=== rv_skid_buffer ===
rv_skid_buffer, signal wires on met1:
Supply wires on this layer in grey.
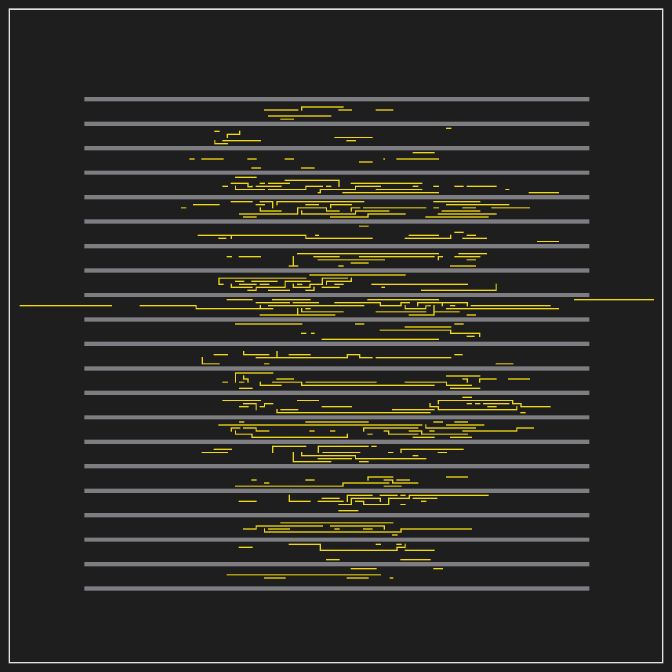
rv_skid_buffer, routed metal per tile:
14 x 14 tiles, from black (low) to pale yellow (high), scaled to the fullest tile. Values are wire area over tile area, all layers added.
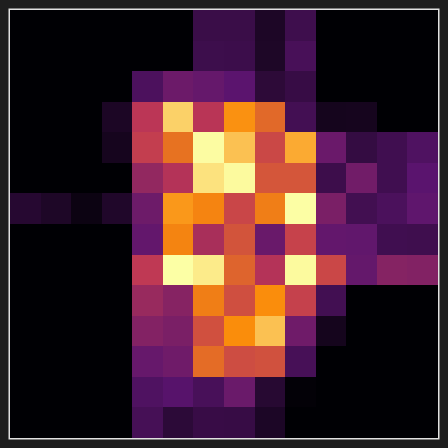
rv_skid_buffer, cell outlines without signal wires:
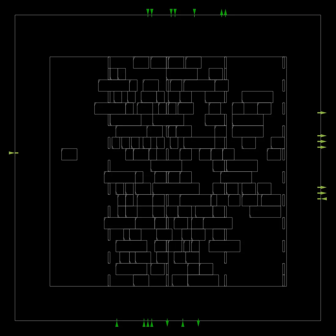
**src/rtl/rv_pkg.sv**
```systemverilog
// rv_pkg: shared ready/valid buffer state encoding for the FIFO library
// Contents:
//   rv_state_e - occupancy state of a two-entry skid buffer (EMPTY/BUSY/FULL)
package rv_pkg;
    typedef enum logic [1:0] {
        EMPTY = 2'd0,
        BUSY  = 2'd1,
        FULL  = 2'd2
    } rv_state_e;
endpackage

```
**src/rtl/rv_skid_buffer.sv**
```systemverilog
// rv_skid_buffer: two-entry ready/valid skid buffer with fully registered outputs
// Ports:
//   clk     - clock, all state updates on rising edge
//   reset_n - synchronous active-low reset
//   s_valid - upstream valid
//   s_data  - upstream payload
//   s_ready - buffer can accept a beat (flop)
//   m_valid - downstream valid (flop)
//   m_data  - downstream payload, the OUT register
//   m_ready - downstream accepts a beat
module rv_skid_buffer
    import rv_pkg::*;
#(
    parameter int DATA_WIDTH = 8
) (
    input  logic                  clk,
    input  logic                  reset_n,
    input  logic                  s_valid,
    input  logic [DATA_WIDTH-1:0] s_data,
    output logic                  s_ready,
    output logic                  m_valid,
    output logic [DATA_WIDTH-1:0] m_data,
    input  logic                  m_ready
);
    rv_state_e             state_q, state_d;
    logic [DATA_WIDTH-1:0] out_q, out_d, skid_q, skid_d;
    logic                  s_ready_q, m_valid_q;
    logic                  up, dn;

    assign up      = s_valid && s_ready_q;
    assign dn      = m_valid_q && m_ready;
    assign s_ready = s_ready_q;
    assign m_valid = m_valid_q;
    assign m_data  = out_q;

    always_comb begin
        state_d = state_q;
        out_d   = out_q;
        skid_d  = skid_q;
        case (state_q)
            EMPTY: begin
                out_d   = up ? s_data : out_q;
                state_d = up ? BUSY : EMPTY;
            end
            BUSY: begin
                // simultaneous in/out refreshes OUT; in-only spills into SKID
                out_d   = (up && dn) ? s_data : out_q;
                skid_d  = (up && !dn) ? s_data : skid_q;
                state_d = (up && !dn) ? FULL : (!up && dn) ? EMPTY : BUSY;
            end
            FULL: begin
                out_d   = dn ? skid_q : out_q;
                state_d = dn ? BUSY : FULL;
            end
            default: state_d = EMPTY;
        endcase
    end

    // handshake outputs are registered from the next state so no input reaches an output
    always_ff @(posedge clk) begin
        if (!reset_n) begin
            state_q   <= EMPTY;
            out_q     <= '0;
            skid_q    <= '0;
            s_ready_q <= 1'b0;
            m_valid_q <= 1'b0;
        end else begin
            state_q   <= state_d;
            out_q     <= out_d;
            skid_q    <= skid_d;
            s_ready_q <= (state_d != FULL);
            m_valid_q <= (state_d != EMPTY);
        end
    end
endmodule

```
**config.mk**
```make
export PLATFORM = sky130hd
export DESIGN_NAME = rv_skid_buffer
export DESIGN_NICKNAME = d
export VERILOG_FILES = /design/src/rtl/rv_pkg.sv /design/src/rtl/rv_skid_buffer.sv
export SDC_FILE = /design/constraint.sdc
export NUM_CORES = 1
export LEC_CHECK = 0
export CORE_MARGIN = 8
export CORE_UTILIZATION = 30
export DETAILED_ROUTE_END_ITERATION = 6
export PLACE_DENSITY = 0.6
export SETUP_SLACK_MARGIN = 0.05
export SYNTH_ARGS = -nofsm -noshare
export SYNTH_HDL_FRONTEND = slang
export SYNTH_SLANG_ARGS = --single-unit
export TNS_END_PERCENT = 10
```
**constraint.sdc**
```tcl
create_clock -name clk -period 1.59 [get_ports clk]
set_input_delay 0.477 -clock clk [delete_from_list [all_inputs] [get_ports clk]]
set_output_delay 0.477 -clock clk [all_outputs]
set_load 0.02 [all_outputs]
```
==> results.cfg <==
; yosys + openroad results
[routing]
wl_met3_um = 111
wl_met2_mm = 1.141

[clocking]
post_cts_buffers = 0
cts_root_buf = clkbuf_4

[global_route]
grt_use_met3 = 0.01928
grt_busiest_layer = met2
grt_use_met2 = 0.1655

[layout]
comb_area_frac = 0.3720
num-nonclk-inverters = 1
clkbuf_count = 3

[worst_setup_path]
reg2reg_from = state_q[0]$_SDFF_PN0_
ff2ff_path_depth = 4

[die]
io_pins = 22

[run_status]
outcome = completed

[yosys]
ys_types = 29
ys_warn_count = 0
ys_sh_xor = 0

[placement]
port_buffers = 21
Notes on 'signal wires on met1' of rv_skid_buffer above:
nets with wire on the layer	125
share of all routed wire	44%
longest straight run	22.5 um
Post-Route WL: 2.345 mm
GRT met1 Usage: 0.1002
routed via count: 847

Notes on 'routed metal per tile' of rv_skid_buffer above:
nearly empty tiles	45%
tiles over half the peak	19%
mean over tiles	0.070

Notes on 'cell outlines without signal wires' of rv_skid_buffer above:
Core Footprint: 0.003053 mm2
sequential cells: 20
Std-Cell Rows: 20
filler cell count: 319
flop share of the area: 0.3068


=== sprite_compositor ===
$ cat src/rtl/sprite_compositor.sv
// N-channel sprite compositor. Each channel does its own hit test and address generation.
// The result is transparency-keyed and mixed by fixed priority over the background, with per-frame collision flags.

module sprite_chan #(
    parameter int DEPTH_BIT = 19
) (
    input  logic                 clk,
    input  logic                 rst_n,
    input  logic                 frame_sync,
    input  logic                 cfg_we,
    input  logic [2:0]           cfg_field,
    input  logic [DEPTH_BIT-1:0] cfg_data,
    input  logic [9:0]           col,
    input  logic [8:0]           row,
    output logic                 hit,
    output logic [DEPTH_BIT-1:0] addr
);
    localparam int AW = (DEPTH_BIT > 20) ? DEPTH_BIT : 20;

    typedef struct packed {
        logic [9:0]           posx;
        logic [8:0]           posy;
        logic [9:0]           width;
        logic [8:0]           height;
        logic [DEPTH_BIT-1:0] mem_start;
        logic                 en;
    } geom_t;

    geom_t shadow, shadow_nxt, active;

    // Commit takes shadow_nxt so a write landing on the frame_sync cycle is included.
    always_comb begin
        shadow_nxt = shadow;
        if (cfg_we) begin
            case (cfg_field)
                3'd0:    shadow_nxt.posx      = cfg_data[9:0];
                3'd1:    shadow_nxt.posy      = cfg_data[8:0];
                3'd2:    shadow_nxt.width     = cfg_data[9:0];
                3'd3:    shadow_nxt.height    = cfg_data[8:0];
                3'd4:    shadow_nxt.mem_start = cfg_data;
                3'd5:    shadow_nxt.en        = cfg_data[0];
                default: ;
            endcase
        end
    end

    logic [10:0]   x_end;
    logic [9:0]    y_end;
    logic [9:0]    dx;
    logic [8:0]    dy;
    logic [AW-1:0] off;
    logic          hit_c;

    assign x_end = {1'b0, active.posx} + {1'b0, active.width};
    assign y_end = {1'b0, active.posy} + {1'b0, active.height};
    assign hit_c = active.en && (col >= active.posx) && ({1'b0, col} < x_end)
                && (row >= active.posy) && ({1'b0, row} < y_end);
    assign dx    = col - active.posx;
    assign dy    = row - active.posy;
    assign off   = AW'(dy) * AW'(active.width) + AW'(dx);

    always_ff @(posedge clk or negedge rst_n) begin
        if (!rst_n) begin
            shadow <= '0;
            active <= '0;
            hit    <= 1'b0;
            addr   <= '0;
        end else begin
            shadow <= shadow_nxt;
            if (frame_sync)
                active <= shadow_nxt;
            hit  <= hit_c;
            addr <= hit_c ? active.mem_start + off[DEPTH_BIT-1:0] : active.mem_start;
        end
    end
endmodule

module sprite_compositor #(
    parameter int          N_SPR     = 4,
    parameter int          DEPTH_BIT = 19,
    parameter logic [11:0] TRANS_KEY = 12'h000,
    parameter int          SEL_W     = (N_SPR > 1) ? $clog2(N_SPR) : 1
) (
    input  logic                       clk,
    input  logic                       rst_n,
    input  logic                       pix_valid,
    input  logic [9:0]                 col,
    input  logic [8:0]                 row,
    input  logic                       frame_sync,
    input  logic [11:0]                bg_data,
    input  logic                       cfg_we,
    input  logic [SEL_W-1:0]           cfg_sel,
    input  logic [2:0]                 cfg_field,
    input  logic [DEPTH_BIT-1:0]       cfg_data,
    output logic [N_SPR*DEPTH_BIT-1:0] mem_addr,
    input  logic [N_SPR*12-1:0]        mem_data,
    output logic [11:0]                pix_out,
    output logic                       pix_out_valid,
    output logic [N_SPR-1:0]           coll_status
);
    localparam int STAGES = 3;

    logic [STAGES:1]                  vld_pipe;
    logic [N_SPR-1:0]                 hit_s1, hit_s2, opaque, coll_set, coll_acc;
    logic [N_SPR-1:0][DEPTH_BIT-1:0]  addr_v;
    logic [N_SPR-1:0][11:0]           spr_px;
    logic [11:0]                      bg_s1, bg_s2, mix;

    assign mem_addr = addr_v;
    assign spr_px   = mem_data;

    for (genvar i = 0; i < N_SPR; i++) begin : g_chan
        sprite_chan #(.DEPTH_BIT(DEPTH_BIT)) u_chan (
            .clk        (clk),
            .rst_n      (rst_n),
            .frame_sync (frame_sync),
            .cfg_we     (cfg_we && (cfg_sel == SEL_W'(i))),
            .cfg_field  (cfg_field),
            .cfg_data   (cfg_data),
            .col        (col),
            .row        (row),
            .hit        (hit_s1[i]),
            .addr       (addr_v[i])
        );
        assign opaque[i] = hit_s2[i] && (spr_px[i] != TRANS_KEY);
    end

    // Walk from the highest index down so the lowest-index opaque channel wins.
    always_comb begin
        mix = bg_s2;
        for (int i = N_SPR - 1; i >= 0; i--)
            if (opaque[i]) mix = spr_px[i];
    end

    always_comb begin
        coll_set = '0;
        for (int i = 0; i < N_SPR; i++)
            coll_set[i] = vld_pipe[2] && opaque[i] && |(opaque & ~(N_SPR'(1) << i));
    end

    always_ff @(posedge clk or negedge rst_n) begin
        if (!rst_n) begin
            vld_pipe    <= '0;
            hit_s2      <= '0;
            bg_s1       <= '0;
            bg_s2       <= '0;
            pix_out     <= '0;
            coll_acc    <= '0;
            coll_status <= '0;
        end else begin
            vld_pipe <= {vld_pipe[STAGES-1:1], pix_valid};
            hit_s2   <= hit_s1;
            bg_s1    <= bg_data;
            bg_s2    <= bg_s1;
            pix_out  <= vld_pipe[2] ? mix : 12'h000;
            if (frame_sync) begin
                coll_status <= coll_acc | coll_set;
                coll_acc    <= '0;
            end else begin
                coll_acc <= coll_acc | coll_set;
            end
        end
    end

    assign pix_out_valid = vld_pipe[STAGES];
endmodule

$ cat config.mk
export PLATFORM = sky130hd
export DESIGN_NAME = sprite_compositor
export DESIGN_NICKNAME = d
export VERILOG_FILES = /design/src/rtl/sprite_compositor.sv
export SDC_FILE = /design/constraint.sdc
export NUM_CORES = 2
export LEC_CHECK = 0
export ABC_AREA = 1
export CORE_ASPECT_RATIO = 1.1
export CORE_MARGIN = 2
export CORE_UTILIZATION = 55
export DETAILED_ROUTE_END_ITERATION = 7
export PLACE_DENSITY_LB_ADDON = 0.1
export SETUP_SLACK_MARGIN = 0.5
export SLEW_MARGIN = 20
export SYNTH_ARGS = -nofsm -noshare
export SYNTH_HDL_FRONTEND = slang
export SYNTH_SLANG_ARGS = --single-unit
$ cat constraint.sdc
create_clock -name clk -period 16.75 [get_ports clk]
set_input_delay 4.1875 -clock clk [delete_from_list [all_inputs] [get_ports clk]]
set_output_delay 4.1875 -clock clk [all_outputs]
set_load 0.01 [all_outputs]
sprite_compositor, signal wires on met1:
Supply wires on this layer in grey.
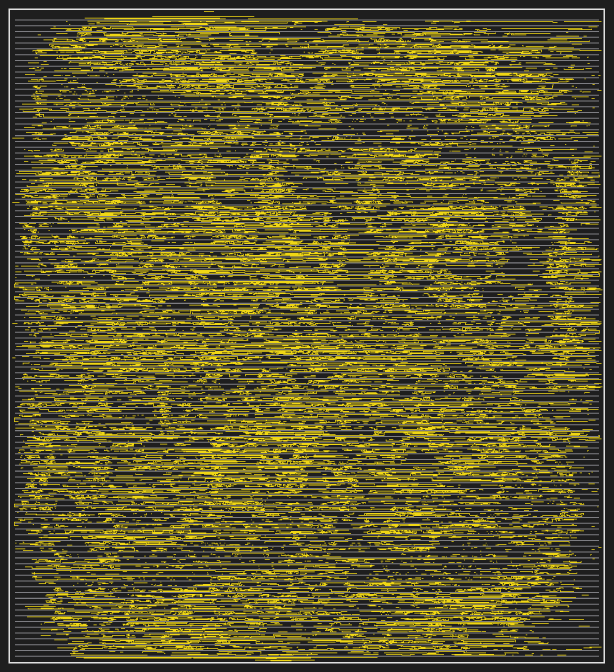
main direction	horizontal
wire length on this layer	59.7 mm
nets with wire on the layer	6133
routed via count: 37.69k
GRT met1 Usage: 0.4606
Post-Route WL: 136.0 mm

sprite_compositor, metal layers overlaid:
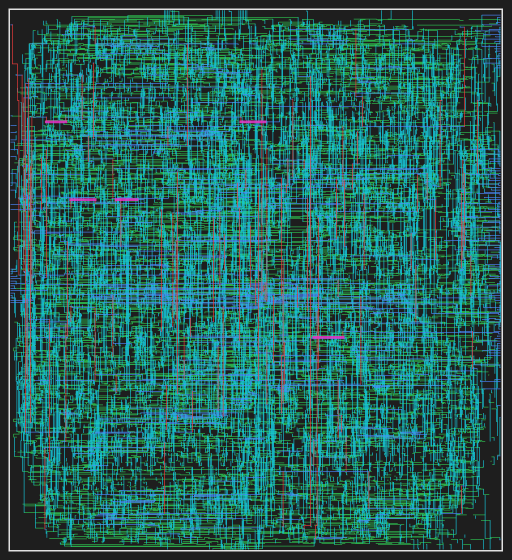
colour	layer	wire length
blue	metal 3	10500 um
magenta	metal 5	67.2 um
cyan	metal 2	61.3 mm
green	metal 1	59.7 mm
red	metal 4	4450 um

==> results.cfg <==
; yosys + openroad results
[worst_setup_path]
path_max_fanout = 8
worstSetupPathDepth = 29

[routing]
highest_layer = met5
wl_met3_mm = 10.50
first_pass_iters = 6

[layout]
syn_to_final_growth_pct = 11.19
buf_share = 0.04481
layout_top_cell = nand2_1

[sta]
finalCriticalPeriod_ns = 10.57
relSlewSlack = 0.2511
layout_setup_ws_ns = 6.175

[clocking]
insertion_delay_ns = 0.63
post_cts_buffers = 0
clockBufferDepth = 3

[yosys]
adder_share = 0.2641
yosys.area_share.simple = 0.1700
ys_sh_mux = 0

[global_route]
grt_busiest_layer = met2
gr-total-overflow = 0

[power]
pwr-share-comb = 0.663

[run_status]
outcome = completed

=== count_monitor_flat ===
### config.mk
export PLATFORM = sky130hd
export DESIGN_NAME = count_monitor_flat
export DESIGN_NICKNAME = d
export VERILOG_FILES = /design/src/rtl/count_monitor_if.sv /design/src/rtl/count_monitor.sv /design/src/flat_wrapper.sv
export SDC_FILE = /design/constraint.sdc
export NUM_CORES = 1
export LEC_CHECK = 0
export CAP_MARGIN = 20
export CORE_MARGIN = 2
export CORE_UTILIZATION = 41
export CTS_CLUSTER_DIAMETER = 150
export DETAILED_ROUTE_END_ITERATION = 16
export PLACE_DENSITY = 0.84
export SLEW_MARGIN = 10
export SYNTH_ARGS = -nofsm -noshare
export SYNTH_HDL_FRONTEND = slang
export SYNTH_SLANG_ARGS = --single-unit
### constraint.sdc
create_clock -name clk -period 1.9 [get_ports clk]
set_clock_uncertainty 0.15 [all_clocks]
set_input_delay 0.19 -clock clk [delete_from_list [all_inputs] [get_ports clk]]
set_output_delay 0.19 -clock clk [all_outputs]
set_load 0.02 [all_outputs]
### src/rtl/count_monitor_if.sv
// Interface bundling the counter input, threshold/control pulses, snapshot
// handshake and status outputs of count_monitor.
interface count_monitor_if #(
  parameter int CNT_W = 8,
  parameter int EXT_W = 8
) ();
  localparam int XW = CNT_W + EXT_W;

  logic [CNT_W-1:0] cnt_in;
  logic             arm;
  logic             clr;
  logic [XW-1:0]    thresh;
  logic             snap_req;
  logic             snap_ready;
  logic             snap_valid;
  logic [XW-1:0]    snap_data;
  logic [XW-1:0]    ext_cnt;
  logic             hit;
  logic             wrap_ovf;

  // master drives the counter and control side; slave is the monitor itself
  modport master (
    output cnt_in, arm, clr, thresh, snap_req, snap_ready,
    input  snap_valid, snap_data, ext_cnt, hit, wrap_ovf
  );

  modport slave (
    input  cnt_in, arm, clr, thresh, snap_req, snap_ready,
    output snap_valid, snap_data, ext_cnt, hit, wrap_ovf
  );
endinterface

### src/rtl/count_monitor.sv
// Extends an 8-bit free-running counter with a saturating wrap count, runs a
// sticky threshold comparator and offers a valid/ready snapshot of the count.
module count_monitor #(
  parameter int CNT_W = 8,
  parameter int EXT_W = 8
) (
  input  logic             clk,
  input  logic             reset,
  count_monitor_if.slave   bus
);
  localparam int XW = CNT_W + EXT_W;

  typedef enum logic [1:0] {
    IDLE  = 2'd0,
    ARMED = 2'd1,
    HIT   = 2'd2
  } state_e;

  logic [CNT_W-1:0] cnt_prev_q, cnt_prev_d;
  logic [EXT_W-1:0] wraps_q, wraps_d;
  logic             wrap_ovf_q, wrap_ovf_d;
  logic [XW-1:0]    ext_cnt_q, ext_cnt_d;
  state_e           state_q, state_d;
  logic             snap_valid_q, snap_valid_d;
  logic [XW-1:0]    snap_data_q, snap_data_d;
  logic             wrap;

  // Wrap tracking; clr takes priority over a wrap seen in the same cycle.
  always_comb begin
    // NOTE: every comb output gets a default first so no path infers a latch.
    cnt_prev_d = bus.cnt_in;
    wrap       = bus.cnt_in < cnt_prev_q;
    wraps_d    = wraps_q;
    wrap_ovf_d = wrap_ovf_q;
    if (bus.clr) begin
      wraps_d    = '0;
      wrap_ovf_d = 1'b0;
    end else if (wrap) begin
      if (&wraps_q) wrap_ovf_d = 1'b1;
      else          wraps_d    = wraps_q + EXT_W'(1);
    end
    ext_cnt_d = {wraps_d, bus.cnt_in};
  end

  // Next-state logic; the comparison uses the registered extended count.
  always_comb begin
    state_d = state_q;
    if (bus.clr) begin
      state_d = IDLE;
    end else begin
      unique case (state_q)
        IDLE:    if (bus.arm) state_d = ARMED;
        ARMED:   if (ext_cnt_q >= bus.thresh) state_d = HIT;
        HIT:     state_d = HIT;
        default: state_d = IDLE;
      endcase
    end
  end

  // Snapshot: capture only when the holding register is empty, so a request
  // in the accept cycle is dropped rather than chained back-to-back.
  always_comb begin
    snap_valid_d = snap_valid_q;
    snap_data_d  = snap_data_q;
    if (snap_valid_q) begin
      if (bus.snap_ready) snap_valid_d = 1'b0;
    end else if (bus.snap_req) begin
      snap_valid_d = 1'b1;
      snap_data_d  = ext_cnt_q;
    end
  end

  always_ff @(posedge clk or negedge reset) begin
    // NOTE: sequential state uses non-blocking assignments so all flops update
    // from pre-edge values regardless of process ordering.
    if (!reset) begin
      cnt_prev_q   <= '0;
      wraps_q      <= '0;
      wrap_ovf_q   <= 1'b0;
      ext_cnt_q    <= '0;
      state_q      <= IDLE;
      snap_valid_q <= 1'b0;
      snap_data_q  <= '0;
    end else begin
      cnt_prev_q   <= cnt_prev_d;
      wraps_q      <= wraps_d;
      wrap_ovf_q   <= wrap_ovf_d;
      ext_cnt_q    <= ext_cnt_d;
      state_q      <= state_d;
      snap_valid_q <= snap_valid_d;
      snap_data_q  <= snap_data_d;
    end
  end

  always_comb begin
    bus.hit        = (state_q == HIT);
    bus.wrap_ovf   = wrap_ovf_q;
    bus.ext_cnt    = ext_cnt_q;
    bus.snap_valid = snap_valid_q;
    bus.snap_data  = snap_data_q;
  end
endmodule
### src/flat_wrapper.sv
// flat-port wrapper written by rule: the top's interface ports become plain ports
module count_monitor_flat 
#(
  parameter int CNT_W = 8,
  parameter int EXT_W = 8
)
  (clk, reset, bus_cnt_in, bus_arm, bus_clr, bus_thresh, bus_snap_req, bus_snap_ready, bus_snap_valid, bus_snap_data, bus_ext_cnt, bus_hit, bus_wrap_ovf);
  count_monitor_if #(.CNT_W(CNT_W), .EXT_W(EXT_W)) bus_i ();
  input  logic clk;
  input  logic reset;
  input wire logic [$bits(bus_i.cnt_in)-1:0] bus_cnt_in;
  input wire logic [$bits(bus_i.arm)-1:0] bus_arm;
  input wire logic [$bits(bus_i.clr)-1:0] bus_clr;
  input wire logic [$bits(bus_i.thresh)-1:0] bus_thresh;
  input wire logic [$bits(bus_i.snap_req)-1:0] bus_snap_req;
  input wire logic [$bits(bus_i.snap_ready)-1:0] bus_snap_ready;
  output wire logic [$bits(bus_i.snap_valid)-1:0] bus_snap_valid;
  output wire logic [$bits(bus_i.snap_data)-1:0] bus_snap_data;
  output wire logic [$bits(bus_i.ext_cnt)-1:0] bus_ext_cnt;
  output wire logic [$bits(bus_i.hit)-1:0] bus_hit;
  output wire logic [$bits(bus_i.wrap_ovf)-1:0] bus_wrap_ovf;
  assign bus_i.cnt_in = bus_cnt_in;
  assign bus_i.arm = bus_arm;
  assign bus_i.clr = bus_clr;
  assign bus_i.thresh = bus_thresh;
  assign bus_i.snap_req = bus_snap_req;
  assign bus_i.snap_ready = bus_snap_ready;
  assign bus_snap_valid = bus_i.snap_valid;
  assign bus_snap_data = bus_i.snap_data;
  assign bus_ext_cnt = bus_i.ext_cnt;
  assign bus_hit = bus_i.hit;
  assign bus_wrap_ovf = bus_i.wrap_ovf;
  count_monitor #(.CNT_W(CNT_W), .EXT_W(EXT_W)) u_core (.clk(clk), .reset(reset), .bus(bus_i));
endmodule
count_monitor_flat, routed metal per tile:
15 x 15 tiles, from black (low) to pale yellow (high), scaled to the fullest tile. Values are wire area over tile area, all layers added.
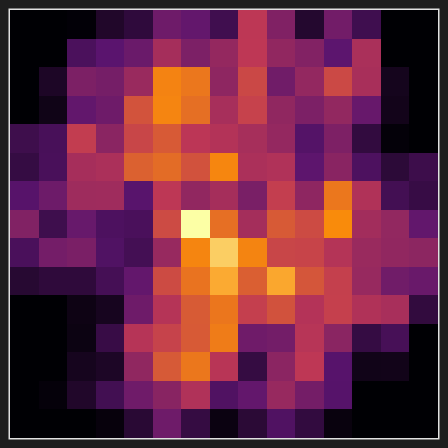
tiles over half the peak	20%
nearly empty tiles	16%
emptiest ninth of the die	south-west
mean over tiles	0.16
DR WL/cell: 16.11 um
GRT Total Usage: 0.2077
routed via count: 1821
Post-Route WL: 5.653 mm

count_monitor_flat, signal wires on met1:
Supply wires on this layer in grey.
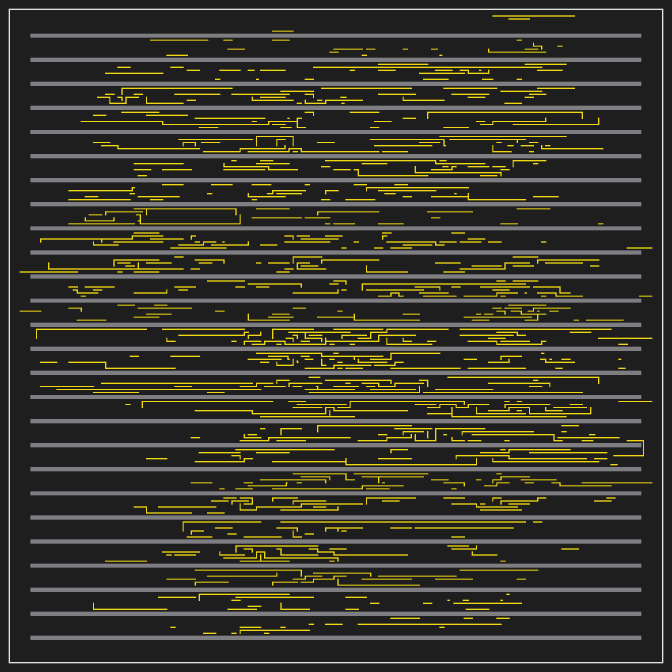
nets with wire on the layer	315
wire length on this layer	2380 um
longest straight run	27.6 um
share of all routed wire	42%
main direction	horizontal

==> results.cfg <==
; yosys + openroad results
[run_status]
outcome = complete, but fails checks
violations = negative setup slack

[worst_setup_path]
endpoint = u_core.state_q[1]$_DFFE_PN0P_
path_max_fanout = 2
cp-end-kind = flip-flop
cp.required_ns = 1.93
worstReg2RegEnd = u_core.state_q[1]$_DFFE_PN0P_

[yosys]
aoi_share = 0.1203
syn_area_per_cell_um2 = 10.29
top_cell = dfrtp_1
synthArstFlopShare = 1.000
syn-num-nets = 251
ys_types = 35
yosys.area_share.simple = 0.1190
synth_top_flop_cell = dfrtp_1

[min_path]
hold_start = bus_cnt_in[0]

[clocking]
cts_root_buf = clkbuf_8

[die]
tap_cells = 54

[power]
irDropWorstVdd_uv = 400.0
p_switching_uw = 735.3

[layout]
layout_top_cell = clkdlybuf4s50_1

[sta]
finalSetupViolCount = 10
layout_setup_ws_ns = -0.2038

[routing]
routed_via_density = 5.188

=== control_sequencer ===
**src/rtl/control_sequencer_pkg.sv**
```systemverilog
// Shared definitions for the CPU control sequencer: opcodes, step states,
// instruction classes and the packed control-strobe bundle.
package control_sequencer_pkg;

    localparam int OPC_W = 5;

    localparam logic [4:0] OP_LD   = 5'b00000;
    localparam logic [4:0] OP_LDI  = 5'b00001;
    localparam logic [4:0] OP_ST   = 5'b00010;
    localparam logic [4:0] OP_ADD  = 5'b00011;
    localparam logic [4:0] OP_SUB  = 5'b00100;
    localparam logic [4:0] OP_AND  = 5'b00101;
    localparam logic [4:0] OP_OR   = 5'b00110;
    localparam logic [4:0] OP_ADDI = 5'b01100;
    localparam logic [4:0] OP_BR   = 5'b10010;
    localparam logic [4:0] OP_NOP  = 5'b11010;
    localparam logic [4:0] OP_HALT = 5'b11011;

    typedef enum logic [3:0] {
        S_RESET = 4'd0,
        T0      = 4'd1,
        T1      = 4'd2,
        T2      = 4'd3,
        T3      = 4'd4,
        T4      = 4'd5,
        T5      = 4'd6,
        T6      = 4'd7,
        T7      = 4'd8,
        S_HALT  = 4'd9
    } state_t;

    typedef struct packed {
        logic ld;
        logic ldi;
        logic st;
        logic alu;
        logic addi;
        logic br;
        logic halt;
        logic nop;
    } iclass_t;

    typedef enum logic [1:0] {
        ALU_ADD = 2'd0,
        ALU_SUB = 2'd1,
        ALU_AND = 2'd2,
        ALU_OR  = 2'd3
    } alu_op_t;

    // Field order matches the output concatenation in control_sequencer (MSB first).
    typedef struct packed {
        logic ramwrite;
        logic ramread;
        logic alu_or;
        logic alu_and;
        logic alu_sub;
        logic alu_add;
        logic outportin;
        logic inportout;
        logic conin;
        logic cout;
        logic baout;
        logic rout;
        logic rin;
        logic grc;
        logic grb;
        logic gra;
        logic loout;
        logic hiout;
        logic loin;
        logic hiin;
        logic zhighout;
        logic zhighin;
        logic zlowout;
        logic zlowin;
        logic yin;
        logic irin;
        logic mdmuxread;
        logic mdrout;
        logic mdrin;
        logic marin;
        logic incpc;
        logic pcin;
        logic pcout;
    } ctrl_t;

    function automatic logic is_run(state_t s);
        return (s != S_RESET) && (s != S_HALT);
    endfunction

endpackage

```
**src/rtl/control_sequencer_instr_decode.sv**
```systemverilog
// Opcode to one-hot instruction class; anything unlisted is treated as nop.
module instr_decode
    import control_sequencer_pkg::*;
#(
    parameter int OP_W = OPC_W
) (
    input  logic [OP_W-1:0] opcode,
    output iclass_t         iclass,
    output alu_op_t         alu_op
);

    always_comb begin
        iclass = '0;
        alu_op = ALU_ADD;
        case (opcode)
            OP_W'(OP_LD):   iclass.ld   = 1'b1;
            OP_W'(OP_LDI):  iclass.ldi  = 1'b1;
            OP_W'(OP_ST):   iclass.st   = 1'b1;
            OP_W'(OP_ADD):  iclass.alu  = 1'b1;
            OP_W'(OP_SUB):  begin iclass.alu = 1'b1; alu_op = ALU_SUB; end
            OP_W'(OP_AND):  begin iclass.alu = 1'b1; alu_op = ALU_AND; end
            OP_W'(OP_OR):   begin iclass.alu = 1'b1; alu_op = ALU_OR;  end
            OP_W'(OP_ADDI): iclass.addi = 1'b1;
            OP_W'(OP_BR):   iclass.br   = 1'b1;
            OP_W'(OP_HALT): iclass.halt = 1'b1;
            default:        iclass.nop  = 1'b1;
        endcase
    end

endmodule

```
**src/rtl/control_sequencer.sv**
```systemverilog
// Moore control sequencer for the single-bus CPU: fetch T0..T2, execute T3..T7.
// Build option MEM_WAIT_EN adds mem_ready and stretches memory steps until it is seen.
//
// state   | meaning
// S_RESET | held in clear, all strobes 0
// T0..T2  | instruction fetch (PC->MAR, mem->MDR, MDR->IR)
// T3..T7  | execute, decoded from the latched opcode
// S_HALT  | stopped, all strobes 0, left only through clear
module control_sequencer
    import control_sequencer_pkg::*;
#(
    parameter int OP_MSB = 31,
    parameter int OP_W   = OPC_W
) (
    input  logic        clock,
    input  logic        clear,
    input  logic [31:0] IR,
    input  logic        ConFFQ,
    input  logic        stop,
`ifdef MEM_WAIT_EN
    input  logic        mem_ready,
`endif
    output logic        run,
    output logic        PCout, PCin, IncPC, MARin, MDRin, MDRout, MDMuxread, IRin, Yin,
    output logic        Zlowin, Zlowout, Zhighin, Zhighout, HIin, LOin, HIout, LOout,
    output logic        Gra, Grb, Grc, Rin, Rout, BAout, Cout, CONin, InPortout, OutPortin,
    output logic        ADD, SUB, AND, OR,
    output logic        RAMread, RAMwrite
);

    state_t           state, state_nxt, boundary;
    logic [OP_W-1:0]  opcode_q, opcode_sel;
    iclass_t          iclass;
    alu_op_t          alu_op;
    ctrl_t            c;
    logic             stall;
    logic             unused_ir;

    assign unused_ir = ^IR;

    // T2 must already know whether the new instruction is a nop, before the opcode is latched.
    assign opcode_sel = (state == T2) ? IR[OP_MSB -: OP_W] : opcode_q;

    instr_decode #(.OP_W(OP_W)) u_decode (
        .opcode (opcode_sel),
        .iclass (iclass),
        .alu_op (alu_op)
    );

    always_ff @(posedge clock) begin
        if (!clear) begin
            state    <= S_RESET;
            opcode_q <= '0;
        end else begin
            state <= state_nxt;
            if (state == T2) opcode_q <= IR[OP_MSB -: OP_W];
        end
    end

    always_comb begin
        c = '0;
        case (state)
            T0: begin c.pcout = 1'b1; c.marin = 1'b1; c.incpc = 1'b1; c.zlowin = 1'b1; end
            T1: begin
                c.zlowout = 1'b1; c.pcin = 1'b1; c.ramread = 1'b1;
                c.mdmuxread = 1'b1; c.mdrin = 1'b1;
            end
            T2: begin c.mdrout = 1'b1; c.irin = 1'b1; end
            T3: begin
                if (iclass.br) begin
                    c.gra = 1'b1; c.rout = 1'b1; c.conin = 1'b1;
                end else if (iclass.alu || iclass.addi) begin
                    c.grb = 1'b1; c.rout = 1'b1; c.yin = 1'b1;
                end else if (iclass.ld || iclass.ldi || iclass.st) begin
                    c.grb = 1'b1; c.baout = 1'b1; c.yin = 1'b1;
                end
            end
            T4: begin
                if (iclass.alu) begin
                    c.grc = 1'b1; c.rout = 1'b1; c.zlowin = 1'b1;
                    c.alu_add = (alu_op == ALU_ADD);
                    c.alu_sub = (alu_op == ALU_SUB);
                    c.alu_and = (alu_op == ALU_AND);
                    c.alu_or  = (alu_op == ALU_OR);
                end else if (iclass.br) begin
                    c.pcout = 1'b1; c.yin = 1'b1;
                end else if (iclass.ld || iclass.ldi || iclass.st || iclass.addi) begin
                    c.cout = 1'b1; c.alu_add = 1'b1; c.zlowin = 1'b1;
                end
            end
            T5: begin
                if (iclass.ld || iclass.st) begin
                    c.zlowout = 1'b1; c.marin = 1'b1;
                end else if (iclass.ldi || iclass.alu || iclass.addi) begin
                    c.zlowout = 1'b1; c.gra = 1'b1; c.rin = 1'b1;
                end else if (iclass.br) begin
                    c.cout = 1'b1; c.alu_add = 1'b1; c.zlowin = 1'b1;
                end
            end
            T6: begin
                if (iclass.ld) begin
                    c.ramread = 1'b1; c.mdmuxread = 1'b1; c.mdrin = 1'b1;
                end else if (iclass.st) begin
                    c.gra = 1'b1; c.rout = 1'b1; c.mdrin = 1'b1;
                end else if (iclass.br) begin
                    c.zlowout = 1'b1; c.pcin = ConFFQ;
                end
            end
            T7: begin
                if (iclass.ld) begin
                    c.mdrout = 1'b1; c.gra = 1'b1; c.rin = 1'b1;
                end else if (iclass.st) begin
                    c.ramwrite = 1'b1;
                end
            end
            default: c = '0;
        endcase
    end

`ifdef MEM_WAIT_EN
    assign stall = (c.ramread || c.ramwrite) && !mem_ready;
`else
    assign stall = 1'b0;
`endif

    always_comb begin
        boundary  = stop ? S_HALT : T0;
        state_nxt = state;
        case (state)
            S_RESET: state_nxt = T0;
            T0:      state_nxt = T1;
            T1:      state_nxt = T2;
            T2:      state_nxt = iclass.nop ? boundary : T3;
            T3:      state_nxt = iclass.halt ? S_HALT : T4;
            T4:      state_nxt = T5;
            T5:      state_nxt = (iclass.ldi || iclass.alu || iclass.addi) ? boundary : T6;
            T6:      state_nxt = iclass.br ? boundary : T7;
            T7:      state_nxt = boundary;
            S_HALT:  state_nxt = S_HALT;
            default: state_nxt = S_RESET;
        endcase
        if (stall) state_nxt = state;
    end

    assign run = is_run(state);

    assign {RAMwrite, RAMread, OR, AND, SUB, ADD, OutPortin, InPortout, CONin, Cout, BAout,
            Rout, Rin, Grc, Grb, Gra, LOout, HIout, LOin, HIin, Zhighout, Zhighin, Zlowout,
            Zlowin, Yin, IRin, MDMuxread, MDRout, MDRin, MARin, IncPC, PCin, PCout} = c;

endmodule
```
**config.mk**
```make
export PLATFORM = sky130hd
export DESIGN_NAME = control_sequencer
export DESIGN_NICKNAME = d
export VERILOG_FILES = /design/src/rtl/control_sequencer_pkg.sv /design/src/rtl/control_sequencer_instr_decode.sv /design/src/rtl/control_sequencer.sv
export SDC_FILE = /design/constraint.sdc
export NUM_CORES = 1
export LEC_CHECK = 0
export ABC_CLOCK_PERIOD_IN_PS = 4900
export CORE_ASPECT_RATIO = 0.6
export CORE_MARGIN = 3
export CORE_UTILIZATION = 36
export CTS_CLUSTER_DIAMETER = 120
export DETAILED_ROUTE_END_ITERATION = 8
export PLACE_DENSITY_LB_ADDON = 0.25
export SLEW_MARGIN = 5
export SYNTH_ARGS = -nofsm -noshare
export SYNTH_HDL_FRONTEND = slang
export SYNTH_SLANG_ARGS = --single-unit
```
**constraint.sdc**
```tcl
create_clock -name clock -period 4.9 [get_ports clock]
set_clock_uncertainty 0.1 [all_clocks]
set_input_delay 0.98 -clock clock [delete_from_list [all_inputs] [get_ports clock]]
set_output_delay 0.98 -clock clock [all_outputs]
set_load 0.03 [all_outputs]
```
control_sequencer, routed metal per tile:
16 x 10 tiles, from black (low) to pale yellow (high), scaled to the fullest tile. Values are wire area over tile area, all layers added.
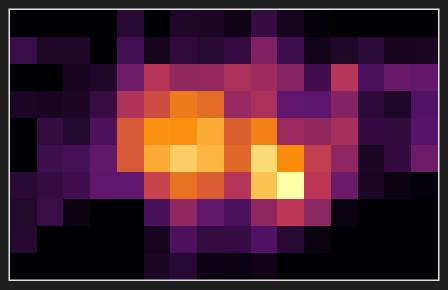
mean over tiles	0.16
densest ninth of the die	centre
tiles over half the peak	14%
DR WL/cell: 15.09 um
routed via count: 1447

==> results.cfg <==
; yosys + openroad results
[die]
die_w_um = 80.65

[power]
p_switching_uw = 159.6
p_sw_frac = 0.4338

[layout]
max_flop_register = opcode_q
drive_gt1_frac = 0.06542
top_regs = opcode_q (5), state (4)
syn_to_final_growth_pct = 32.02
sh_seq_area = 0.1134
comb_area_frac = 0.5764

[run_status]
outcome = completed

[worst_setup_path]
cpMostUsedCell = clkdlybuf4s50_1
path_max_fanout = 7

[global_route]
grt_max_degree = 21
grt_pass1_wl_mm = 6.410

[yosys]
adder_share = 0
ys_ff = 9

[placement]
place_area_mm2 = 0.001544

[clocking]
numCtsBuffers = 3
ctsHoldBuffers = 0
control_sequencer, signal wires on met1:
Supply wires on this layer in grey.
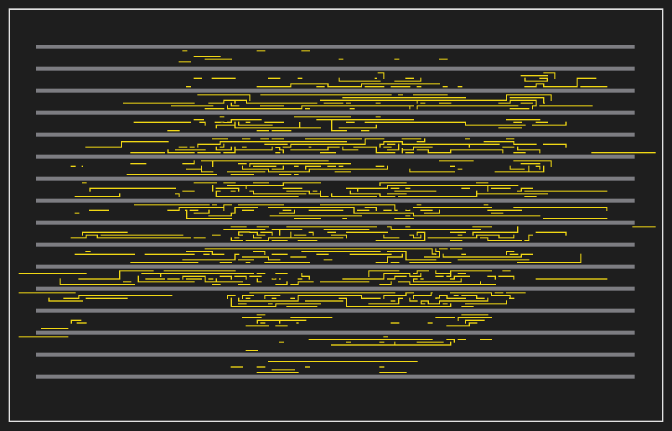
nets with wire on the layer	194
wire length on this layer	1730 um
main direction	horizontal
GRT met1 Usage: 0.2886
Post-Route WL: 3.862 mm


=== signed_divider ===
signed_divider, signal wires on met1:
Supply wires on this layer in grey.
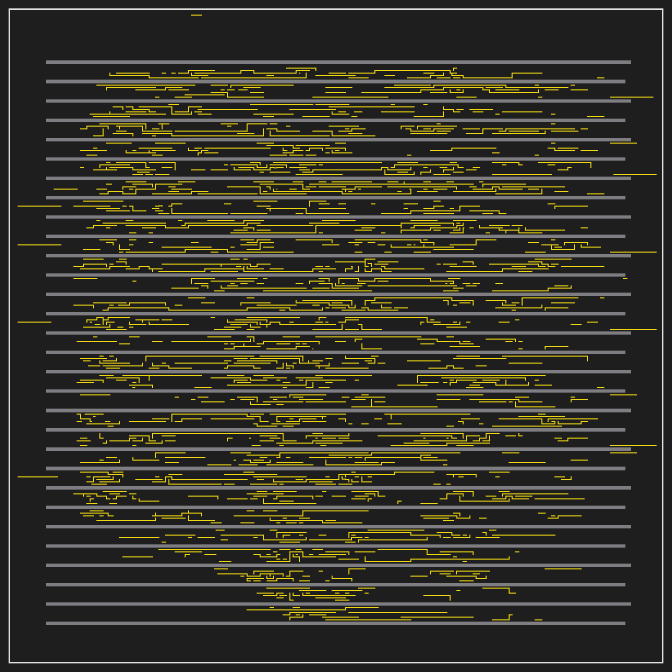
signed_divider, cell outlines without signal wires:
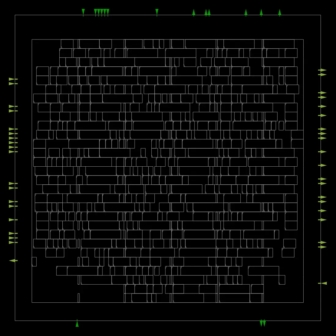
==> config.mk <==
export PLATFORM = sky130hd
export DESIGN_NAME = signed_divider
export DESIGN_NICKNAME = d
export VERILOG_FILES = /design/src/rtl/signed_divider.sv
export SDC_FILE = /design/constraint.sdc
export NUM_CORES = 1
export LEC_CHECK = 0
export CAP_MARGIN = 10
export CORE_MARGIN = 5
export CORE_UTILIZATION = 59
export CTS_CLUSTER_DIAMETER = 120
export DETAILED_ROUTE_END_ITERATION = 12
export PLACE_DENSITY = 0.85
export SLEW_MARGIN = 30
export SYNTH_ARGS = -nofsm -noshare
export SYNTH_HDL_FRONTEND = slang
export SYNTH_SLANG_ARGS = --single-unit
==> constraint.sdc <==
create_clock -name clk -period 3.6 [get_ports clk]
set_input_delay 0.54 -clock clk [delete_from_list [all_inputs] [get_ports clk]]
set_output_delay 0.54 -clock clk [all_outputs]
set_load 0.05 [all_outputs]
==> src/rtl/signed_divider.sv <==
// Sequential signed 16/8 restoring divider with start/busy/done handshake.
// Optional divide-by-zero short-cut and flag enabled by SIGNED_DIVIDER_DBZ_EN.
module signed_divider (
    input  logic        clk,
    input  logic        rst_n,
    input  logic        start,
    input  logic [15:0] dividend,
    input  logic [7:0]  divisor,
    output logic        busy,
    output logic        done,
    output logic [15:0] quotient,
    output logic [7:0]  remainder,
    output logic        ovf,
    output logic        dbz
);
    typedef enum logic [1:0] {IDLE, RUN, FIX} state_t;

    state_t      state;
    logic [15:0] dvd_q;     // dividend bits shift out the top, quotient bits shift in the bottom
    logic [7:0]  rem_r;
    logic [7:0]  dvs_mag;
    logic [4:0]  cnt;
    logic        q_neg;
    logic        r_neg;
    logic        ovf_pend;
    logic [8:0]  trial;
    logic [7:0]  diff;
    logic        fits;

    assign trial = {rem_r, dvd_q[15]};
    assign fits  = trial >= {1'b0, dvs_mag};
    // When the subtraction is taken the result is below |divisor| <= 128, so 8 bits hold it.
    assign diff  = trial[7:0] - dvs_mag;

`ifdef SIGNED_DIVIDER_DBZ_EN
    logic dbz_pend;
`else
    assign dbz = 1'b0;
`endif

    always_ff @(posedge clk or negedge rst_n) begin
        if (!rst_n) begin
            state     <= IDLE;
            dvd_q     <= '0;
            rem_r     <= '0;
            dvs_mag   <= '0;
            cnt       <= '0;
            q_neg     <= 1'b0;
            r_neg     <= 1'b0;
            ovf_pend  <= 1'b0;
            busy      <= 1'b0;
            done      <= 1'b0;
            quotient  <= '0;
            remainder <= '0;
            ovf       <= 1'b0;
`ifdef SIGNED_DIVIDER_DBZ_EN
            dbz_pend  <= 1'b0;
            dbz       <= 1'b0;
`endif
        end else begin
            done <= 1'b0;
            case (state)
                IDLE: begin
                    if (start) begin
                        busy     <= 1'b1;
                        cnt      <= '0;
                        rem_r    <= '0;
                        q_neg    <= dividend[15] ^ divisor[7];
                        r_neg    <= dividend[15];
                        ovf_pend <= (dividend == 16'h8000) && (divisor == 8'hff);
                        dvd_q    <= dividend[15] ? (~dividend + 16'd1) : dividend;
                        dvs_mag  <= divisor[7] ? (~divisor + 8'd1) : divisor;
                        state    <= RUN;
`ifdef SIGNED_DIVIDER_DBZ_EN
                        dbz_pend <= (divisor == 8'h00);
                        // Zeroed operands make FIX produce an all-zero result.
                        if (divisor == 8'h00) begin
                            dvd_q    <= '0;
                            q_neg    <= 1'b0;
                            r_neg    <= 1'b0;
                            ovf_pend <= 1'b0;
                            state    <= FIX;
                        end
`endif
                    end
                end
                RUN: begin
                    rem_r <= fits ? diff : trial[7:0];
                    dvd_q <= {dvd_q[14:0], fits};
                    cnt   <= cnt + 5'd1;
                    if (cnt == 5'd15)
                        state <= FIX;
                end
                FIX: begin
                    quotient  <= q_neg ? (~dvd_q + 16'd1) : dvd_q;
                    remainder <= r_neg ? (~rem_r + 8'd1) : rem_r;
                    ovf       <= ovf_pend;
`ifdef SIGNED_DIVIDER_DBZ_EN
                    dbz       <= dbz_pend;
`endif
                    done      <= 1'b1;
                    busy      <= 1'b0;
                    state     <= IDLE;
                end
                default: state <= IDLE;
            endcase
        end
    end
endmodule

==> results.cfg <==
; yosys + openroad results
[layout]
fin_nets = 523
buf_share = 0.1180

[sta]
fin_setup_tns_ns = 0
relSlewSlack = 0.4762
rsz0062_at_grt = false

[yosys]
yosys.area_share.simple = 0.1485
logic_family = AND-OR/OR-AND gates
ys_area_mm2 = 0.003934
ys_sh_xor = 0.09796
top_area_cell = dfrtp_1

[die]
fp.dieH_um = 91.66
coreArea_mm2 = 0.006422

[power]
p_per_area_mw_per_mm2 = 926.7
maxPowerGroup = combinational cells

[run_status]
outcome = completed

[worst_setup_path]
cp_cell_sequence = clkdlybuf4s50_1, or3_1, or4_1, o21ai_0, xor2_1, o21ai_0
worstPathArrival_ns = 2.58
slowest_delay_ns = 0.53

[routing]
wl_met3_um = 655
About 'signal wires on met1' of signed_divider:
share of all routed wire	42%
longest straight run	23.0 um
nets with wire on the layer	468
Post-Route WL: 8.741 mm
routed via count: 3281
GRT met1 Usage: 0.3013

About 'cell outlines without signal wires' of signed_divider:
Std-Cell Rows: 29
post-route core utilization: 0.7333


=== wbu_arb ===
wbu_arb, routed metal per tile:
20 x 25 tiles, from black (low) to pale yellow (high), scaled to the fullest tile. Values are wire area over tile area, all layers added.
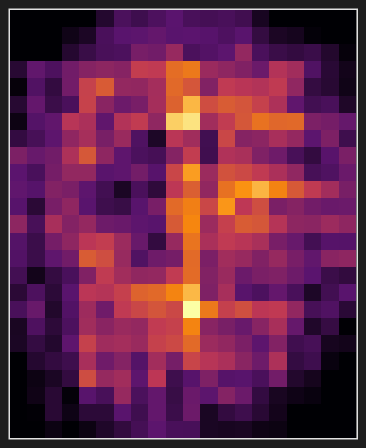
File: src/rtl/wbu_arb.sv
// wbu_arb: writeback unit merging the in-order load/store result and the
// buffered out-of-order multiply/divide result onto one registered
// register-file write port.
module wbu_arb #(
  parameter int unsigned DataWidth    = 32,
  parameter int unsigned RegAddrWidth = 5,
  parameter int unsigned MdFifoDepth  = 2,
  parameter int unsigned OffWidth     = $clog2(DataWidth / 8)
) (
  input  logic                    clk,
  input  logic                    rst_n,
  input  logic                    ldst_valid,
  input  logic                    ldst_memtoreg,
  input  logic [1:0]              ldst_load_size,
  input  logic                    ldst_load_unsigned,
  input  logic [OffWidth-1:0]     ldst_byte_off,
  input  logic [RegAddrWidth-1:0] ldst_addr_dst,
  input  logic [DataWidth-1:0]    ldst_alu_result,
  input  logic [DataWidth-1:0]    ldst_load_data,
  input  logic                    md_valid,
  output logic                    md_ready,
  input  logic [RegAddrWidth-1:0] md_addr_dst,
  input  logic [DataWidth-1:0]    md_result,
  output logic                    wbu_we,
  output logic [RegAddrWidth-1:0] wbu_addr_dst,
  output logic [DataWidth-1:0]    wbu_result,
  output logic                    wbu_md_pending,
  output logic                    wbu_stall
);

  localparam int unsigned PtrW = $clog2(MdFifoDepth);
  localparam int unsigned CntW = PtrW + 1;

  logic [DataWidth-1:0]    r_mem_data [MdFifoDepth];
  logic [RegAddrWidth-1:0] r_mem_addr [MdFifoDepth];
  logic [PtrW-1:0]         r_rd_ptr;
  logic [PtrW-1:0]         r_wr_ptr;
  logic [CntW-1:0]         r_count;
  logic                    r_we;
  logic [RegAddrWidth-1:0] r_addr;
  logic [DataWidth-1:0]    r_result;

  logic                    w_full;
  logic                    w_empty;
  logic                    w_accept;
  logic                    w_pipe;
  logic                    w_pop;
  logic                    w_bypass;
  logic                    w_push;
  logic [OffWidth-1:0]     w_sh_bytes;
  logic [6:0]              w_bits;
  logic [DataWidth-1:0]    w_shifted;
  logic [DataWidth-1:0]    w_mask;
  logic [DataWidth-1:0]    w_msb;
  logic                    w_sign;
  logic [DataWidth-1:0]    w_load;
  logic [DataWidth-1:0]    w_pipe_result;

  assign w_full   = (r_count == CntW'(MdFifoDepth));
  assign w_empty  = (r_count == '0);
  assign md_ready = !w_full;
  assign w_accept = md_valid && !w_full;
  assign w_pipe   = ldst_valid && (ldst_addr_dst != '0);
  assign w_pop    = !w_pipe && !w_empty;
  assign w_bypass = !w_pipe && w_empty && w_accept && (md_addr_dst != '0);
  assign w_push   = w_accept && (md_addr_dst != '0) && !w_bypass;

  assign wbu_we         = r_we;
  assign wbu_addr_dst   = r_addr;
  assign wbu_result     = r_result;
  assign wbu_md_pending = !w_empty;
  assign wbu_stall      = w_full;

  // Load lane selection and field width; sign bit found via the mask MSB
  // so the field width can be a runtime value without variable indexing.
  always_comb begin
    w_sh_bytes = '0;
    w_bits     = 7'(DataWidth);
    unique case (ldst_load_size)
      2'b00: begin
        w_sh_bytes = ldst_byte_off;
        w_bits     = 7'd8;
      end
      2'b01: begin
        w_sh_bytes = ldst_byte_off & ~OffWidth'(1);
        w_bits     = 7'd16;
      end
      2'b10: begin
        if (DataWidth == 64) begin
          w_sh_bytes = ldst_byte_off & ~OffWidth'(3);
          w_bits     = 7'd32;
        end
      end
      default: ;
    endcase
    w_shifted     = ldst_load_data >> {w_sh_bytes, 3'b000};
    w_mask        = {DataWidth{1'b1}} >> (7'(DataWidth) - w_bits);
    w_msb         = w_mask & ~(w_mask >> 1);
    w_sign        = |(w_shifted & w_msb);
    w_load        = (w_shifted & w_mask) |
                    ((!ldst_load_unsigned && w_sign) ? ~w_mask : '0);
    w_pipe_result = ldst_memtoreg ? w_load : ldst_alu_result;
  end

  // FIFO pointers/occupancy and the registered write port.
  always_ff @(posedge clk or negedge rst_n) begin
    if (!rst_n) begin
      r_rd_ptr <= '0;
      r_wr_ptr <= '0;
      r_count  <= '0;
      r_we     <= 1'b0;
      r_addr   <= '0;
      r_result <= '0;
    end else begin
      if (w_push) r_wr_ptr <= r_wr_ptr + 1'b1;
      if (w_pop)  r_rd_ptr <= r_rd_ptr + 1'b1;
      if (w_push && !w_pop)      r_count <= r_count + 1'b1;
      else if (w_pop && !w_push) r_count <= r_count - 1'b1;

      r_we     <= w_pipe || w_pop || w_bypass;
      r_addr   <= '0;
      r_result <= '0;
      if (w_pipe) begin
        r_addr   <= ldst_addr_dst;
        r_result <= w_pipe_result;
      end else if (w_pop) begin
        r_addr   <= r_mem_addr[r_rd_ptr];
        r_result <= r_mem_data[r_rd_ptr];
      end else if (w_bypass) begin
        r_addr   <= md_addr_dst;
        r_result <= md_result;
      end
    end
  end

  // FIFO storage; contents are only meaningful below the occupancy count.
  always_ff @(posedge clk) begin
    if (w_push) begin
      r_mem_addr[r_wr_ptr] <= md_addr_dst;
      r_mem_data[r_wr_ptr] <= md_result;
    end
  end

endmodule

File: config.mk
export PLATFORM = sky130hd
export DESIGN_NAME = wbu_arb
export DESIGN_NICKNAME = d
export VERILOG_FILES = /design/src/rtl/wbu_arb.sv
export SDC_FILE = /design/constraint.sdc
export NUM_CORES = 1
export LEC_CHECK = 0
export ABC_CLOCK_PERIOD_IN_PS = 6500
export CORE_ASPECT_RATIO = 1.25
export CORE_MARGIN = 3
export CORE_UTILIZATION = 50
export CTS_BUF_LIST = sky130_fd_sc_hd__clkbuf_4 sky130_fd_sc_hd__clkbuf_8
export DETAILED_ROUTE_END_ITERATION = 16
export GPL_TIMING_DRIVEN = 0
export PLACE_DENSITY = 0.91
export SLEW_MARGIN = 25
export SYNTH_ARGS = -nofsm -noshare
export SYNTH_HDL_FRONTEND = slang
export SYNTH_SLANG_ARGS = --single-unit
File: constraint.sdc
create_clock -name clk -period 6.5 [get_ports clk]
set_input_delay 1.3 -clock clk [delete_from_list [all_inputs] [get_ports clk]]
set_output_delay 1.3 -clock clk [all_outputs]
set_load 0.005 [all_outputs]
==> results.cfg <==
; yosys + openroad results
[die]
fp_util = 0.5240

[sta]
fin_setup_tns_ns = 0
hold_violations = 0
timing.final.crit_share = 0.6723

[layout]
layout_top_cell = clkdlybuf4s50_1
drive_gt1_frac = 0.09716
seq_cells = 116
clkbuf_count = 27
max_flop_register = r_mem_data
regArea_mm2 = 0.003273

[yosys]
aoi_share = 0.1557
ys_sh_mux = 0.1138

[run_status]
outcome = completed

[clocking]
cts_tree = built
clockBufferDepth = 2

[worst_setup_path]
cpMostUsedCell = o21ai_2
path_max_fanout = 10

[routing]
routed_wl_mm = 17.86

[global_route]
grt_pass1_vias = 5023

[power]
irDropWorstVdd_uv = 183.7
## Picture notes: 'routed metal per tile' of wbu_arb
tiles over half the peak	17%
nearly empty tiles	8.8%
densest ninth of the die	centre
mean over tiles	0.23
emptiest ninth of the die	south-east
fullest tile	0.78


=== vga_out_stage_flat ===
[config.mk]
export PLATFORM = sky130hd
export DESIGN_NAME = vga_out_stage_flat
export DESIGN_NICKNAME = d
export VERILOG_FILES = /design/src/rtl/vga_out_stage_if.sv /design/src/rtl/vga_out_stage.sv /design/src/flat_wrapper.sv
export SDC_FILE = /design/constraint.sdc
export NUM_CORES = 1
export LEC_CHECK = 0
export ABC_AREA = 1
export CORE_MARGIN = 4
export CORE_UTILIZATION = 26
export DETAILED_ROUTE_END_ITERATION = 8
export GPL_ROUTABILITY_DRIVEN = 0
export MAX_ROUTING_LAYER = met4
export PLACE_DENSITY = 0.7
export SLEW_MARGIN = 5
export SYNTH_ARGS = -nofsm -noshare
export SYNTH_HDL_FRONTEND = slang
export SYNTH_SLANG_ARGS = --single-unit
[constraint.sdc]
create_clock -name clk -period 1 [get_ports clk]
set_clock_uncertainty 0.2 [all_clocks]
set_input_delay 0.2 -clock clk [delete_from_list [all_inputs] [get_ports clk]]
set_output_delay 0.2 -clock clk [all_outputs]
set_load 0.02 [all_outputs]
[src/rtl/vga_out_stage_if.sv]
// Renderer-to-VGA-pin bundle for vga_out_stage: renderer sync/position/pixel in, registered VGA pins out.
// master = renderer side (drives pixel stream), slave = the output stage.
interface vga_out_stage_if;
  logic       hsync_n_in;
  logic       vsync_n_in;
  logic [9:0] hpos;
  logic [9:0] vpos;
  logic [5:0] rgb6;
  logic       hsync;
  logic       vsync;
  logic [2:0] rgb;
  logic       field;

  modport master (
    output hsync_n_in, vsync_n_in, hpos, vpos, rgb6,
    input  hsync, vsync, rgb, field
  );

  modport slave (
    input  hsync_n_in, vsync_n_in, hpos, vpos, rgb6,
    output hsync, vsync, rgb, field
  );
endinterface

[src/rtl/vga_out_stage.sv]
// Two-stage registered VGA output: blanking, sync inversion and optional 2x2 ordered dither of BBGGRR to 3-bit RGB.
// Define VGA_OUT_DITHER_EN to enable the dither and the clk-domain field/frame counter; otherwise field=0 and MSBs pass.
module vga_out_stage #(
  parameter int unsigned H_VISIBLE = 640,
  parameter int unsigned V_VISIBLE = 480,
  parameter int unsigned FIELD_DIV = 1
) (
  input  logic            clk,
  input  logic            reset_n,
  vga_out_stage_if.slave  vga
);

  localparam logic [9:0] H_LIM = 10'(H_VISIBLE);
  localparam logic [9:0] V_LIM = 10'(V_VISIBLE);

  // Stage 1
  logic s1_hsync_n_q;
  logic s1_vsync_n_q;
  logic s1_vis_q;
  logic s1_vis_d;

  // Stage 2
  logic       hsync_q;
  logic       vsync_q;
  logic [2:0] rgb_q;
  logic [2:0] rgb_d;

  assign s1_vis_d = (vga.hpos < H_LIM) && (vga.vpos < V_LIM);

  always_ff @(posedge clk or negedge reset_n) begin
    if (!reset_n) begin
      s1_hsync_n_q <= 1'b1;
      s1_vsync_n_q <= 1'b1;
      s1_vis_q     <= 1'b0;
      hsync_q      <= 1'b0;
      vsync_q      <= 1'b0;
      rgb_q        <= '0;
    end else begin
      s1_hsync_n_q <= vga.hsync_n_in;
      s1_vsync_n_q <= vga.vsync_n_in;
      s1_vis_q     <= s1_vis_d;
      hsync_q      <= ~s1_hsync_n_q;
      vsync_q      <= ~s1_vsync_n_q;
      rgb_q        <= rgb_d;
    end
  end

`ifdef VGA_OUT_DITHER_EN
  localparam int unsigned CNT_W = $clog2(FIELD_DIV) + 1;
  localparam logic [CNT_W-1:0] CNT_LAST = CNT_W'(FIELD_DIV - 1);

  logic             s1_xo_q;
  logic             s1_yo_q;
  logic [5:0]       s1_rgb6_q;
  logic             vs_prev_q;
  logic [CNT_W-1:0] frame_cnt_q;
  logic [CNT_W-1:0] frame_cnt_d;
  logic             field_q;
  logic             field_d;
  logic             vs_fall;
  logic             dither_hi;

  function automatic logic chan(input logic [1:0] lvl, input logic dh);
    case (lvl)
      2'b11:   return 1'b1;
      2'b10:   return dh;
      2'b01:   return ~dh;
      default: return 1'b0;
    endcase
  endfunction

  always_ff @(posedge clk or negedge reset_n) begin
    if (!reset_n) begin
      s1_xo_q     <= 1'b0;
      s1_yo_q     <= 1'b0;
      s1_rgb6_q   <= '0;
      vs_prev_q   <= 1'b1;
      frame_cnt_q <= '0;
      field_q     <= 1'b0;
    end else begin
      s1_xo_q     <= vga.hpos[0];
      s1_yo_q     <= vga.vpos[0];
      s1_rgb6_q   <= vga.rgb6;
      vs_prev_q   <= vga.vsync_n_in;
      frame_cnt_q <= frame_cnt_d;
      field_q     <= field_d;
    end
  end

  // Field only advances on a vsync_n falling edge, so it is stable across the visible frame.
  always_comb begin
    vs_fall     = ~vga.vsync_n_in & vs_prev_q;
    frame_cnt_d = frame_cnt_q;
    field_d     = field_q;
    if (vs_fall) begin
      if (frame_cnt_q == CNT_LAST) begin
        frame_cnt_d = '0;
        field_d     = ~field_q;
      end else begin
        frame_cnt_d = frame_cnt_q + 1'b1;
      end
    end
  end

  always_comb begin
    dither_hi = s1_yo_q ? (field_q | ~s1_xo_q) : (field_q ^ s1_xo_q);
    rgb_d     = '0;
    if (s1_vis_q) begin
      rgb_d[0] = chan(s1_rgb6_q[1:0], dither_hi);
      rgb_d[1] = chan(s1_rgb6_q[3:2], dither_hi);
      rgb_d[2] = chan(s1_rgb6_q[5:4], dither_hi);
    end
  end

  assign vga.field = field_q;
`else
  logic [2:0] s1_msb_q;

  always_ff @(posedge clk or negedge reset_n) begin
    if (!reset_n) begin
      s1_msb_q <= '0;
    end else begin
      s1_msb_q <= {vga.rgb6[5], vga.rgb6[3], vga.rgb6[1]};
    end
  end

  always_comb begin
    rgb_d = s1_vis_q ? s1_msb_q : '0;
  end

  assign vga.field = 1'b0;
`endif

  assign vga.hsync = hsync_q;
  assign vga.vsync = vsync_q;
  assign vga.rgb   = rgb_q;

endmodule
[src/flat_wrapper.sv]
// flat-port wrapper written by rule: the top's interface ports become plain ports
module vga_out_stage_flat 
#(
  parameter int unsigned H_VISIBLE = 640,
  parameter int unsigned V_VISIBLE = 480,
  parameter int unsigned FIELD_DIV = 1
)
  (clk, reset_n, vga_hsync_n_in, vga_vsync_n_in, vga_hpos, vga_vpos, vga_rgb6, vga_hsync, vga_vsync, vga_rgb, vga_field);
  vga_out_stage_if vga_i ();
  input  logic clk;
  input  logic reset_n;
  input wire logic [$bits(vga_i.hsync_n_in)-1:0] vga_hsync_n_in;
  input wire logic [$bits(vga_i.vsync_n_in)-1:0] vga_vsync_n_in;
  input wire logic [$bits(vga_i.hpos)-1:0] vga_hpos;
  input wire logic [$bits(vga_i.vpos)-1:0] vga_vpos;
  input wire logic [$bits(vga_i.rgb6)-1:0] vga_rgb6;
  output wire logic [$bits(vga_i.hsync)-1:0] vga_hsync;
  output wire logic [$bits(vga_i.vsync)-1:0] vga_vsync;
  output wire logic [$bits(vga_i.rgb)-1:0] vga_rgb;
  output wire logic [$bits(vga_i.field)-1:0] vga_field;
  assign vga_i.hsync_n_in = vga_hsync_n_in;
  assign vga_i.vsync_n_in = vga_vsync_n_in;
  assign vga_i.hpos = vga_hpos;
  assign vga_i.vpos = vga_vpos;
  assign vga_i.rgb6 = vga_rgb6;
  assign vga_hsync = vga_i.hsync;
  assign vga_vsync = vga_i.vsync;
  assign vga_rgb = vga_i.rgb;
  assign vga_field = vga_i.field;
  vga_out_stage #(.H_VISIBLE(H_VISIBLE), .V_VISIBLE(V_VISIBLE), .FIELD_DIV(FIELD_DIV)) u_core (.clk(clk), .reset_n(reset_n), .vga(vga_i));
endmodule
vga_out_stage_flat, signal wires on met1:
Supply wires on this layer in grey.
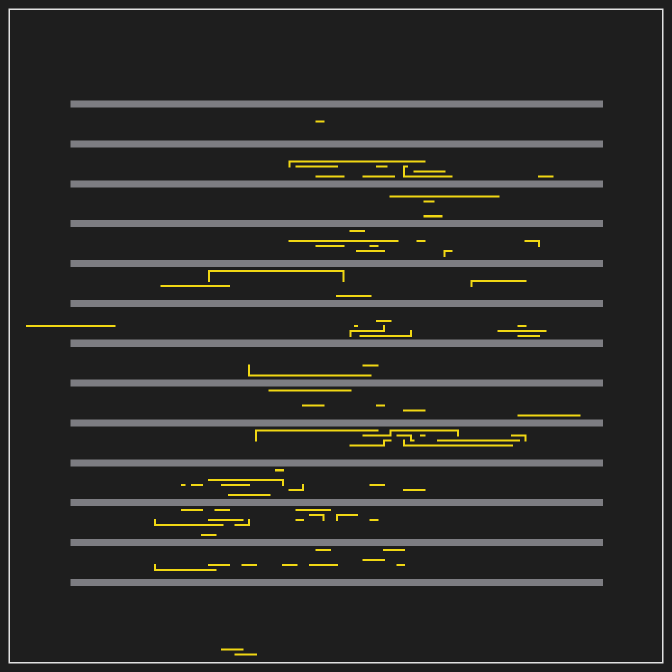
nets with wire on the layer	57
share of all routed wire	33%

==> results.cfg <==
; yosys + openroad results
[power]
p_int_uw = 701.8
leakagePower_uw = 0.0003043
p_switching_uw = 191.7

[sta]
fin_setup_tns_ns = -0.8238
hold_violations = 0
finalSetupViolCount = 5
layout_setup_ws_ns = -0.1674

[layout]
final_area_um2 = 594.3
clock_area_frac = 0.04421
largestClassByArea = registers

[yosys]
logic_family = buffers and inverters
synthCells = 28

[run_status]
violations = negative setup slack
outcome = complete, but fails checks

[worst_setup_path]
crit_path_start_kind = flip-flop
cp_cell_sequence = buf_6

[global_route]
met1_usage = 0.08312

[die]
die_w_um = 44.51

[clocking]
clk_pin_slew_ns = 0.07

[routing]
first_pass_iters = 1

=== mem_port_arbiter_flat ===
**src/rtl/mem_port_arbiter_pkg.sv**
```systemverilog
// Shared types for the memory port arbiter: sequencer states and requester identifiers.
package mem_port_arbiter_pkg;

  typedef enum logic {
    ARB   = 1'b0,
    CLEAR = 1'b1
  } state_t;

  typedef logic port_id_t;

  localparam port_id_t PORT_A = 1'b0;
  localparam port_id_t PORT_B = 1'b1;

endpackage

```
**src/rtl/mem_port_arbiter_if.sv**
```systemverilog
// Requester, clear-control and RAM command bundle for mem_port_arbiter.
interface mem_port_arbiter_if #(
  parameter int unsigned AW = 4,
  parameter int unsigned DW = 4
);
  logic          clr_start;
  logic          clr_busy;
  logic          a_req;
  logic          a_we;
  logic [AW-1:0] a_addr;
  logic [DW-1:0] a_wdata;
  logic          a_gnt;
  logic          a_rvalid;
  logic          b_req;
  logic [AW-1:0] b_addr;
  logic          b_gnt;
  logic          b_rvalid;
  logic [DW-1:0] rdata;
  logic          ram_we;
  logic [AW-1:0] ram_addr;
  logic [DW-1:0] ram_wdata;
  logic [DW-1:0] ram_rdata;

  modport master (
    output clr_start, a_req, a_we, a_addr, a_wdata, b_req, b_addr,
    input  clr_busy, a_gnt, a_rvalid, b_gnt, b_rvalid, rdata
  );

  modport slave (
    input  clr_start, a_req, a_we, a_addr, a_wdata, b_req, b_addr, ram_rdata,
    output clr_busy, a_gnt, a_rvalid, b_gnt, b_rvalid, rdata,
           ram_we, ram_addr, ram_wdata
  );

  modport ram (
    input  ram_we, ram_addr, ram_wdata,
    output ram_rdata
  );
endinterface

```
**src/rtl/mem_port_arbiter_rr_arbiter2.sv**
```systemverilog
// Two-requester round-robin arbiter; index 0 is port A, index 1 is port B.
module rr_arbiter2
  import mem_port_arbiter_pkg::*;
(
  input  logic       clk,
  input  logic       reset,
  input  logic       i_en,
  input  logic [1:0] i_req,
  output logic [1:0] o_gnt
);

  port_id_t r_last;

  always_comb begin
    o_gnt = '0;
    if (i_en) begin
      if (i_req[0] && i_req[1]) begin
        o_gnt = (r_last == PORT_A) ? 2'b10 : 2'b01;
      end else begin
        o_gnt = i_req;
      end
    end
  end

  // Priority pointer only moves when a grant is actually issued.
  always_ff @(posedge clk) begin
    if (reset) begin
      r_last <= PORT_B;
    end else if (o_gnt[0]) begin
      r_last <= PORT_A;
    end else if (o_gnt[1]) begin
      r_last <= PORT_B;
    end
  end

endmodule

```
**src/rtl/mem_port_arbiter.sv**
```systemverilog
// Shares one single-port synchronous RAM between an edit port (A) and a read-only
// scanner port (B), with a built-in full-memory clear sweep.
module mem_port_arbiter
  import mem_port_arbiter_pkg::*;
#(
  parameter int unsigned AW = 4,
  parameter int unsigned DW = 4
) (
  input  logic               clk,
  input  logic               reset,
  mem_port_arbiter_if.slave  bus
);

  state_t        r_state;
  logic [AW-1:0] r_clr_cnt;
  logic          r_clr_busy;
  logic          r_rd_v;
  port_id_t      r_rd_own;
  logic          r_a_rvalid;
  logic          r_b_rvalid;
  logic [DW-1:0] r_rdata;

  logic          w_arb_en;
  logic [1:0]    w_gnt;

  // A clear request wins the cycle it arrives, so arbitration is held off.
  assign w_arb_en = !reset && (r_state == ARB) && !bus.clr_start;

  rr_arbiter2 u_rr (
    .clk   (clk),
    .reset (reset),
    .i_en  (w_arb_en),
    .i_req ({bus.b_req, bus.a_req}),
    .o_gnt (w_gnt)
  );

  assign bus.a_gnt    = w_gnt[0];
  assign bus.b_gnt    = w_gnt[1];
  assign bus.clr_busy = r_clr_busy;
  assign bus.a_rvalid = r_a_rvalid;
  assign bus.b_rvalid = r_b_rvalid;
  assign bus.rdata    = r_rdata;

  always_comb begin
    bus.ram_we    = 1'b0;
    bus.ram_addr  = '0;
    bus.ram_wdata = '0;
    if (!reset) begin
      if (r_state == CLEAR) begin
        bus.ram_we   = 1'b1;
        bus.ram_addr = r_clr_cnt;
      end else if (w_gnt[0]) begin
        bus.ram_we    = bus.a_we;
        bus.ram_addr  = bus.a_addr;
        bus.ram_wdata = bus.a_wdata;
      end else if (w_gnt[1]) begin
        bus.ram_addr = bus.b_addr;
      end
    end
  end

  always_ff @(posedge clk) begin
    if (reset) begin
      r_state    <= ARB;
      r_clr_busy <= 1'b0;
      r_clr_cnt  <= '0;
    end else begin
      case (r_state)
        ARB: begin
          if (bus.clr_start) begin
            r_state    <= CLEAR;
            r_clr_busy <= 1'b1;
            r_clr_cnt  <= '0;
          end
        end
        CLEAR: begin
          r_clr_cnt <= r_clr_cnt + 1'b1;
          if (r_clr_cnt == '1) begin
            r_state    <= ARB;
            r_clr_busy <= 1'b0;
          end
        end
        default: begin
          r_state    <= ARB;
          r_clr_busy <= 1'b0;
        end
      endcase
    end
  end

  // Grant cycle tags the read; RAM data is captured one cycle later and the
  // owner's rvalid is raised alongside it.
  always_ff @(posedge clk) begin
    if (reset) begin
      r_rd_v     <= 1'b0;
      r_rd_own   <= PORT_A;
      r_a_rvalid <= 1'b0;
      r_b_rvalid <= 1'b0;
      r_rdata    <= '0;
    end else begin
      r_rd_v     <= (w_gnt[0] && !bus.a_we) || w_gnt[1];
      r_rd_own   <= w_gnt[0] ? PORT_A : PORT_B;
      r_a_rvalid <= r_rd_v && (r_rd_own == PORT_A);
      r_b_rvalid <= r_rd_v && (r_rd_own == PORT_B);
      if (r_rd_v) begin
        r_rdata <= bus.ram_rdata;
      end
    end
  end

endmodule

```
**src/flat_wrapper.sv**
```systemverilog
// flat-port wrapper written by rule: the top's interface ports become plain ports
module mem_port_arbiter_flat import mem_port_arbiter_pkg::*;
#(
  parameter int unsigned AW = 4,
  parameter int unsigned DW = 4
)
  (clk, reset, bus_clr_start, bus_a_req, bus_a_we, bus_a_addr, bus_a_wdata, bus_b_req, bus_b_addr, bus_ram_rdata, bus_clr_busy, bus_a_gnt, bus_a_rvalid, bus_b_gnt, bus_b_rvalid, bus_rdata, bus_ram_we, bus_ram_addr, bus_ram_wdata);
  mem_port_arbiter_if #(.AW(AW), .DW(DW)) bus_i ();
  input  logic clk;
  input  logic reset;
  input wire logic [$bits(bus_i.clr_start)-1:0] bus_clr_start;
  input wire logic [$bits(bus_i.a_req)-1:0] bus_a_req;
  input wire logic [$bits(bus_i.a_we)-1:0] bus_a_we;
  input wire logic [$bits(bus_i.a_addr)-1:0] bus_a_addr;
  input wire logic [$bits(bus_i.a_wdata)-1:0] bus_a_wdata;
  input wire logic [$bits(bus_i.b_req)-1:0] bus_b_req;
  input wire logic [$bits(bus_i.b_addr)-1:0] bus_b_addr;
  input wire logic [$bits(bus_i.ram_rdata)-1:0] bus_ram_rdata;
  output wire logic [$bits(bus_i.clr_busy)-1:0] bus_clr_busy;
  output wire logic [$bits(bus_i.a_gnt)-1:0] bus_a_gnt;
  output wire logic [$bits(bus_i.a_rvalid)-1:0] bus_a_rvalid;
  output wire logic [$bits(bus_i.b_gnt)-1:0] bus_b_gnt;
  output wire logic [$bits(bus_i.b_rvalid)-1:0] bus_b_rvalid;
  output wire logic [$bits(bus_i.rdata)-1:0] bus_rdata;
  output wire logic [$bits(bus_i.ram_we)-1:0] bus_ram_we;
  output wire logic [$bits(bus_i.ram_addr)-1:0] bus_ram_addr;
  output wire logic [$bits(bus_i.ram_wdata)-1:0] bus_ram_wdata;
  assign bus_i.clr_start = bus_clr_start;
  assign bus_i.a_req = bus_a_req;
  assign bus_i.a_we = bus_a_we;
  assign bus_i.a_addr = bus_a_addr;
  assign bus_i.a_wdata = bus_a_wdata;
  assign bus_i.b_req = bus_b_req;
  assign bus_i.b_addr = bus_b_addr;
  assign bus_i.ram_rdata = bus_ram_rdata;
  assign bus_clr_busy = bus_i.clr_busy;
  assign bus_a_gnt = bus_i.a_gnt;
  assign bus_a_rvalid = bus_i.a_rvalid;
  assign bus_b_gnt = bus_i.b_gnt;
  assign bus_b_rvalid = bus_i.b_rvalid;
  assign bus_rdata = bus_i.rdata;
  assign bus_ram_we = bus_i.ram_we;
  assign bus_ram_addr = bus_i.ram_addr;
  assign bus_ram_wdata = bus_i.ram_wdata;
  mem_port_arbiter #(.AW(AW), .DW(DW)) u_core (.clk(clk), .reset(reset), .bus(bus_i));
endmodule
```
**config.mk**
```make
export PLATFORM = sky130hd
export DESIGN_NAME = mem_port_arbiter_flat
export DESIGN_NICKNAME = d
export VERILOG_FILES = /design/src/rtl/mem_port_arbiter_pkg.sv /design/src/rtl/mem_port_arbiter_if.sv /design/src/rtl/mem_port_arbiter_rr_arbiter2.sv /design/src/rtl/mem_port_arbiter.sv /design/src/flat_wrapper.sv
export SDC_FILE = /design/constraint.sdc
export NUM_CORES = 1
export LEC_CHECK = 0
export CORE_MARGIN = 1
export CORE_UTILIZATION = 33
export CTS_CLUSTER_SIZE = 16
export DETAILED_ROUTE_END_ITERATION = 8
export GPL_TIMING_DRIVEN = 0
export HOLD_SLACK_MARGIN = 0.06
export PLACE_DENSITY = 0.73
export SLEW_MARGIN = 15
export SYNTH_ARGS = -nofsm -noshare
export SYNTH_HDL_FRONTEND = slang
export SYNTH_SLANG_ARGS = --single-unit
```
**constraint.sdc**
```tcl
create_clock -name clk -period 1.7 [get_ports clk]
set_clock_uncertainty 0.15 [all_clocks]
set_input_delay 0.34 -clock clk [delete_from_list [all_inputs] [get_ports clk]]
set_output_delay 0.34 -clock clk [all_outputs]
set_load 0.02 [all_outputs]
```
mem_port_arbiter_flat, cell outlines without signal wires:
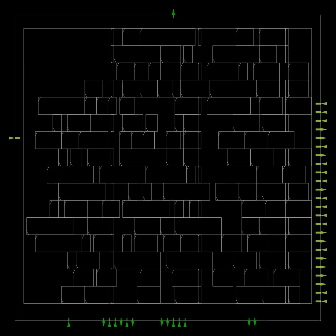
sequential cells: 15
flop share of the area: 0.2413
filler cell count: 170

mem_port_arbiter_flat, routed metal per tile:
10 x 10 tiles, from black (low) to pale yellow (high), scaled to the fullest tile. Values are wire area over tile area, all layers added.
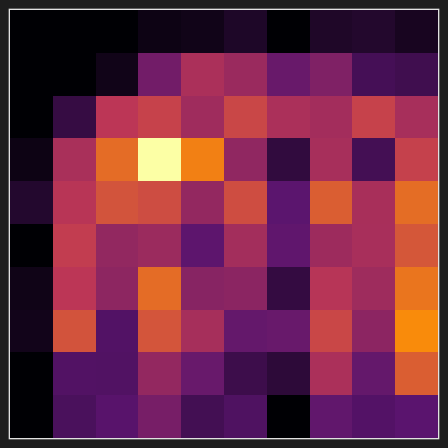
tiles over half the peak	21%
emptiest ninth of the die	north-west
nearly empty tiles	11%
densest ninth of the die	east
DR WL/cell: 12.38 um
Post-Route WL: 1.882 mm
GRT Total Usage: 0.1759
routed via count: 732

==> results.cfg <==
; yosys + openroad results
[routing]
wl_met1_um = 803
drc_errors = 0

[sta]
timing.final.crit_share = 1.294
layout_setup_ws_ns = -0.5003
finalSetupViolCount = 11
fin_setup_tns_ns = -4.520

[yosys]
yosysTopAreaCellShare = 0.4233
synthTopCellsByCount = dfxtp_1 (15), nor2_1 (9), a21oi_1 (5), and3_1 (5), mux2i_1 (5)
syn-num-nets = 97

[worst_setup_path]
ff2ff_path_depth = 6
cp-end-kind = output port
crit_family = simple AND/OR/NAND/NOR gates

[run_status]
violations = negative setup slack
outcome = complete, but fails checks

[die]
io_pins = 40

[job]
cap_violations = 0

[clocking]
insertion_delay_ns = 0.29

[min_path]
hold_path_class = in2reg

[layout]
regArea_um2 = 304.0

=== tile_ram_arbiter ===
tile_ram_arbiter, metal layers overlaid:
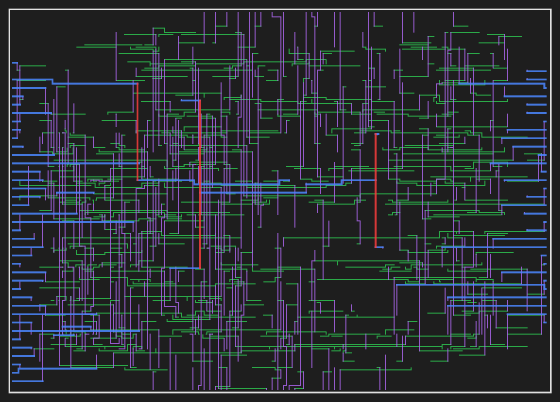
## src/rtl/tile_ram_arbiter_pkg.sv

```systemverilog
// Shared constants and enums for the tile RAM arbiter.
// Clear-on-reset sweep is enabled by TILE_RAM_CLEAR_ON_RESET_EN.
package tile_ram_pkg;
  localparam int ADDR_W = 10;
  localparam int DATA_W = 8;
  localparam logic [7:0] CLEAR_VALUE = 8'h00;

  typedef enum logic [1:0] {
    SRC_NONE,
    SRC_VID,
    SRC_C0,
    SRC_C1
  } src_e;

  typedef enum logic {
    ST_CLEAR,
    ST_RUN
  } state_e;
endpackage

```

## src/rtl/tile_ram_arbiter_rr_arb2.sv

```systemverilog
// Two-requester round-robin arbiter with enable.
// rr_last_q holds the last granted client (0 = c0, 1 = c1).
module rr_arb2 (
  input  logic       clk,
  input  logic       reset,
  input  logic       en_i,
  input  logic [1:0] req_i,
  output logic [1:0] gnt_o
);
  logic rr_last_q, rr_last_d;

  always_comb begin
    gnt_o     = 2'b00;
    rr_last_d = rr_last_q;
    if (en_i) begin
      unique case (req_i)
        2'b01:   gnt_o = 2'b01;
        2'b10:   gnt_o = 2'b10;
        2'b11:   gnt_o = rr_last_q ? 2'b01 : 2'b10;
        default: gnt_o = 2'b00;
      endcase
      if (gnt_o[1]) rr_last_d = 1'b1;
      else if (gnt_o[0]) rr_last_d = 1'b0;
    end
  end

  always_ff @(posedge clk) begin
    if (reset) rr_last_q <= 1'b1;
    else rr_last_q <= rr_last_d;
  end
endmodule

```

## src/rtl/tile_ram_arbiter.sv

```systemverilog
// Tile RAM arbiter: video priority, two round-robin clients.
// Optional clear sweep after reset: TILE_RAM_CLEAR_ON_RESET_EN.
module tile_ram_arbiter #(
  parameter int ADDR_W = tile_ram_pkg::ADDR_W,
  parameter int DATA_W = tile_ram_pkg::DATA_W,
  parameter logic [DATA_W-1:0] CLEAR_VALUE =
    tile_ram_pkg::CLEAR_VALUE
) (
  input  logic              clk,
  input  logic              reset,
  input  logic              vid_req,
  input  logic [ADDR_W-1:0] vid_addr,
  output logic              vid_rvalid,
  output logic [DATA_W-1:0] vid_rdata,
  input  logic              c0_req,
  input  logic              c0_we,
  input  logic [ADDR_W-1:0] c0_addr,
  input  logic [DATA_W-1:0] c0_wdata,
  output logic              c0_gnt,
  output logic              c0_rvalid,
  output logic [DATA_W-1:0] c0_rdata,
  input  logic              c1_req,
  input  logic              c1_we,
  input  logic [ADDR_W-1:0] c1_addr,
  input  logic [DATA_W-1:0] c1_wdata,
  output logic              c1_gnt,
  output logic              c1_rvalid,
  output logic [DATA_W-1:0] c1_rdata,
  output logic [ADDR_W-1:0] ram_addr,
  output logic [DATA_W-1:0] ram_din,
  output logic              ram_we,
  input  logic [DATA_W-1:0] ram_dout,
  output logic              ready
);
  import tile_ram_pkg::*;

  logic              clr_act;
  logic [ADDR_W-1:0] clr_addr;

`ifdef TILE_RAM_CLEAR_ON_RESET_EN
  state_e            state_q, state_d;
  logic [ADDR_W-1:0] cnt_q, cnt_d;

  always_ff @(posedge clk) begin
    if (reset) begin
      state_q <= ST_CLEAR;
      cnt_q   <= '0;
    end else begin
      state_q <= state_d;
      cnt_q   <= cnt_d;
    end
  end

  // Video takes the cycle; the sweep just pauses.
  always_comb begin
    state_d = state_q;
    cnt_d   = cnt_q;
    clr_act = 1'b0;
    if (state_q == ST_CLEAR && !vid_req && !reset) begin
      clr_act = 1'b1;
      cnt_d   = cnt_q + 1'b1;
      if (&cnt_q) state_d = ST_RUN;
    end
  end

  assign clr_addr = cnt_q;
  assign ready    = (state_q == ST_RUN);
`else
  assign clr_act  = 1'b0;
  assign clr_addr = '0;
  assign ready    = 1'b1;
`endif

  logic [1:0]        gnt;
  src_e              tag_q, tag_d;
  logic [ADDR_W-1:0] addr_q;
  logic [DATA_W-1:0] din_q;
  logic [DATA_W-1:0] vid_q, c0_q, c1_q;

  rr_arb2 u_rr (
    .clk   (clk),
    .reset (reset),
    .en_i  (ready & ~vid_req & ~reset),
    .req_i ({c1_req, c0_req}),
    .gnt_o (gnt)
  );

  assign c0_gnt = gnt[0];
  assign c1_gnt = gnt[1];

  always_comb begin
    ram_addr = addr_q;
    ram_din  = din_q;
    ram_we   = 1'b0;
    tag_d    = SRC_NONE;
    unique case (1'b1)
      vid_req: begin
        ram_addr = vid_addr;
        tag_d    = SRC_VID;
      end
      gnt[0]: begin
        ram_addr = c0_addr;
        ram_din  = c0_wdata;
        ram_we   = c0_we;
        tag_d    = c0_we ? SRC_NONE : SRC_C0;
      end
      gnt[1]: begin
        ram_addr = c1_addr;
        ram_din  = c1_wdata;
        ram_we   = c1_we;
        tag_d    = c1_we ? SRC_NONE : SRC_C1;
      end
      clr_act: begin
        ram_addr = clr_addr;
        ram_din  = CLEAR_VALUE;
        ram_we   = 1'b1;
      end
      default: ;
    endcase
  end

  // Returns are masked while reset is high so a pending read dies.
  assign vid_rvalid = (tag_q == SRC_VID) && !reset;
  assign c0_rvalid  = (tag_q == SRC_C0) && !reset;
  assign c1_rvalid  = (tag_q == SRC_C1) && !reset;

  assign vid_rdata = vid_rvalid ? ram_dout : vid_q;
  assign c0_rdata  = c0_rvalid ? ram_dout : c0_q;
  assign c1_rdata  = c1_rvalid ? ram_dout : c1_q;

  always_ff @(posedge clk) begin
    if (reset) begin
      tag_q  <= SRC_NONE;
      addr_q <= '0;
      din_q  <= '0;
      vid_q  <= '0;
      c0_q   <= '0;
      c1_q   <= '0;
    end else begin
      tag_q  <= tag_d;
      addr_q <= ram_addr;
      din_q  <= ram_din;
      vid_q  <= vid_rdata;
      c0_q   <= c0_rdata;
      c1_q   <= c1_rdata;
    end
  end
endmodule

```

## config.mk

```make
export PLATFORM = sky130hd
export DESIGN_NAME = tile_ram_arbiter
export DESIGN_NICKNAME = d
export VERILOG_FILES = /design/src/rtl/tile_ram_arbiter_pkg.sv /design/src/rtl/tile_ram_arbiter_rr_arb2.sv /design/src/rtl/tile_ram_arbiter.sv
export SDC_FILE = /design/constraint.sdc
export NUM_CORES = 1
export LEC_CHECK = 0
export CORE_ASPECT_RATIO = 0.7
export CORE_UTILIZATION = 39
export DETAILED_ROUTE_END_ITERATION = 12
export PLACE_DENSITY = 0.81
export SETUP_SLACK_MARGIN = 0.3
export SYNTH_ARGS = -nofsm -noshare
export SYNTH_HDL_FRONTEND = slang
export SYNTH_HIERARCHICAL = 1
export SYNTH_SLANG_ARGS = --single-unit
```

## constraint.sdc

```tcl
create_clock -name clk -period 3.6 [get_ports clk]
set_input_delay 0.72 -clock clk [delete_from_list [all_inputs] [get_ports clk]]
set_output_delay 0.72 -clock clk [all_outputs]
set_load 0.005 [all_outputs]
```

==> results.cfg <==
; yosys + openroad results
[routing]
drc_errors = 0
first_iter_violations = 41
routed_via_density = 4.951
routed_wl_mm = 5.584

[power]
power_frac_clock = 0.289
powerClk_uw = 313

[placement]
place_ws_ns = 0.03876
place_area_mm2 = 0.003164

[layout]
clock_area_frac = 0.02572
comb_cells = 140
clkbuf_count = 7

[worst_setup_path]
worst-path-buf-inv = 3
cp-end-kind = output port
slowest_delay_ns = 0.52

[run_status]
outcome = completed

[yosys]
ys_warn_count = 6
syn-cell-area_mm2 = 0.002002
syn-num-nets = 263

[sta]
rsz0062_at_grt = true

[global_route]
grt_pass1_vias = 1801
## Picture notes: 'metal layers overlaid' of tile_ram_arbiter
colour	layer	wire length
green	metal 1	2460 um
red	metal 4	61.2 um
blue	metal 3	478 um
purple	metal 2	2590 um


=== nibble_serial_adder ===
nibble_serial_adder, placed cells, one colour a class:
The bar under the picture is 20 um long. Fill, decap, tap and diode cells in grey.
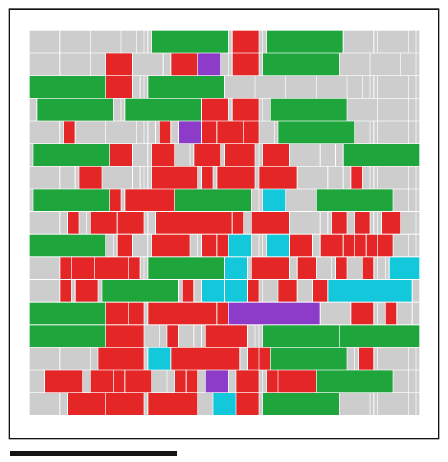
nibble_serial_adder, cell outlines without signal wires:
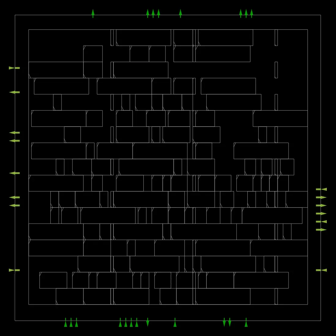
### src/rtl/nibble_serial_adder.sv
// nibble_serial_adder
//   Adds two W-bit words (W = 4*NIBBLES) one nibble pair at a time, least
//   significant nibble first. The carry is chained across slices. When the
//   word is complete, the sum is held on a valid/ready output port.
//
//   Ports:
//     clk, rst_n            clock, asynchronous active-low reset
//     abort                 synchronous clear of partial or held word
//     in_valid / in_ready   operand nibble handshake (x_nib, y_nib, cin)
//     cin                   word carry-in, used only on the first nibble
//     out_valid / out_ready result handshake (sum, cout, ovf)
//     busy                  word in progress or result held
//
//   state | meaning
//   ------+---------------------------------------------------------
//   ACCUM | accepting nibble pairs, in_ready=1
//   HOLD  | full word assembled, out_valid=1 until the consumer takes it
module nibble_serial_adder #(
    parameter int NIBBLES = 4
) (
    input  logic                 clk,
    input  logic                 rst_n,
    input  logic                 abort,
    input  logic                 in_valid,
    output logic                 in_ready,
    input  logic [3:0]           x_nib,
    input  logic [3:0]           y_nib,
    input  logic                 cin,
    output logic                 out_valid,
    input  logic                 out_ready,
    output logic [4*NIBBLES-1:0] sum,
    output logic                 cout,
    output logic                 ovf,
    output logic                 busy
);

    localparam int W  = 4 * NIBBLES;
    localparam int CW = $clog2(NIBBLES);

    typedef enum logic {
        ACCUM = 1'b0,
        HOLD  = 1'b1
    } state_t;

    state_t          state;
    logic [CW-1:0]   nib_cnt;
    logic            carry;
    logic [W-1:0]    sum_q;
    logic            cout_q;
    logic            ovf_q;
    logic            in_ready_q;
    logic            out_valid_q;

    logic            slice_cin;
    logic [3:0]      slice_lo;    // low 3 bits plus their carry into bit 3
    logic [4:0]      slice_sum;
    logic            last_nib;

    always_comb begin
        slice_cin = (nib_cnt == '0) ? cin : carry;
        slice_lo  = {1'b0, x_nib[2:0]} + {1'b0, y_nib[2:0]} + {3'b000, slice_cin};
        slice_sum = {1'b0, x_nib} + {1'b0, y_nib} + {4'b0000, slice_cin};
        last_nib  = (nib_cnt == CW'(NIBBLES - 1));
    end

    always_ff @(posedge clk or negedge rst_n) begin
        if (!rst_n) begin
            state       <= ACCUM;
            nib_cnt     <= '0;
            carry       <= 1'b0;
            sum_q       <= '0;
            cout_q      <= 1'b0;
            ovf_q       <= 1'b0;
            in_ready_q  <= 1'b1;
            out_valid_q <= 1'b0;
        end else if (abort) begin
            state       <= ACCUM;
            nib_cnt     <= '0;
            carry       <= 1'b0;
            sum_q       <= '0;
            cout_q      <= 1'b0;
            ovf_q       <= 1'b0;
            in_ready_q  <= 1'b1;
            out_valid_q <= 1'b0;
        end else begin
            case (state)
                ACCUM: begin
                    if (in_valid) begin
                        sum_q[{nib_cnt, 2'b00} +: 4] <= slice_sum[3:0];
                        carry <= slice_sum[4];
                        if (last_nib) begin
                            cout_q      <= slice_sum[4];
                            // overflow: carry into the sign bit differs from carry out
                            ovf_q       <= slice_lo[3] ^ slice_sum[4];
                            nib_cnt     <= '0;
                            state       <= HOLD;
                            in_ready_q  <= 1'b0;
                            out_valid_q <= 1'b1;
                        end else begin
                            nib_cnt <= nib_cnt + CW'(1);
                        end
                    end
                end
                HOLD: begin
                    if (out_ready) begin
                        state       <= ACCUM;
                        in_ready_q  <= 1'b1;
                        out_valid_q <= 1'b0;
                    end
                end
                default: begin
                    state       <= ACCUM;
                    in_ready_q  <= 1'b1;
                    out_valid_q <= 1'b0;
                end
            endcase
        end
    end

    assign in_ready  = in_ready_q;
    assign out_valid = out_valid_q;
    assign sum       = sum_q;
    assign cout      = cout_q;
    assign ovf       = ovf_q;
    assign busy      = (nib_cnt != '0) | out_valid_q;

endmodule

### config.mk
export PLATFORM = sky130hd
export DESIGN_NAME = nibble_serial_adder
export DESIGN_NICKNAME = d
export VERILOG_FILES = /design/src/rtl/nibble_serial_adder.sv
export SDC_FILE = /design/constraint.sdc
export NUM_CORES = 1
export LEC_CHECK = 0
export CAP_MARGIN = 20
export CORE_MARGIN = 2
export CORE_UTILIZATION = 55
export CTS_CLUSTER_DIAMETER = 150
export DETAILED_ROUTE_END_ITERATION = 10
export DONT_BUFFER_PORTS = 1
export PLACE_DENSITY = 0.73
export SYNTH_ARGS = -nofsm -noshare
export SYNTH_HDL_FRONTEND = slang
export SYNTH_SLANG_ARGS = --single-unit
### constraint.sdc
create_clock -name clk -period 2.25 [get_ports clk]
set_input_delay 0.45 -clock clk [delete_from_list [all_inputs] [get_ports clk]]
set_output_delay 0.45 -clock clk [all_outputs]
set_load 0.01 [all_outputs]
==> results.cfg <==
; yosys + openroad results
[worst_setup_path]
slowest_delay_ns = 0.41
worstPathArrival_ns = 2.49
reg2reg_from = nib_cnt[1]$_DFFE_PN0P_

[power]
p_seq_frac = 0.468
pwr-share-comb = 0.214

[layout]
logic_area_um2 = 640.6
num-nonclk-inverters = 7
final_cell_mix = dfrtp_1 (23), nor2_1 (17), a21oi_1 (8), a22o_1 (8), buf_4 (8)
seq_cells = 24

[yosys]
syn-cell-area_mm2 = 0.001236
yosys.area_share.simple = 0.1660
synth_top_flop_cell = dfrtp_1
adder_share = 0.1032

[min_path]
hold_start = abort

[placement]
port_buffers = 0
dp_hpwl_mm = 1.924

[routing]
drc_errors = 0

[run_status]
outcome = completed

[sta]
finalCriticalPeriod_ns = 2.247
max_freq_mhz = 445.0
worst_pin_slew_ns = 0.4215
About 'placed cells, one colour a class' of nibble_serial_adder:
colour	class	cells
purple	clock drivers and dummy loads	4
cyan	other buffers and delay cells	10
red	combinational and other logic	85
green	flops	24

About 'cell outlines without signal wires' of nibble_serial_adder:
Std-Cell Rows: 17
filler cell count: 175
Core Footprint: 0.002170 mm2


=== digitron_scan_display ===
## src/rtl/digitron_pkg.sv

```systemverilog
// Shared constants for the scanned 7-segment display: segment patterns,
// the Mode encoding and the BCD width helper used by the converter.
package digitron_pkg;

    typedef enum logic {
        MODE_HEX = 1'b0,
        MODE_DEC = 1'b1
    } mode_e;

    // Active-high patterns, bit6..0 = g..a
    localparam logic [6:0] SEG_DASH  = 7'h40;
    localparam logic [6:0] SEG_BLANK = 7'h00;

    localparam logic [15:0][6:0] SEG_HEX = {
        7'h71, 7'h79, 7'h5E, 7'h39, 7'h7C, 7'h77, 7'h6F, 7'h7F,
        7'h07, 7'h7D, 7'h6D, 7'h66, 7'h4F, 7'h5B, 7'h06, 7'h3F
    };

    function automatic logic [6:0] seg_of(input logic [3:0] nib);
        return SEG_HEX[nib];
    endfunction

    // BCD digits the converter keeps: enough for any DATA_W-bit value
    // (ceil(dw/3) over-covers log10(2)*dw) and always at least one digit
    // beyond the display so overflow has somewhere to land.
    function automatic int bcd_width(input int dw, input int nd);
        int d;
        d = (dw + 2) / 3;
        return (d > nd) ? d : nd + 1;
    endfunction

endpackage

```

## src/rtl/digitron_bin2bcd.sv

```systemverilog
// Sequential double-dabble converter: one shift per cycle after Start,
// Done pulses for one cycle after the last shift with Digits/Overflow valid.
module digitron_bin2bcd
    import digitron_pkg::*;
#(
    parameter int DATA_W     = 20,
    parameter int NUM_DIGITS = 6,
    parameter int BCD_D      = 7
) (
    input  logic                         CLK,
    input  logic                         RSTn,
    input  logic                         Start,
    input  logic [DATA_W-1:0]            Bin,
    output logic                         Done,
    output logic [NUM_DIGITS-1:0][3:0]   Digits,
    output logic                         Overflow
);

    localparam int CW = $clog2(DATA_W + 1);

    logic [DATA_W-1:0]  sr;
    logic [BCD_D*4-1:0] bcd;
    logic [BCD_D*4-1:0] adj;
    logic [CW-1:0]      cnt;
    logic               busy;

    // Add-3 correction on every BCD digit that would reach 10 after the shift
    always_comb begin
        adj = bcd;
        for (int d = 0; d < BCD_D; d++) begin
            if (bcd[4*d +: 4] >= 4'd5)
                adj[4*d +: 4] = bcd[4*d +: 4] + 4'd3;
        end
    end

    // Shift engine: load on Start, DATA_W shifts, then a single Done pulse
    always_ff @(posedge CLK or negedge RSTn) begin
        if (!RSTn) begin
            sr   <= '0;
            bcd  <= '0;
            cnt  <= '0;
            busy <= 1'b0;
            Done <= 1'b0;
        end else begin
            Done <= 1'b0;
            if (Start) begin
                sr   <= Bin;
                bcd  <= '0;
                cnt  <= CW'(DATA_W);
                busy <= 1'b1;
            end else if (busy) begin
                bcd <= {adj[BCD_D*4-2:0], sr[DATA_W-1]};
                sr  <= sr << 1;
                cnt <= cnt - CW'(1);
                if (cnt == CW'(1)) begin
                    busy <= 1'b0;
                    Done <= 1'b1;
                end
            end
        end
    end

    assign Digits   = bcd[NUM_DIGITS*4-1:0];
    assign Overflow = |bcd[BCD_D*4-1:NUM_DIGITS*4];

endmodule

```

## src/rtl/digitron_scan_display.sv

```systemverilog
// Multiplexed 7-segment driver: load handshake, hex or decimal conversion
// into a double-buffered digit store, and a free-running digit scan.
module digitron_scan_display
    import digitron_pkg::*;
#(
    parameter int NUM_DIGITS     = 6,
    parameter int DATA_W         = 20,
    parameter int SCAN_DIV       = 200,
    parameter int SEG_ACTIVE_LOW = 1,
    parameter int CS_ACTIVE_LOW  = 1
) (
    input  logic                  CLK,
    input  logic                  RSTn,
    input  logic                  Load,
    output logic                  Ready,
    input  logic [DATA_W-1:0]     Data,
    input  logic                  Mode,
    input  logic                  Blank_En,
    input  logic [NUM_DIGITS-1:0] Dp,
    output logic                  Overflow,
    output logic [7:0]            Digitron_Out,
    output logic [NUM_DIGITS-1:0] DigitronCS_Out
);

    localparam int BCD_D = bcd_width(DATA_W, NUM_DIGITS);
    localparam int IW    = (NUM_DIGITS > 1) ? $clog2(NUM_DIGITS) : 1;
    localparam int SW    = (SCAN_DIV > 1) ? $clog2(SCAN_DIV) : 1;
    localparam int HW    = DATA_W + 4 * NUM_DIGITS;

    // XOR masks that turn active-high internal values into pin polarity
    localparam logic [7:0]            SEG_OFF = {8{SEG_ACTIVE_LOW != 0}};
    localparam logic [NUM_DIGITS-1:0] CS_OFF  = {NUM_DIGITS{CS_ACTIVE_LOW != 0}};

    typedef enum logic [1:0] {
        ST_IDLE,
        ST_HEX,
        ST_DEC
    } st_e;

    typedef struct packed {
        logic [DATA_W-1:0]     data;
        logic                  blank;
        logic [NUM_DIGITS-1:0] dp;
    } ld_req_t;

    st_e                          st;
    ld_req_t                      req_in, req_q;
    logic                         accept, cv_start, cv_done, cv_ovf;
    logic [NUM_DIGITS-1:0][3:0]   cv_dig, hex_dig, src_dig;
    logic [HW-1:0]                hex_ext;
    logic                         hex_ovf, src_ovf, zero_above;
    logic [NUM_DIGITS-1:0]        src_blank;

    // Display buffer: only ever written at commit
    logic [NUM_DIGITS-1:0][3:0]   buf_dig;
    logic [NUM_DIGITS-1:0]        buf_dp, buf_blank;

    // Scan state
    logic [SW-1:0]                scan_cnt;
    logic [IW-1:0]                idx;
    logic                         wrap;
    logic [7:0]                   cur_seg;
    logic [NUM_DIGITS-1:0]        cur_cs;

    assign req_in   = '{data: Data, blank: Blank_En, dp: Dp};
    assign accept   = Load & Ready;
    // Converter grabs Data straight off the port so its first shift lands on k+1
    assign cv_start = accept & (mode_e'(Mode) == MODE_DEC);

    digitron_bin2bcd #(
        .DATA_W     (DATA_W),
        .NUM_DIGITS (NUM_DIGITS),
        .BCD_D      (BCD_D)
    ) u_bin2bcd (
        .CLK      (CLK),
        .RSTn     (RSTn),
        .Start    (cv_start),
        .Bin      (Data),
        .Done     (cv_done),
        .Digits   (cv_dig),
        .Overflow (cv_ovf)
    );

    // Hex digits are raw nibbles; anything above the displayed nibbles overflows
    assign hex_ext = {{(4*NUM_DIGITS){1'b0}}, req_q.data};
    assign hex_dig = hex_ext[4*NUM_DIGITS-1:0];
    assign hex_ovf = |hex_ext[HW-1:4*NUM_DIGITS];

    // Commit source and leading-zero mask; digit 0 is never blanked
    always_comb begin
        src_dig    = (st == ST_DEC) ? cv_dig : hex_dig;
        src_ovf    = (st == ST_DEC) ? cv_ovf : hex_ovf;
        src_blank  = '0;
        zero_above = 1'b1;
        for (int i = NUM_DIGITS - 1; i > 0; i--) begin
            zero_above   = zero_above & (src_dig[i] == 4'd0);
            src_blank[i] = req_q.blank & zero_above;
        end
    end

    // Load handshake FSM: capture, wait for conversion, commit the buffer
    always_ff @(posedge CLK or negedge RSTn) begin
        if (!RSTn) begin
            st        <= ST_IDLE;
            Ready     <= 1'b1;
            Overflow  <= 1'b0;
            req_q     <= '0;
            buf_dig   <= '0;
            buf_dp    <= '0;
            buf_blank <= '0;
        end else begin
            case (st)
                ST_IDLE: begin
                    if (accept) begin
                        req_q <= req_in;
                        Ready <= 1'b0;
                        st    <= (mode_e'(Mode) == MODE_DEC) ? ST_DEC : ST_HEX;
                    end
                end
                ST_HEX, ST_DEC: begin
                    if (st == ST_HEX || cv_done) begin
                        buf_dig   <= src_dig;
                        buf_dp    <= req_q.dp;
                        buf_blank <= src_blank;
                        Overflow  <= src_ovf;
                        Ready     <= 1'b1;
                        st        <= ST_IDLE;
                    end
                end
                default: st <= ST_IDLE;
            endcase
        end
    end

    assign wrap = (scan_cnt == SW'(SCAN_DIV - 1));

    // Pattern for the digit about to be shown, read from the committed buffer
    always_comb begin
        cur_cs      = '0;
        cur_cs[idx] = 1'b1;
        cur_seg[7]  = buf_dp[idx];
        if (Overflow)
            cur_seg[6:0] = SEG_DASH;
        else if (buf_blank[idx])
            cur_seg[6:0] = SEG_BLANK;
        else
            cur_seg[6:0] = seg_of(buf_dig[idx]);
    end

    // Free-running scan: outputs update only on a dwell wrap, idx points at the next digit
    always_ff @(posedge CLK or negedge RSTn) begin
        if (!RSTn) begin
            scan_cnt       <= '0;
            idx            <= '0;
            Digitron_Out   <= SEG_OFF;
            DigitronCS_Out <= CS_OFF;
        end else begin
            if (wrap) begin
                scan_cnt       <= '0;
                idx            <= (idx == IW'(NUM_DIGITS - 1)) ? '0 : idx + IW'(1);
                Digitron_Out   <= cur_seg ^ SEG_OFF;
                DigitronCS_Out <= cur_cs ^ CS_OFF;
            end else begin
                scan_cnt <= scan_cnt + SW'(1);
            end
        end
    end

endmodule

```

## config.mk

```make
export PLATFORM = sky130hd
export DESIGN_NAME = digitron_scan_display
export DESIGN_NICKNAME = d
export VERILOG_FILES = /design/src/rtl/digitron_pkg.sv /design/src/rtl/digitron_bin2bcd.sv /design/src/rtl/digitron_scan_display.sv
export SDC_FILE = /design/constraint.sdc
export NUM_CORES = 1
export LEC_CHECK = 0
export CORE_AREA = 2 2 108 120
export CTS_CLUSTER_DIAMETER = 200
export DETAILED_ROUTE_END_ITERATION = 12
export DIE_AREA = 0 0 110 122
export PLACE_DENSITY = 0.91
export SETUP_SLACK_MARGIN = 0.05
export SLEW_MARGIN = 20
export SYNTH_ARGS = -nofsm -noshare
export SYNTH_HDL_FRONTEND = slang
export SYNTH_HIERARCHICAL = 1
export SYNTH_SLANG_ARGS = --single-unit
```

## constraint.sdc

```tcl
create_clock -name CLK -period 3.6 [get_ports CLK]
set_input_delay 0.36 -clock CLK [delete_from_list [all_inputs] [get_ports CLK]]
set_output_delay 0.36 -clock CLK [all_outputs]
set_load 0.02 [all_outputs]
```

digitron_scan_display, placed cells, one colour a class:
The bar under the picture is 20 um long. Fill, decap, tap and diode cells in grey.
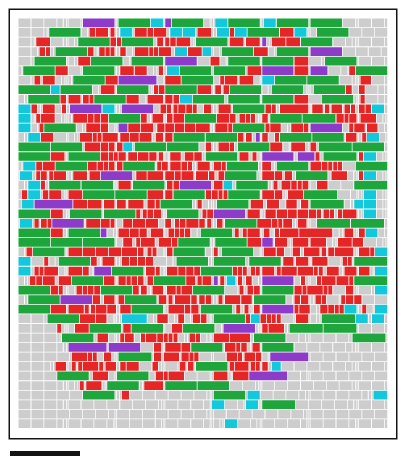
colour	class	cells
cyan	other buffers and delay cells	55
purple	clock drivers and dummy loads	32
green	flops	146
red	combinational and other logic	530

digitron_scan_display, metal layers overlaid:
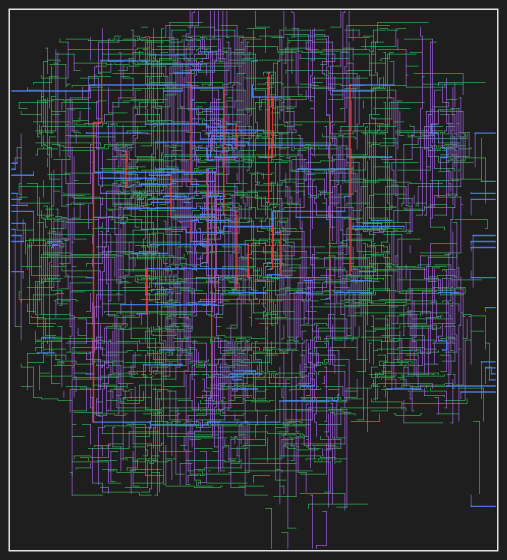
colour	layer	wire length
blue	metal 3	953 um
purple	metal 2	8820 um
green	metal 1	6900 um
red	metal 4	442 um
GRT Total Usage: 0.2713
routed via count: 5697
Post-Route WL: 17.12 mm

==> results.cfg <==
; yosys + openroad results
[run_status]
outcome = completed

[clocking]
insertion_delay_ns = 0.43
cts_tree = built
ctsResizeCount = 0
cts_root_buf = clkbuf_16

[yosys]
synth.yosys.seq_area_share = 0.4738
ys_sh_mux = 0.1251
top_cell = dfrtp_1
yosysCellCount = 738

[routing]
ant_nets = 0
highest_layer = met4

[global_route]
grt_use_met2 = 0.4632
grt_pass1_wl_mm = 28.12
grt_use_met3 = 0.05886
met1_usage = 0.3397

[worst_setup_path]
cpMaxStageDelayCell = dfrtp_1
criticalPathCategory = reg2reg
worstReg2RegEnd = Digitron_Out[3]$_DFFE_PN1N_

[layout]
comb_area_frac = 0.4047
regArea_mm2 = 0.003674
layout_top_cell = dfrtp_1
fin_cells = 920
num-nonclk-inverters = 35
nFillCells = 807

[power]
p_switching_uw = 2178
comb_power_uw = 1840
pwr-share-comb = 0.291
pg_seq_uw = 2540

[die]
fp.dieH_um = 122

=== loss ===
==> src/rtl/loss.sv <==
// Loss stage: pairs an activation with its target, emits the signed error,
// then optionally relays the activation unit's feedback upstream as a delta.
module loss #(
  parameter int unsigned RESW = 8,
  parameter int unsigned ERRW = 16,
  parameter int unsigned FBKW = ERRW
) (
  input  logic            clk,
  input  logic            rst,
  input  logic            en,
  input  logic [RESW-1:0] res_data,
  input  logic            res_valid,
  output logic            res_ready,
  input  logic [RESW-1:0] tgt_data,
  input  logic            tgt_valid,
  output logic            tgt_ready,
  output logic [ERRW-1:0] err_data,
  output logic            err_valid,
  input  logic            err_ready,
  input  logic [FBKW-1:0] fbk_data,
  input  logic            fbk_valid,
  output logic            fbk_ready,
  output logic [FBKW-1:0] dlt_data,
  output logic            dlt_valid,
  input  logic            dlt_ready,
  output logic [15:0]     cnt
);

  localparam logic [1:0] S_IDLE = 2'd0;
  localparam logic [1:0] S_ERR  = 2'd1;
  localparam logic [1:0] S_FBK  = 2'd2;
  localparam logic [1:0] S_DLT  = 2'd3;

  logic [1:0]      state_q, state_d;
  logic            live_q, live_d;
  logic            res_held_q, res_held_d;
  logic            tgt_held_q, tgt_held_d;
  logic [RESW-1:0] res_word_q, res_word_d;
  logic [RESW-1:0] tgt_word_q, tgt_word_d;
  logic            en_lat_q, en_lat_d;
  logic [ERRW-1:0] err_q, err_d;
  logic [FBKW-1:0] dlt_q, dlt_d;
  logic [15:0]     cnt_q, cnt_d;
  logic [RESW:0]   diff;

  // live_q keeps the input readys low until the first edge after reset release.
  assign res_ready = live_q && (state_q == S_IDLE) && !res_held_q;
  assign tgt_ready = live_q && (state_q == S_IDLE) && !tgt_held_q;
  assign err_valid = (state_q == S_ERR);
  assign fbk_ready = (state_q == S_FBK);
  assign dlt_valid = (state_q == S_DLT);
  assign err_data  = err_q;
  assign dlt_data  = dlt_q;
  assign cnt       = cnt_q;

  // One extra bit holds the full -255..+255 range before sign extension.
  assign diff = {1'b0, tgt_word_q} - {1'b0, res_word_q};

  always_comb begin
    state_d    = state_q;
    live_d     = 1'b1;
    res_held_d = res_held_q;
    tgt_held_d = tgt_held_q;
    res_word_d = res_word_q;
    tgt_word_d = tgt_word_q;
    en_lat_d   = en_lat_q;
    err_d      = err_q;
    dlt_d      = dlt_q;
    cnt_d      = cnt_q;
    case (state_q)
      S_IDLE: begin
        if (res_valid && res_ready) begin
          res_held_d = 1'b1;
          res_word_d = res_data;
        end
        if (tgt_valid && tgt_ready) begin
          tgt_held_d = 1'b1;
          tgt_word_d = tgt_data;
        end
        if (res_held_q && tgt_held_q) begin
          state_d    = S_ERR;
          en_lat_d   = en;
          err_d      = {{(ERRW-RESW-1){diff[RESW]}}, diff};
          res_held_d = 1'b0;
          tgt_held_d = 1'b0;
        end
      end
      S_ERR: begin
        if (err_ready) begin
          if (en_lat_q) begin
            state_d = S_FBK;
          end else begin
            state_d = S_IDLE;
            cnt_d   = cnt_q + 16'd1;
          end
        end
      end
      S_FBK: begin
        if (fbk_valid) begin
          dlt_d   = fbk_data;
          state_d = S_DLT;
        end
      end
      default: begin
        if (dlt_ready) begin
          state_d = S_IDLE;
          cnt_d   = cnt_q + 16'd1;
        end
      end
    endcase
  end

  always_ff @(posedge clk or negedge rst) begin
    if (!rst) begin
      state_q    <= S_IDLE;
      live_q     <= 1'b0;
      res_held_q <= 1'b0;
      tgt_held_q <= 1'b0;
      res_word_q <= '0;
      tgt_word_q <= '0;
      en_lat_q   <= 1'b0;
      err_q      <= '0;
      dlt_q      <= '0;
      cnt_q      <= '0;
    end else begin
      state_q    <= state_d;
      live_q     <= live_d;
      res_held_q <= res_held_d;
      tgt_held_q <= tgt_held_d;
      res_word_q <= res_word_d;
      tgt_word_q <= tgt_word_d;
      en_lat_q   <= en_lat_d;
      err_q      <= err_d;
      dlt_q      <= dlt_d;
      cnt_q      <= cnt_d;
    end
  end

endmodule

==> config.mk <==
export PLATFORM = sky130hd
export DESIGN_NAME = loss
export DESIGN_NICKNAME = d
export VERILOG_FILES = /design/src/rtl/loss.sv
export SDC_FILE = /design/constraint.sdc
export NUM_CORES = 1
export LEC_CHECK = 0
export CORE_ASPECT_RATIO = 0.6
export CORE_MARGIN = 5
export CORE_UTILIZATION = 25
export DETAILED_ROUTE_END_ITERATION = 10
export PLACE_DENSITY_LB_ADDON = 0.08
export SYNTH_ARGS = -nofsm -noshare
export SYNTH_HDL_FRONTEND = slang
export SYNTH_SLANG_ARGS = --single-unit
==> constraint.sdc <==
create_clock -name clk -period 1.7 [get_ports clk]
set_input_delay 0.34 -clock clk [delete_from_list [all_inputs] [get_ports clk]]
set_output_delay 0.34 -clock clk [all_outputs]
set_load 0.01 [all_outputs]
loss, placed cells, one colour a class:
The bar under the picture is 50 um long. Fill, decap, tap and diode cells in grey.
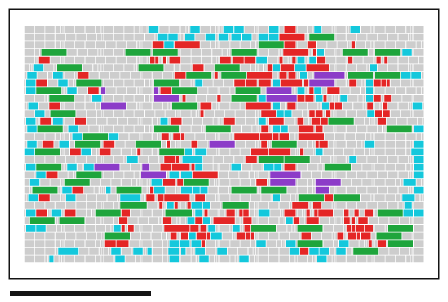
colour	class	cells
cyan	other buffers and delay cells	150
purple	clock drivers and dummy loads	16
green	flops	63
red	combinational and other logic	179

==> results.cfg <==
; yosys + openroad results
[worst_setup_path]
path_max_fanout = 5
startpoint = state_q[1]$_DFFE_PN0P_
worstReg2RegEnd = cnt[5]$_DFFE_PN0P_
crit_family = buffers and inverters
cp_cell_sequence = inv_2, buf_6, ha_4, and3b_2, buf_6, o211ai_4, buf_6, nor2_2, xor2_1
cp.required_ns = 1.91

[power]
comb_power_uw = 5500
pg_seq_uw = 2620
p_seq_frac = 0.256

[routing]
first_iter_violations = 62
first_pass_iters = 4
routed_via_density = 4.269
wl_met2_mm = 3.686
highest_layer = met4

[die]
fp.dieH_um = 95.34

[global_route]
grt_pass1_wl_mm = 13.18

[sta]
layout_setup_ws_ns = -0.05863
finalSetupViolCount = 5
max_freq_mhz = 568.6

[yosys]
syn-cell-area_mm2 = 0.003034
ys_sh_mux = 0.1262
syn_area_per_cell_um2 = 11.99
synthArstFlopShare = 1.000

[clocking]
post_cts_buffers = 6
cts_sinks = 63

[layout]
syn_to_final_growth_pct = 72.16

[run_status]
violations = negative setup slack
outcome = complete, but fails checks

[placement]
place_area_mm2 = 0.004399
loss, cell outlines without signal wires:
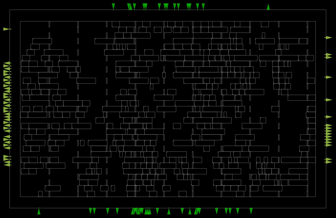
Non-Filler Instances: 573
sequential cells: 63
filler cell count: 1100
TAP cells: 165


=== vga_timing_gen_flat ===
**config.mk**
```make
export PLATFORM = sky130hd
export DESIGN_NAME = vga_timing_gen_flat
export DESIGN_NICKNAME = d
export VERILOG_FILES = /design/src/rtl/vga_pkg.sv /design/src/rtl/vga_if.sv /design/src/rtl/vga_axis_cnt.sv /design/src/rtl/vga_timing_gen.sv /design/src/flat_wrapper.sv
export SDC_FILE = /design/constraint.sdc
export NUM_CORES = 1
export LEC_CHECK = 0
export CAP_MARGIN = 25
export CORE_ASPECT_RATIO = 1.75
export CORE_MARGIN = 4
export CORE_UTILIZATION = 51
export CTS_CLUSTER_SIZE = 30
export DETAILED_ROUTE_END_ITERATION = 8
export PLACE_DENSITY = 0.86
export SYNTH_ARGS = -nofsm -noshare
export SYNTH_HDL_FRONTEND = slang
export SYNTH_HIERARCHICAL = 1
export SYNTH_SLANG_ARGS = --single-unit
```
**constraint.sdc**
```tcl
create_clock -name clk -period 4.5 [get_ports clk]
set_clock_uncertainty 0.05 [all_clocks]
set_input_delay 0.45 -clock clk [delete_from_list [all_inputs] [get_ports clk]]
set_output_delay 0.45 -clock clk [all_outputs]
set_load 0.005 [all_outputs]
```
**src/rtl/vga_pkg.sv**
```systemverilog
// Shared XGA (1024x768@60) raster timing constants for the video pipeline.
// Draw stages import these so their notion of the raster matches the generator.
package vga_pkg;

  localparam int COUNT_W = 11;

  localparam int H_ACTIVE = 1024;
  localparam int H_FP     = 24;
  localparam int H_SYNC   = 136;
  localparam int H_BP     = 160;

  localparam int V_ACTIVE = 768;
  localparam int V_FP     = 3;
  localparam int V_SYNC   = 6;
  localparam int V_BP     = 29;

  localparam logic HSYNC_POL = 1'b0;
  localparam logic VSYNC_POL = 1'b0;

  function automatic int axis_total(input int active, input int fp, input int sync, input int bp);
    return active + fp + sync + bp;
  endfunction

  localparam int H_TOTAL      = axis_total(H_ACTIVE, H_FP, H_SYNC, H_BP);
  localparam int V_TOTAL      = axis_total(V_ACTIVE, V_FP, V_SYNC, V_BP);
  localparam int H_SYNC_START = H_ACTIVE + H_FP;
  localparam int H_SYNC_END   = H_SYNC_START + H_SYNC;
  localparam int V_SYNC_START = V_ACTIVE + V_FP;
  localparam int V_SYNC_END   = V_SYNC_START + V_SYNC;

endpackage

```
**src/rtl/vga_if.sv**
```systemverilog
// Raster bundle passed along the video pipeline; the timing generator drives it.
interface vga_if;
  logic [10:0] hcount;
  logic [10:0] vcount;
  logic        hsync;
  logic        vsync;
  logic        hblnk;
  logic        vblnk;
  logic [11:0] rgb;

  modport out (output hcount, vcount, hsync, vsync, hblnk, vblnk, rgb);
  modport in  (input  hcount, vcount, hsync, vsync, hblnk, vblnk, rgb);
endinterface

```
**src/rtl/vga_axis_cnt.sv**
```systemverilog
// One raster axis: modulo counter with terminal-count flag and registered
// blank/sync decode taken from the next count, so flags align with the count.
module vga_axis_cnt
  import vga_pkg::*;
#(
  parameter int   ACTIVE = 1024,
  parameter int   FP     = 24,
  parameter int   SYNC   = 136,
  parameter int   BP     = 160,
  parameter logic POL    = 1'b0
) (
  input  logic               clk,
  input  logic               rst,
  input  logic               en,
  output logic [COUNT_W-1:0] cnt,
  output logic               wrap,
  output logic               blnk,
  output logic               sync
);

  localparam int TOTAL = axis_total(ACTIVE, FP, SYNC, BP);
  localparam logic [COUNT_W-1:0] LAST_C       = COUNT_W'(TOTAL - 1);
  localparam logic [COUNT_W-1:0] ACTIVE_C     = COUNT_W'(ACTIVE);
  localparam logic [COUNT_W-1:0] SYNC_START_C = COUNT_W'(ACTIVE + FP);
  localparam logic [COUNT_W-1:0] SYNC_END_C   = COUNT_W'(ACTIVE + FP + SYNC);

  logic [COUNT_W-1:0] cnt_q, cnt_d;
  logic               blnk_q, blnk_d;
  logic               sync_q, sync_d;
  logic               at_last_s;

  assign at_last_s = (cnt_q == LAST_C);

  always_comb begin
    cnt_d  = cnt_q;
    blnk_d = blnk_q;
    sync_d = sync_q;
    if (rst) begin
      cnt_d  = '0;
      blnk_d = 1'b0;
      sync_d = ~POL;
    end else begin
      if (en) begin
        cnt_d = at_last_s ? '0 : cnt_q + {{(COUNT_W-1){1'b0}}, 1'b1};
      end else begin
        cnt_d = cnt_q;
      end
      blnk_d = (cnt_d >= ACTIVE_C);
      sync_d = ((cnt_d >= SYNC_START_C) && (cnt_d < SYNC_END_C)) ? POL : ~POL;
    end
  end

  always_ff @(posedge clk) begin
    cnt_q  <= cnt_d;
    blnk_q <= blnk_d;
    sync_q <= sync_d;
  end

  assign cnt  = cnt_q;
  assign wrap = at_last_s;
  assign blnk = blnk_q;
  assign sync = sync_q;

endmodule

```
**src/rtl/vga_timing_gen.sv**
```systemverilog
// Raster source for the video pipeline: pixel/line counters, blank/sync, line and
// frame pulses. Define VGA_FRAME_CNT_EN to build the completed-frame counter.
module vga_timing_gen
  import vga_pkg::*;
#(
  parameter int   H_ACTIVE  = vga_pkg::H_ACTIVE,
  parameter int   H_FP      = vga_pkg::H_FP,
  parameter int   H_SYNC    = vga_pkg::H_SYNC,
  parameter int   H_BP      = vga_pkg::H_BP,
  parameter int   V_ACTIVE  = vga_pkg::V_ACTIVE,
  parameter int   V_FP      = vga_pkg::V_FP,
  parameter int   V_SYNC    = vga_pkg::V_SYNC,
  parameter int   V_BP      = vga_pkg::V_BP,
  parameter logic HSYNC_POL = vga_pkg::HSYNC_POL,
  parameter logic VSYNC_POL = vga_pkg::VSYNC_POL
) (
  input  logic        clk,
  input  logic        rst,
  input  logic        en,
  vga_if.out          vout,
  output logic        line_start,
  output logic        frame_start,
  output logic [15:0] frame_cnt
);

  localparam int H_TOT = axis_total(H_ACTIVE, H_FP, H_SYNC, H_BP);
  localparam int V_TOT = axis_total(V_ACTIVE, V_FP, V_SYNC, V_BP);

  if ((H_TOT > (1 << COUNT_W)) || (V_TOT > (1 << COUNT_W))) begin : g_bad_cfg
    $fatal(1, "vga_timing_gen: H_TOTAL and V_TOTAL must not exceed 2048");
  end

  logic [COUNT_W-1:0] h_cnt_s, v_cnt_s;
  logic               h_wrap_s, v_wrap_s;
  logic               h_blnk_s, v_blnk_s, h_sync_s, v_sync_s;
  logic               h_adv_s, v_adv_s, frame_wrap_s;

  logic started_q, started_d;
  logic line_start_q, line_start_d;
  logic frame_start_q, frame_start_d;

  // The first enabled cycle after reset presents (0,0) with both pulses rather than advancing.
  assign h_adv_s      = en & started_q;
  assign v_adv_s      = h_adv_s & h_wrap_s;
  assign frame_wrap_s = v_adv_s & v_wrap_s;

  vga_axis_cnt #(
    .ACTIVE (H_ACTIVE),
    .FP     (H_FP),
    .SYNC   (H_SYNC),
    .BP     (H_BP),
    .POL    (HSYNC_POL)
  ) u_h_cnt (
    .clk  (clk),
    .rst  (rst),
    .en   (h_adv_s),
    .cnt  (h_cnt_s),
    .wrap (h_wrap_s),
    .blnk (h_blnk_s),
    .sync (h_sync_s)
  );

  vga_axis_cnt #(
    .ACTIVE (V_ACTIVE),
    .FP     (V_FP),
    .SYNC   (V_SYNC),
    .BP     (V_BP),
    .POL    (VSYNC_POL)
  ) u_v_cnt (
    .clk  (clk),
    .rst  (rst),
    .en   (v_adv_s),
    .cnt  (v_cnt_s),
    .wrap (v_wrap_s),
    .blnk (v_blnk_s),
    .sync (v_sync_s)
  );

  always_comb begin
    started_d     = started_q;
    line_start_d  = line_start_q;
    frame_start_d = frame_start_q;
    if (rst) begin
      started_d     = 1'b0;
      line_start_d  = 1'b0;
      frame_start_d = 1'b0;
    end else if (en) begin
      started_d     = 1'b1;
      line_start_d  = ~started_q | h_wrap_s;
      frame_start_d = ~started_q | (h_wrap_s & v_wrap_s);
    end else begin
      started_d     = started_q;
      line_start_d  = line_start_q;
      frame_start_d = frame_start_q;
    end
  end

  always_ff @(posedge clk) begin
    started_q     <= started_d;
    line_start_q  <= line_start_d;
    frame_start_q <= frame_start_d;
  end

`ifdef VGA_FRAME_CNT_EN
  logic [15:0] frame_cnt_q, frame_cnt_d;

  always_comb begin
    frame_cnt_d = frame_cnt_q;
    if (rst) begin
      frame_cnt_d = 16'd0;
    end else if (frame_wrap_s) begin
      frame_cnt_d = frame_cnt_q + 16'd1;
    end else begin
      frame_cnt_d = frame_cnt_q;
    end
  end

  always_ff @(posedge clk) begin
    frame_cnt_q <= frame_cnt_d;
  end

  assign frame_cnt = frame_cnt_q;
`else
  logic unused_frame_wrap_s;
  assign unused_frame_wrap_s = frame_wrap_s;
  assign frame_cnt = 16'd0;
`endif

  assign vout.hcount = h_cnt_s;
  assign vout.vcount = v_cnt_s;
  assign vout.hblnk  = h_blnk_s;
  assign vout.vblnk  = v_blnk_s;
  assign vout.hsync  = h_sync_s;
  assign vout.vsync  = v_sync_s;
  assign vout.rgb    = 12'd0;

  assign line_start  = line_start_q;
  assign frame_start = frame_start_q;

endmodule

```
**src/flat_wrapper.sv**
```systemverilog
// flat-port wrapper written by rule: the top's interface ports become plain ports
module vga_timing_gen_flat import vga_pkg::*;
#(
  parameter int   H_ACTIVE  = vga_pkg::H_ACTIVE,
  parameter int   H_FP      = vga_pkg::H_FP,
  parameter int   H_SYNC    = vga_pkg::H_SYNC,
  parameter int   H_BP      = vga_pkg::H_BP,
  parameter int   V_ACTIVE  = vga_pkg::V_ACTIVE,
  parameter int   V_FP      = vga_pkg::V_FP,
  parameter int   V_SYNC    = vga_pkg::V_SYNC,
  parameter int   V_BP      = vga_pkg::V_BP,
  parameter logic HSYNC_POL = vga_pkg::HSYNC_POL,
  parameter logic VSYNC_POL = vga_pkg::VSYNC_POL
)
  (clk, rst, en, line_start, frame_start, frame_cnt, vout_hcount, vout_vcount, vout_hsync, vout_vsync, vout_hblnk, vout_vblnk, vout_rgb);
  vga_if vout_i ();
  input  logic clk;
  input  logic rst;
  input  logic en;
  output logic line_start;
  output logic frame_start;
  output logic [15:0] frame_cnt;
  output wire logic [$bits(vout_i.hcount)-1:0] vout_hcount;
  output wire logic [$bits(vout_i.vcount)-1:0] vout_vcount;
  output wire logic [$bits(vout_i.hsync)-1:0] vout_hsync;
  output wire logic [$bits(vout_i.vsync)-1:0] vout_vsync;
  output wire logic [$bits(vout_i.hblnk)-1:0] vout_hblnk;
  output wire logic [$bits(vout_i.vblnk)-1:0] vout_vblnk;
  output wire logic [$bits(vout_i.rgb)-1:0] vout_rgb;
  assign vout_hcount = vout_i.hcount;
  assign vout_vcount = vout_i.vcount;
  assign vout_hsync = vout_i.hsync;
  assign vout_vsync = vout_i.vsync;
  assign vout_hblnk = vout_i.hblnk;
  assign vout_vblnk = vout_i.vblnk;
  assign vout_rgb = vout_i.rgb;
  vga_timing_gen #(.H_ACTIVE(H_ACTIVE), .H_FP(H_FP), .H_SYNC(H_SYNC), .H_BP(H_BP), .V_ACTIVE(V_ACTIVE), .V_FP(V_FP), .V_SYNC(V_SYNC), .V_BP(V_BP), .HSYNC_POL(HSYNC_POL), .VSYNC_POL(VSYNC_POL)) u_core (.clk(clk), .rst(rst), .en(en), .vout(vout_i), .line_start(line_start), .frame_start(frame_start), .frame_cnt(frame_cnt));
endmodule
```
vga_timing_gen_flat, placed cells, one colour a class:
The bar under the picture is 20 um long. Fill, decap, tap and diode cells in grey.
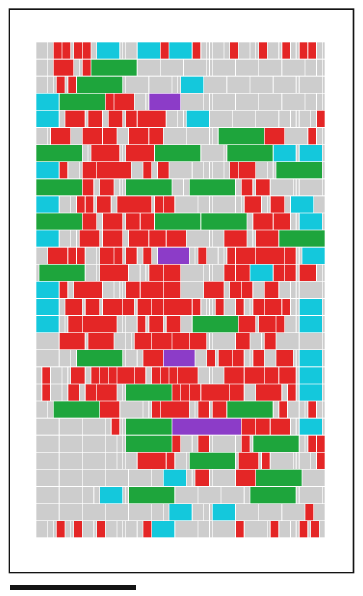
colour	class	cells
red	combinational and other logic	186
green	flops	28
cyan	other buffers and delay cells	30
purple	clock drivers and dummy loads	4

vga_timing_gen_flat, metal layers overlaid:
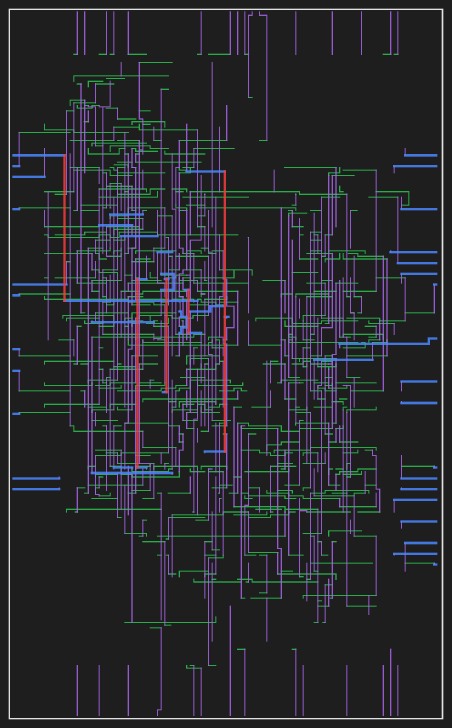
colour	layer	wire length
blue	metal 3	197 um
purple	metal 2	2310 um
red	metal 4	97.2 um
green	metal 1	1510 um

==> results.cfg <==
; yosys + openroad results
[yosys]
synthCells = 228
yosysTopAreaCellShare = 0.2902

[die]
fp.dieH_um = 89.42
coreArea_mm2 = 0.003628

[placement]
place_area_mm2 = 0.002086

[clocking]
cts_max_level = 1
insertion_delay_ns = 0.28
cts_sinks = 28
cts_tree = built

[run_status]
outcome = completed

[sta]
rsz0062_at_grt = false
finalCriticalPeriod_ns = 2.665
timing.final.crit_share = 0.5923

[power]
maxPowerGroup = registers
p_per_area_mw_per_mm2 = 219.8

[layout]
n_all_buffers = 30
comb_cells = 180
layout_top_cell = clkdlybuf4s50_1

[min_path]
hold_start = u_core/started_q$_SDFFE_PP0P_
min_to = u_core/started_q$_SDFFE_PP0P_

[global_route]
antenna_found_initial = 0
grt_use_met2 = 0.3391

[routing]
wl_met1_mm = 1.508
routed_via_density = 5.456

[worst_setup_path]
worstReg2RegEnd = u_core/u_v_cnt/sync$_SDFF_PP1_
path_max_fanout = 13

[job]
cap_violations = 0
vga_timing_gen_flat, cell outlines without signal wires:
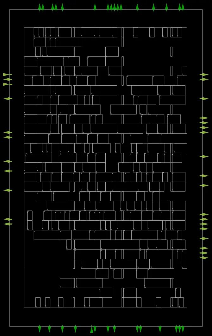
Non-Filler Instances: 294
post-route core utilization: 0.5945
TAP cells: 46
filler cell count: 338
flop share of the area: 0.2599



==> notes/layouts.md <==
Pictures saved along the way, in no particular order.

Signal wires on met1.
Supply wires on this layer in grey.
image #1
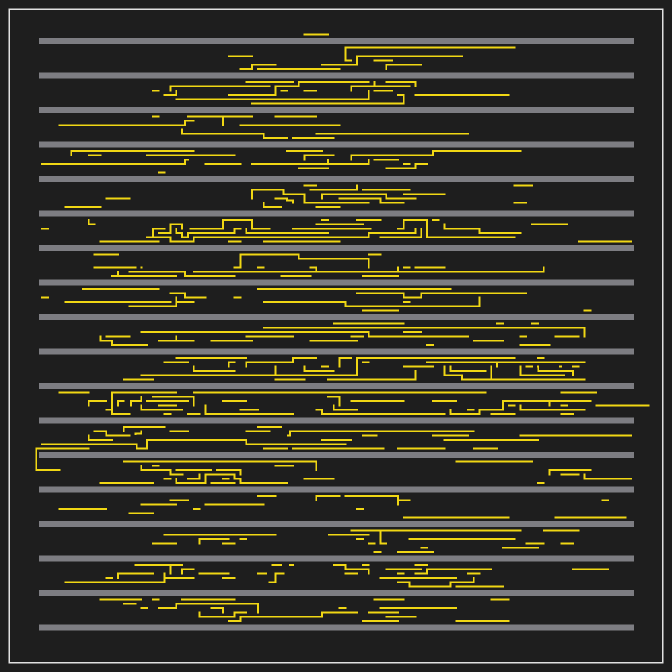
image #2
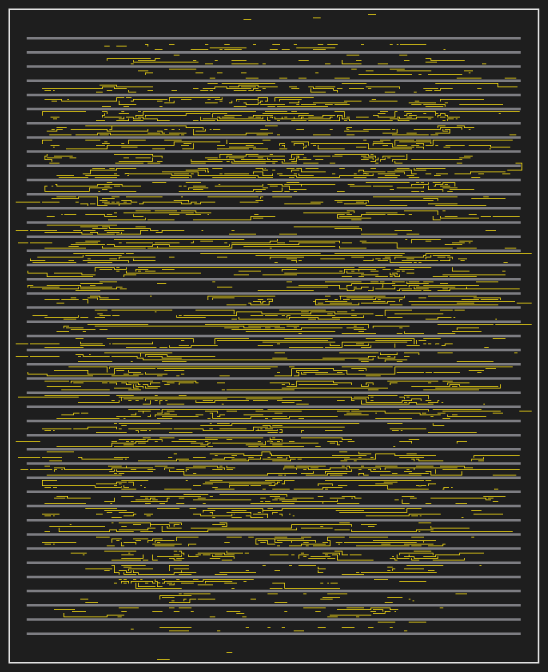
image #3
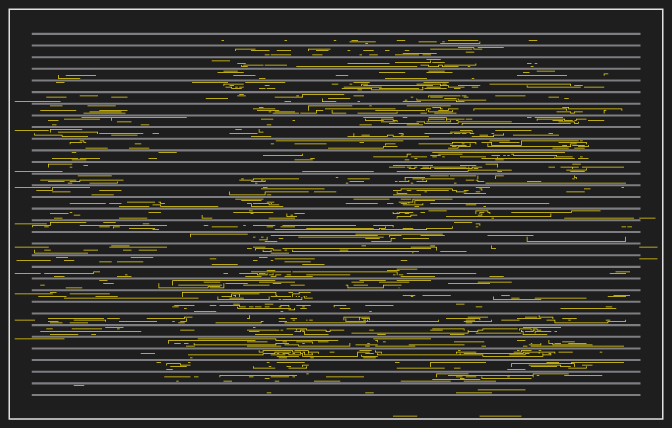
image #4
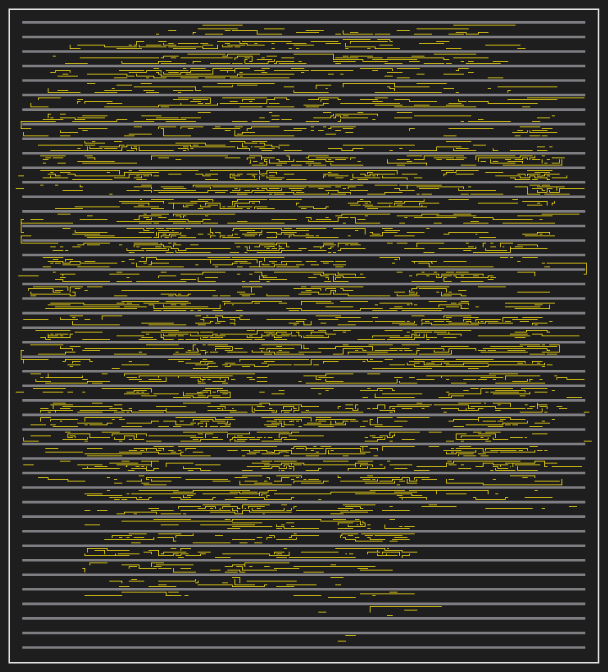
image #5
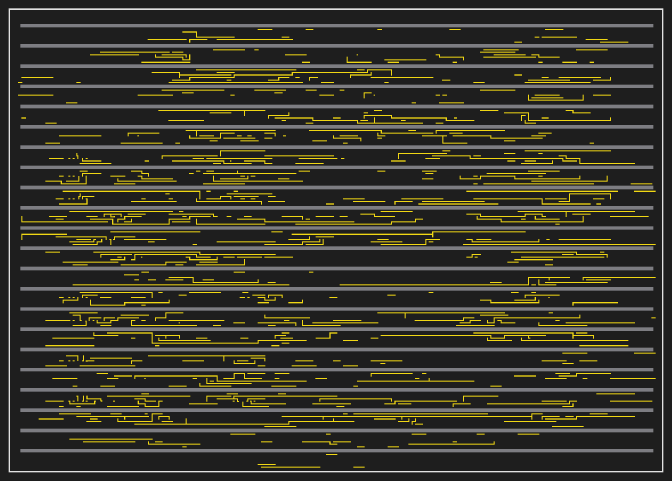
image #6
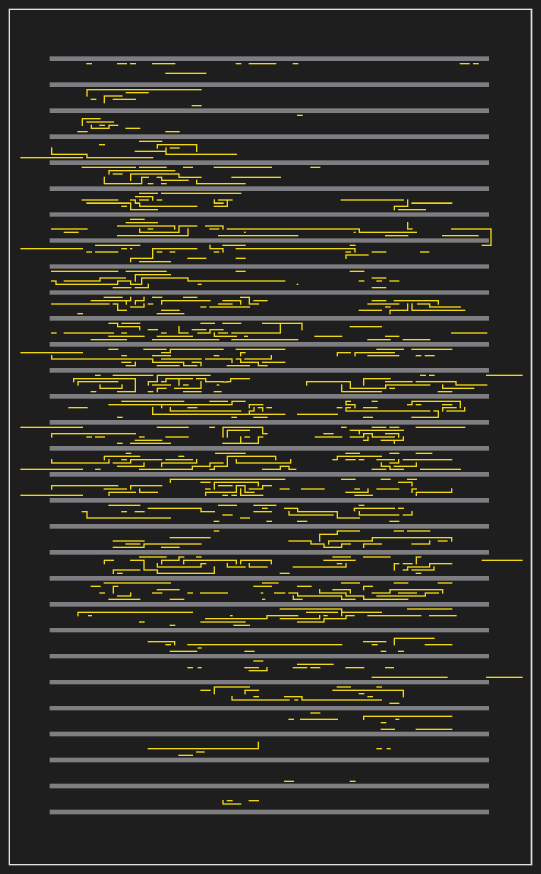
Image #6 is vga_timing_gen_flat.
Image #4 is digitron_scan_display.
Image #3 is loss.
Image #2 is wbu_arb.
Image #5 is tile_ram_arbiter.
Image #1 is nibble_serial_adder.

Key to image #1:
nets with wire on the layer	138
wire length on this layer	1210 um
longest straight run	27.6 um
share of all routed wire	46%
main direction	horizontal


## Gallery

Metal layers overlaid.
shot_01.png
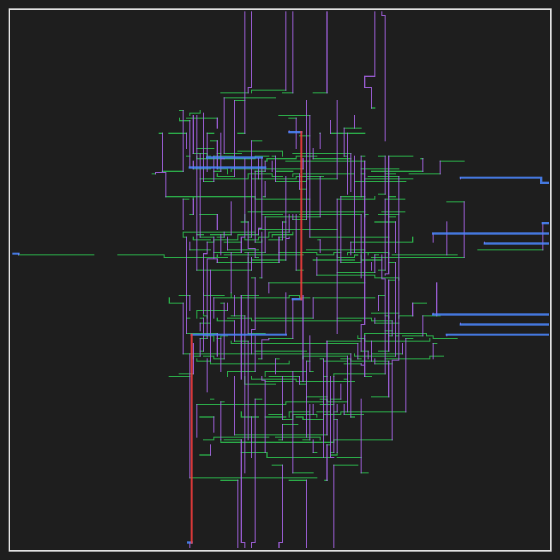
shot_02.png
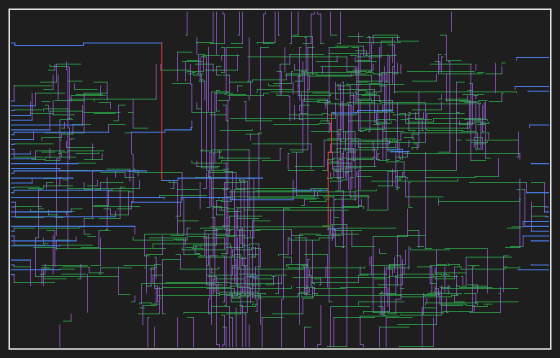
shot_03.png
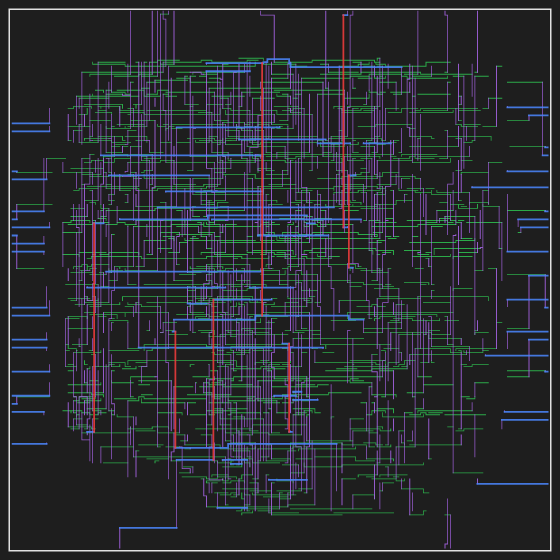
- shot_02.png = loss
- shot_03.png = signed_divider
- shot_01.png = rv_skid_buffer
- least wire: shot_01.png

Key to shot_02.png:
colour	layer	wire length
blue	metal 3	668 um
red	metal 4	72.3 um
green	metal 1	4230 um
purple	metal 2	3690 um

Power and IR drop assume default switching activity.
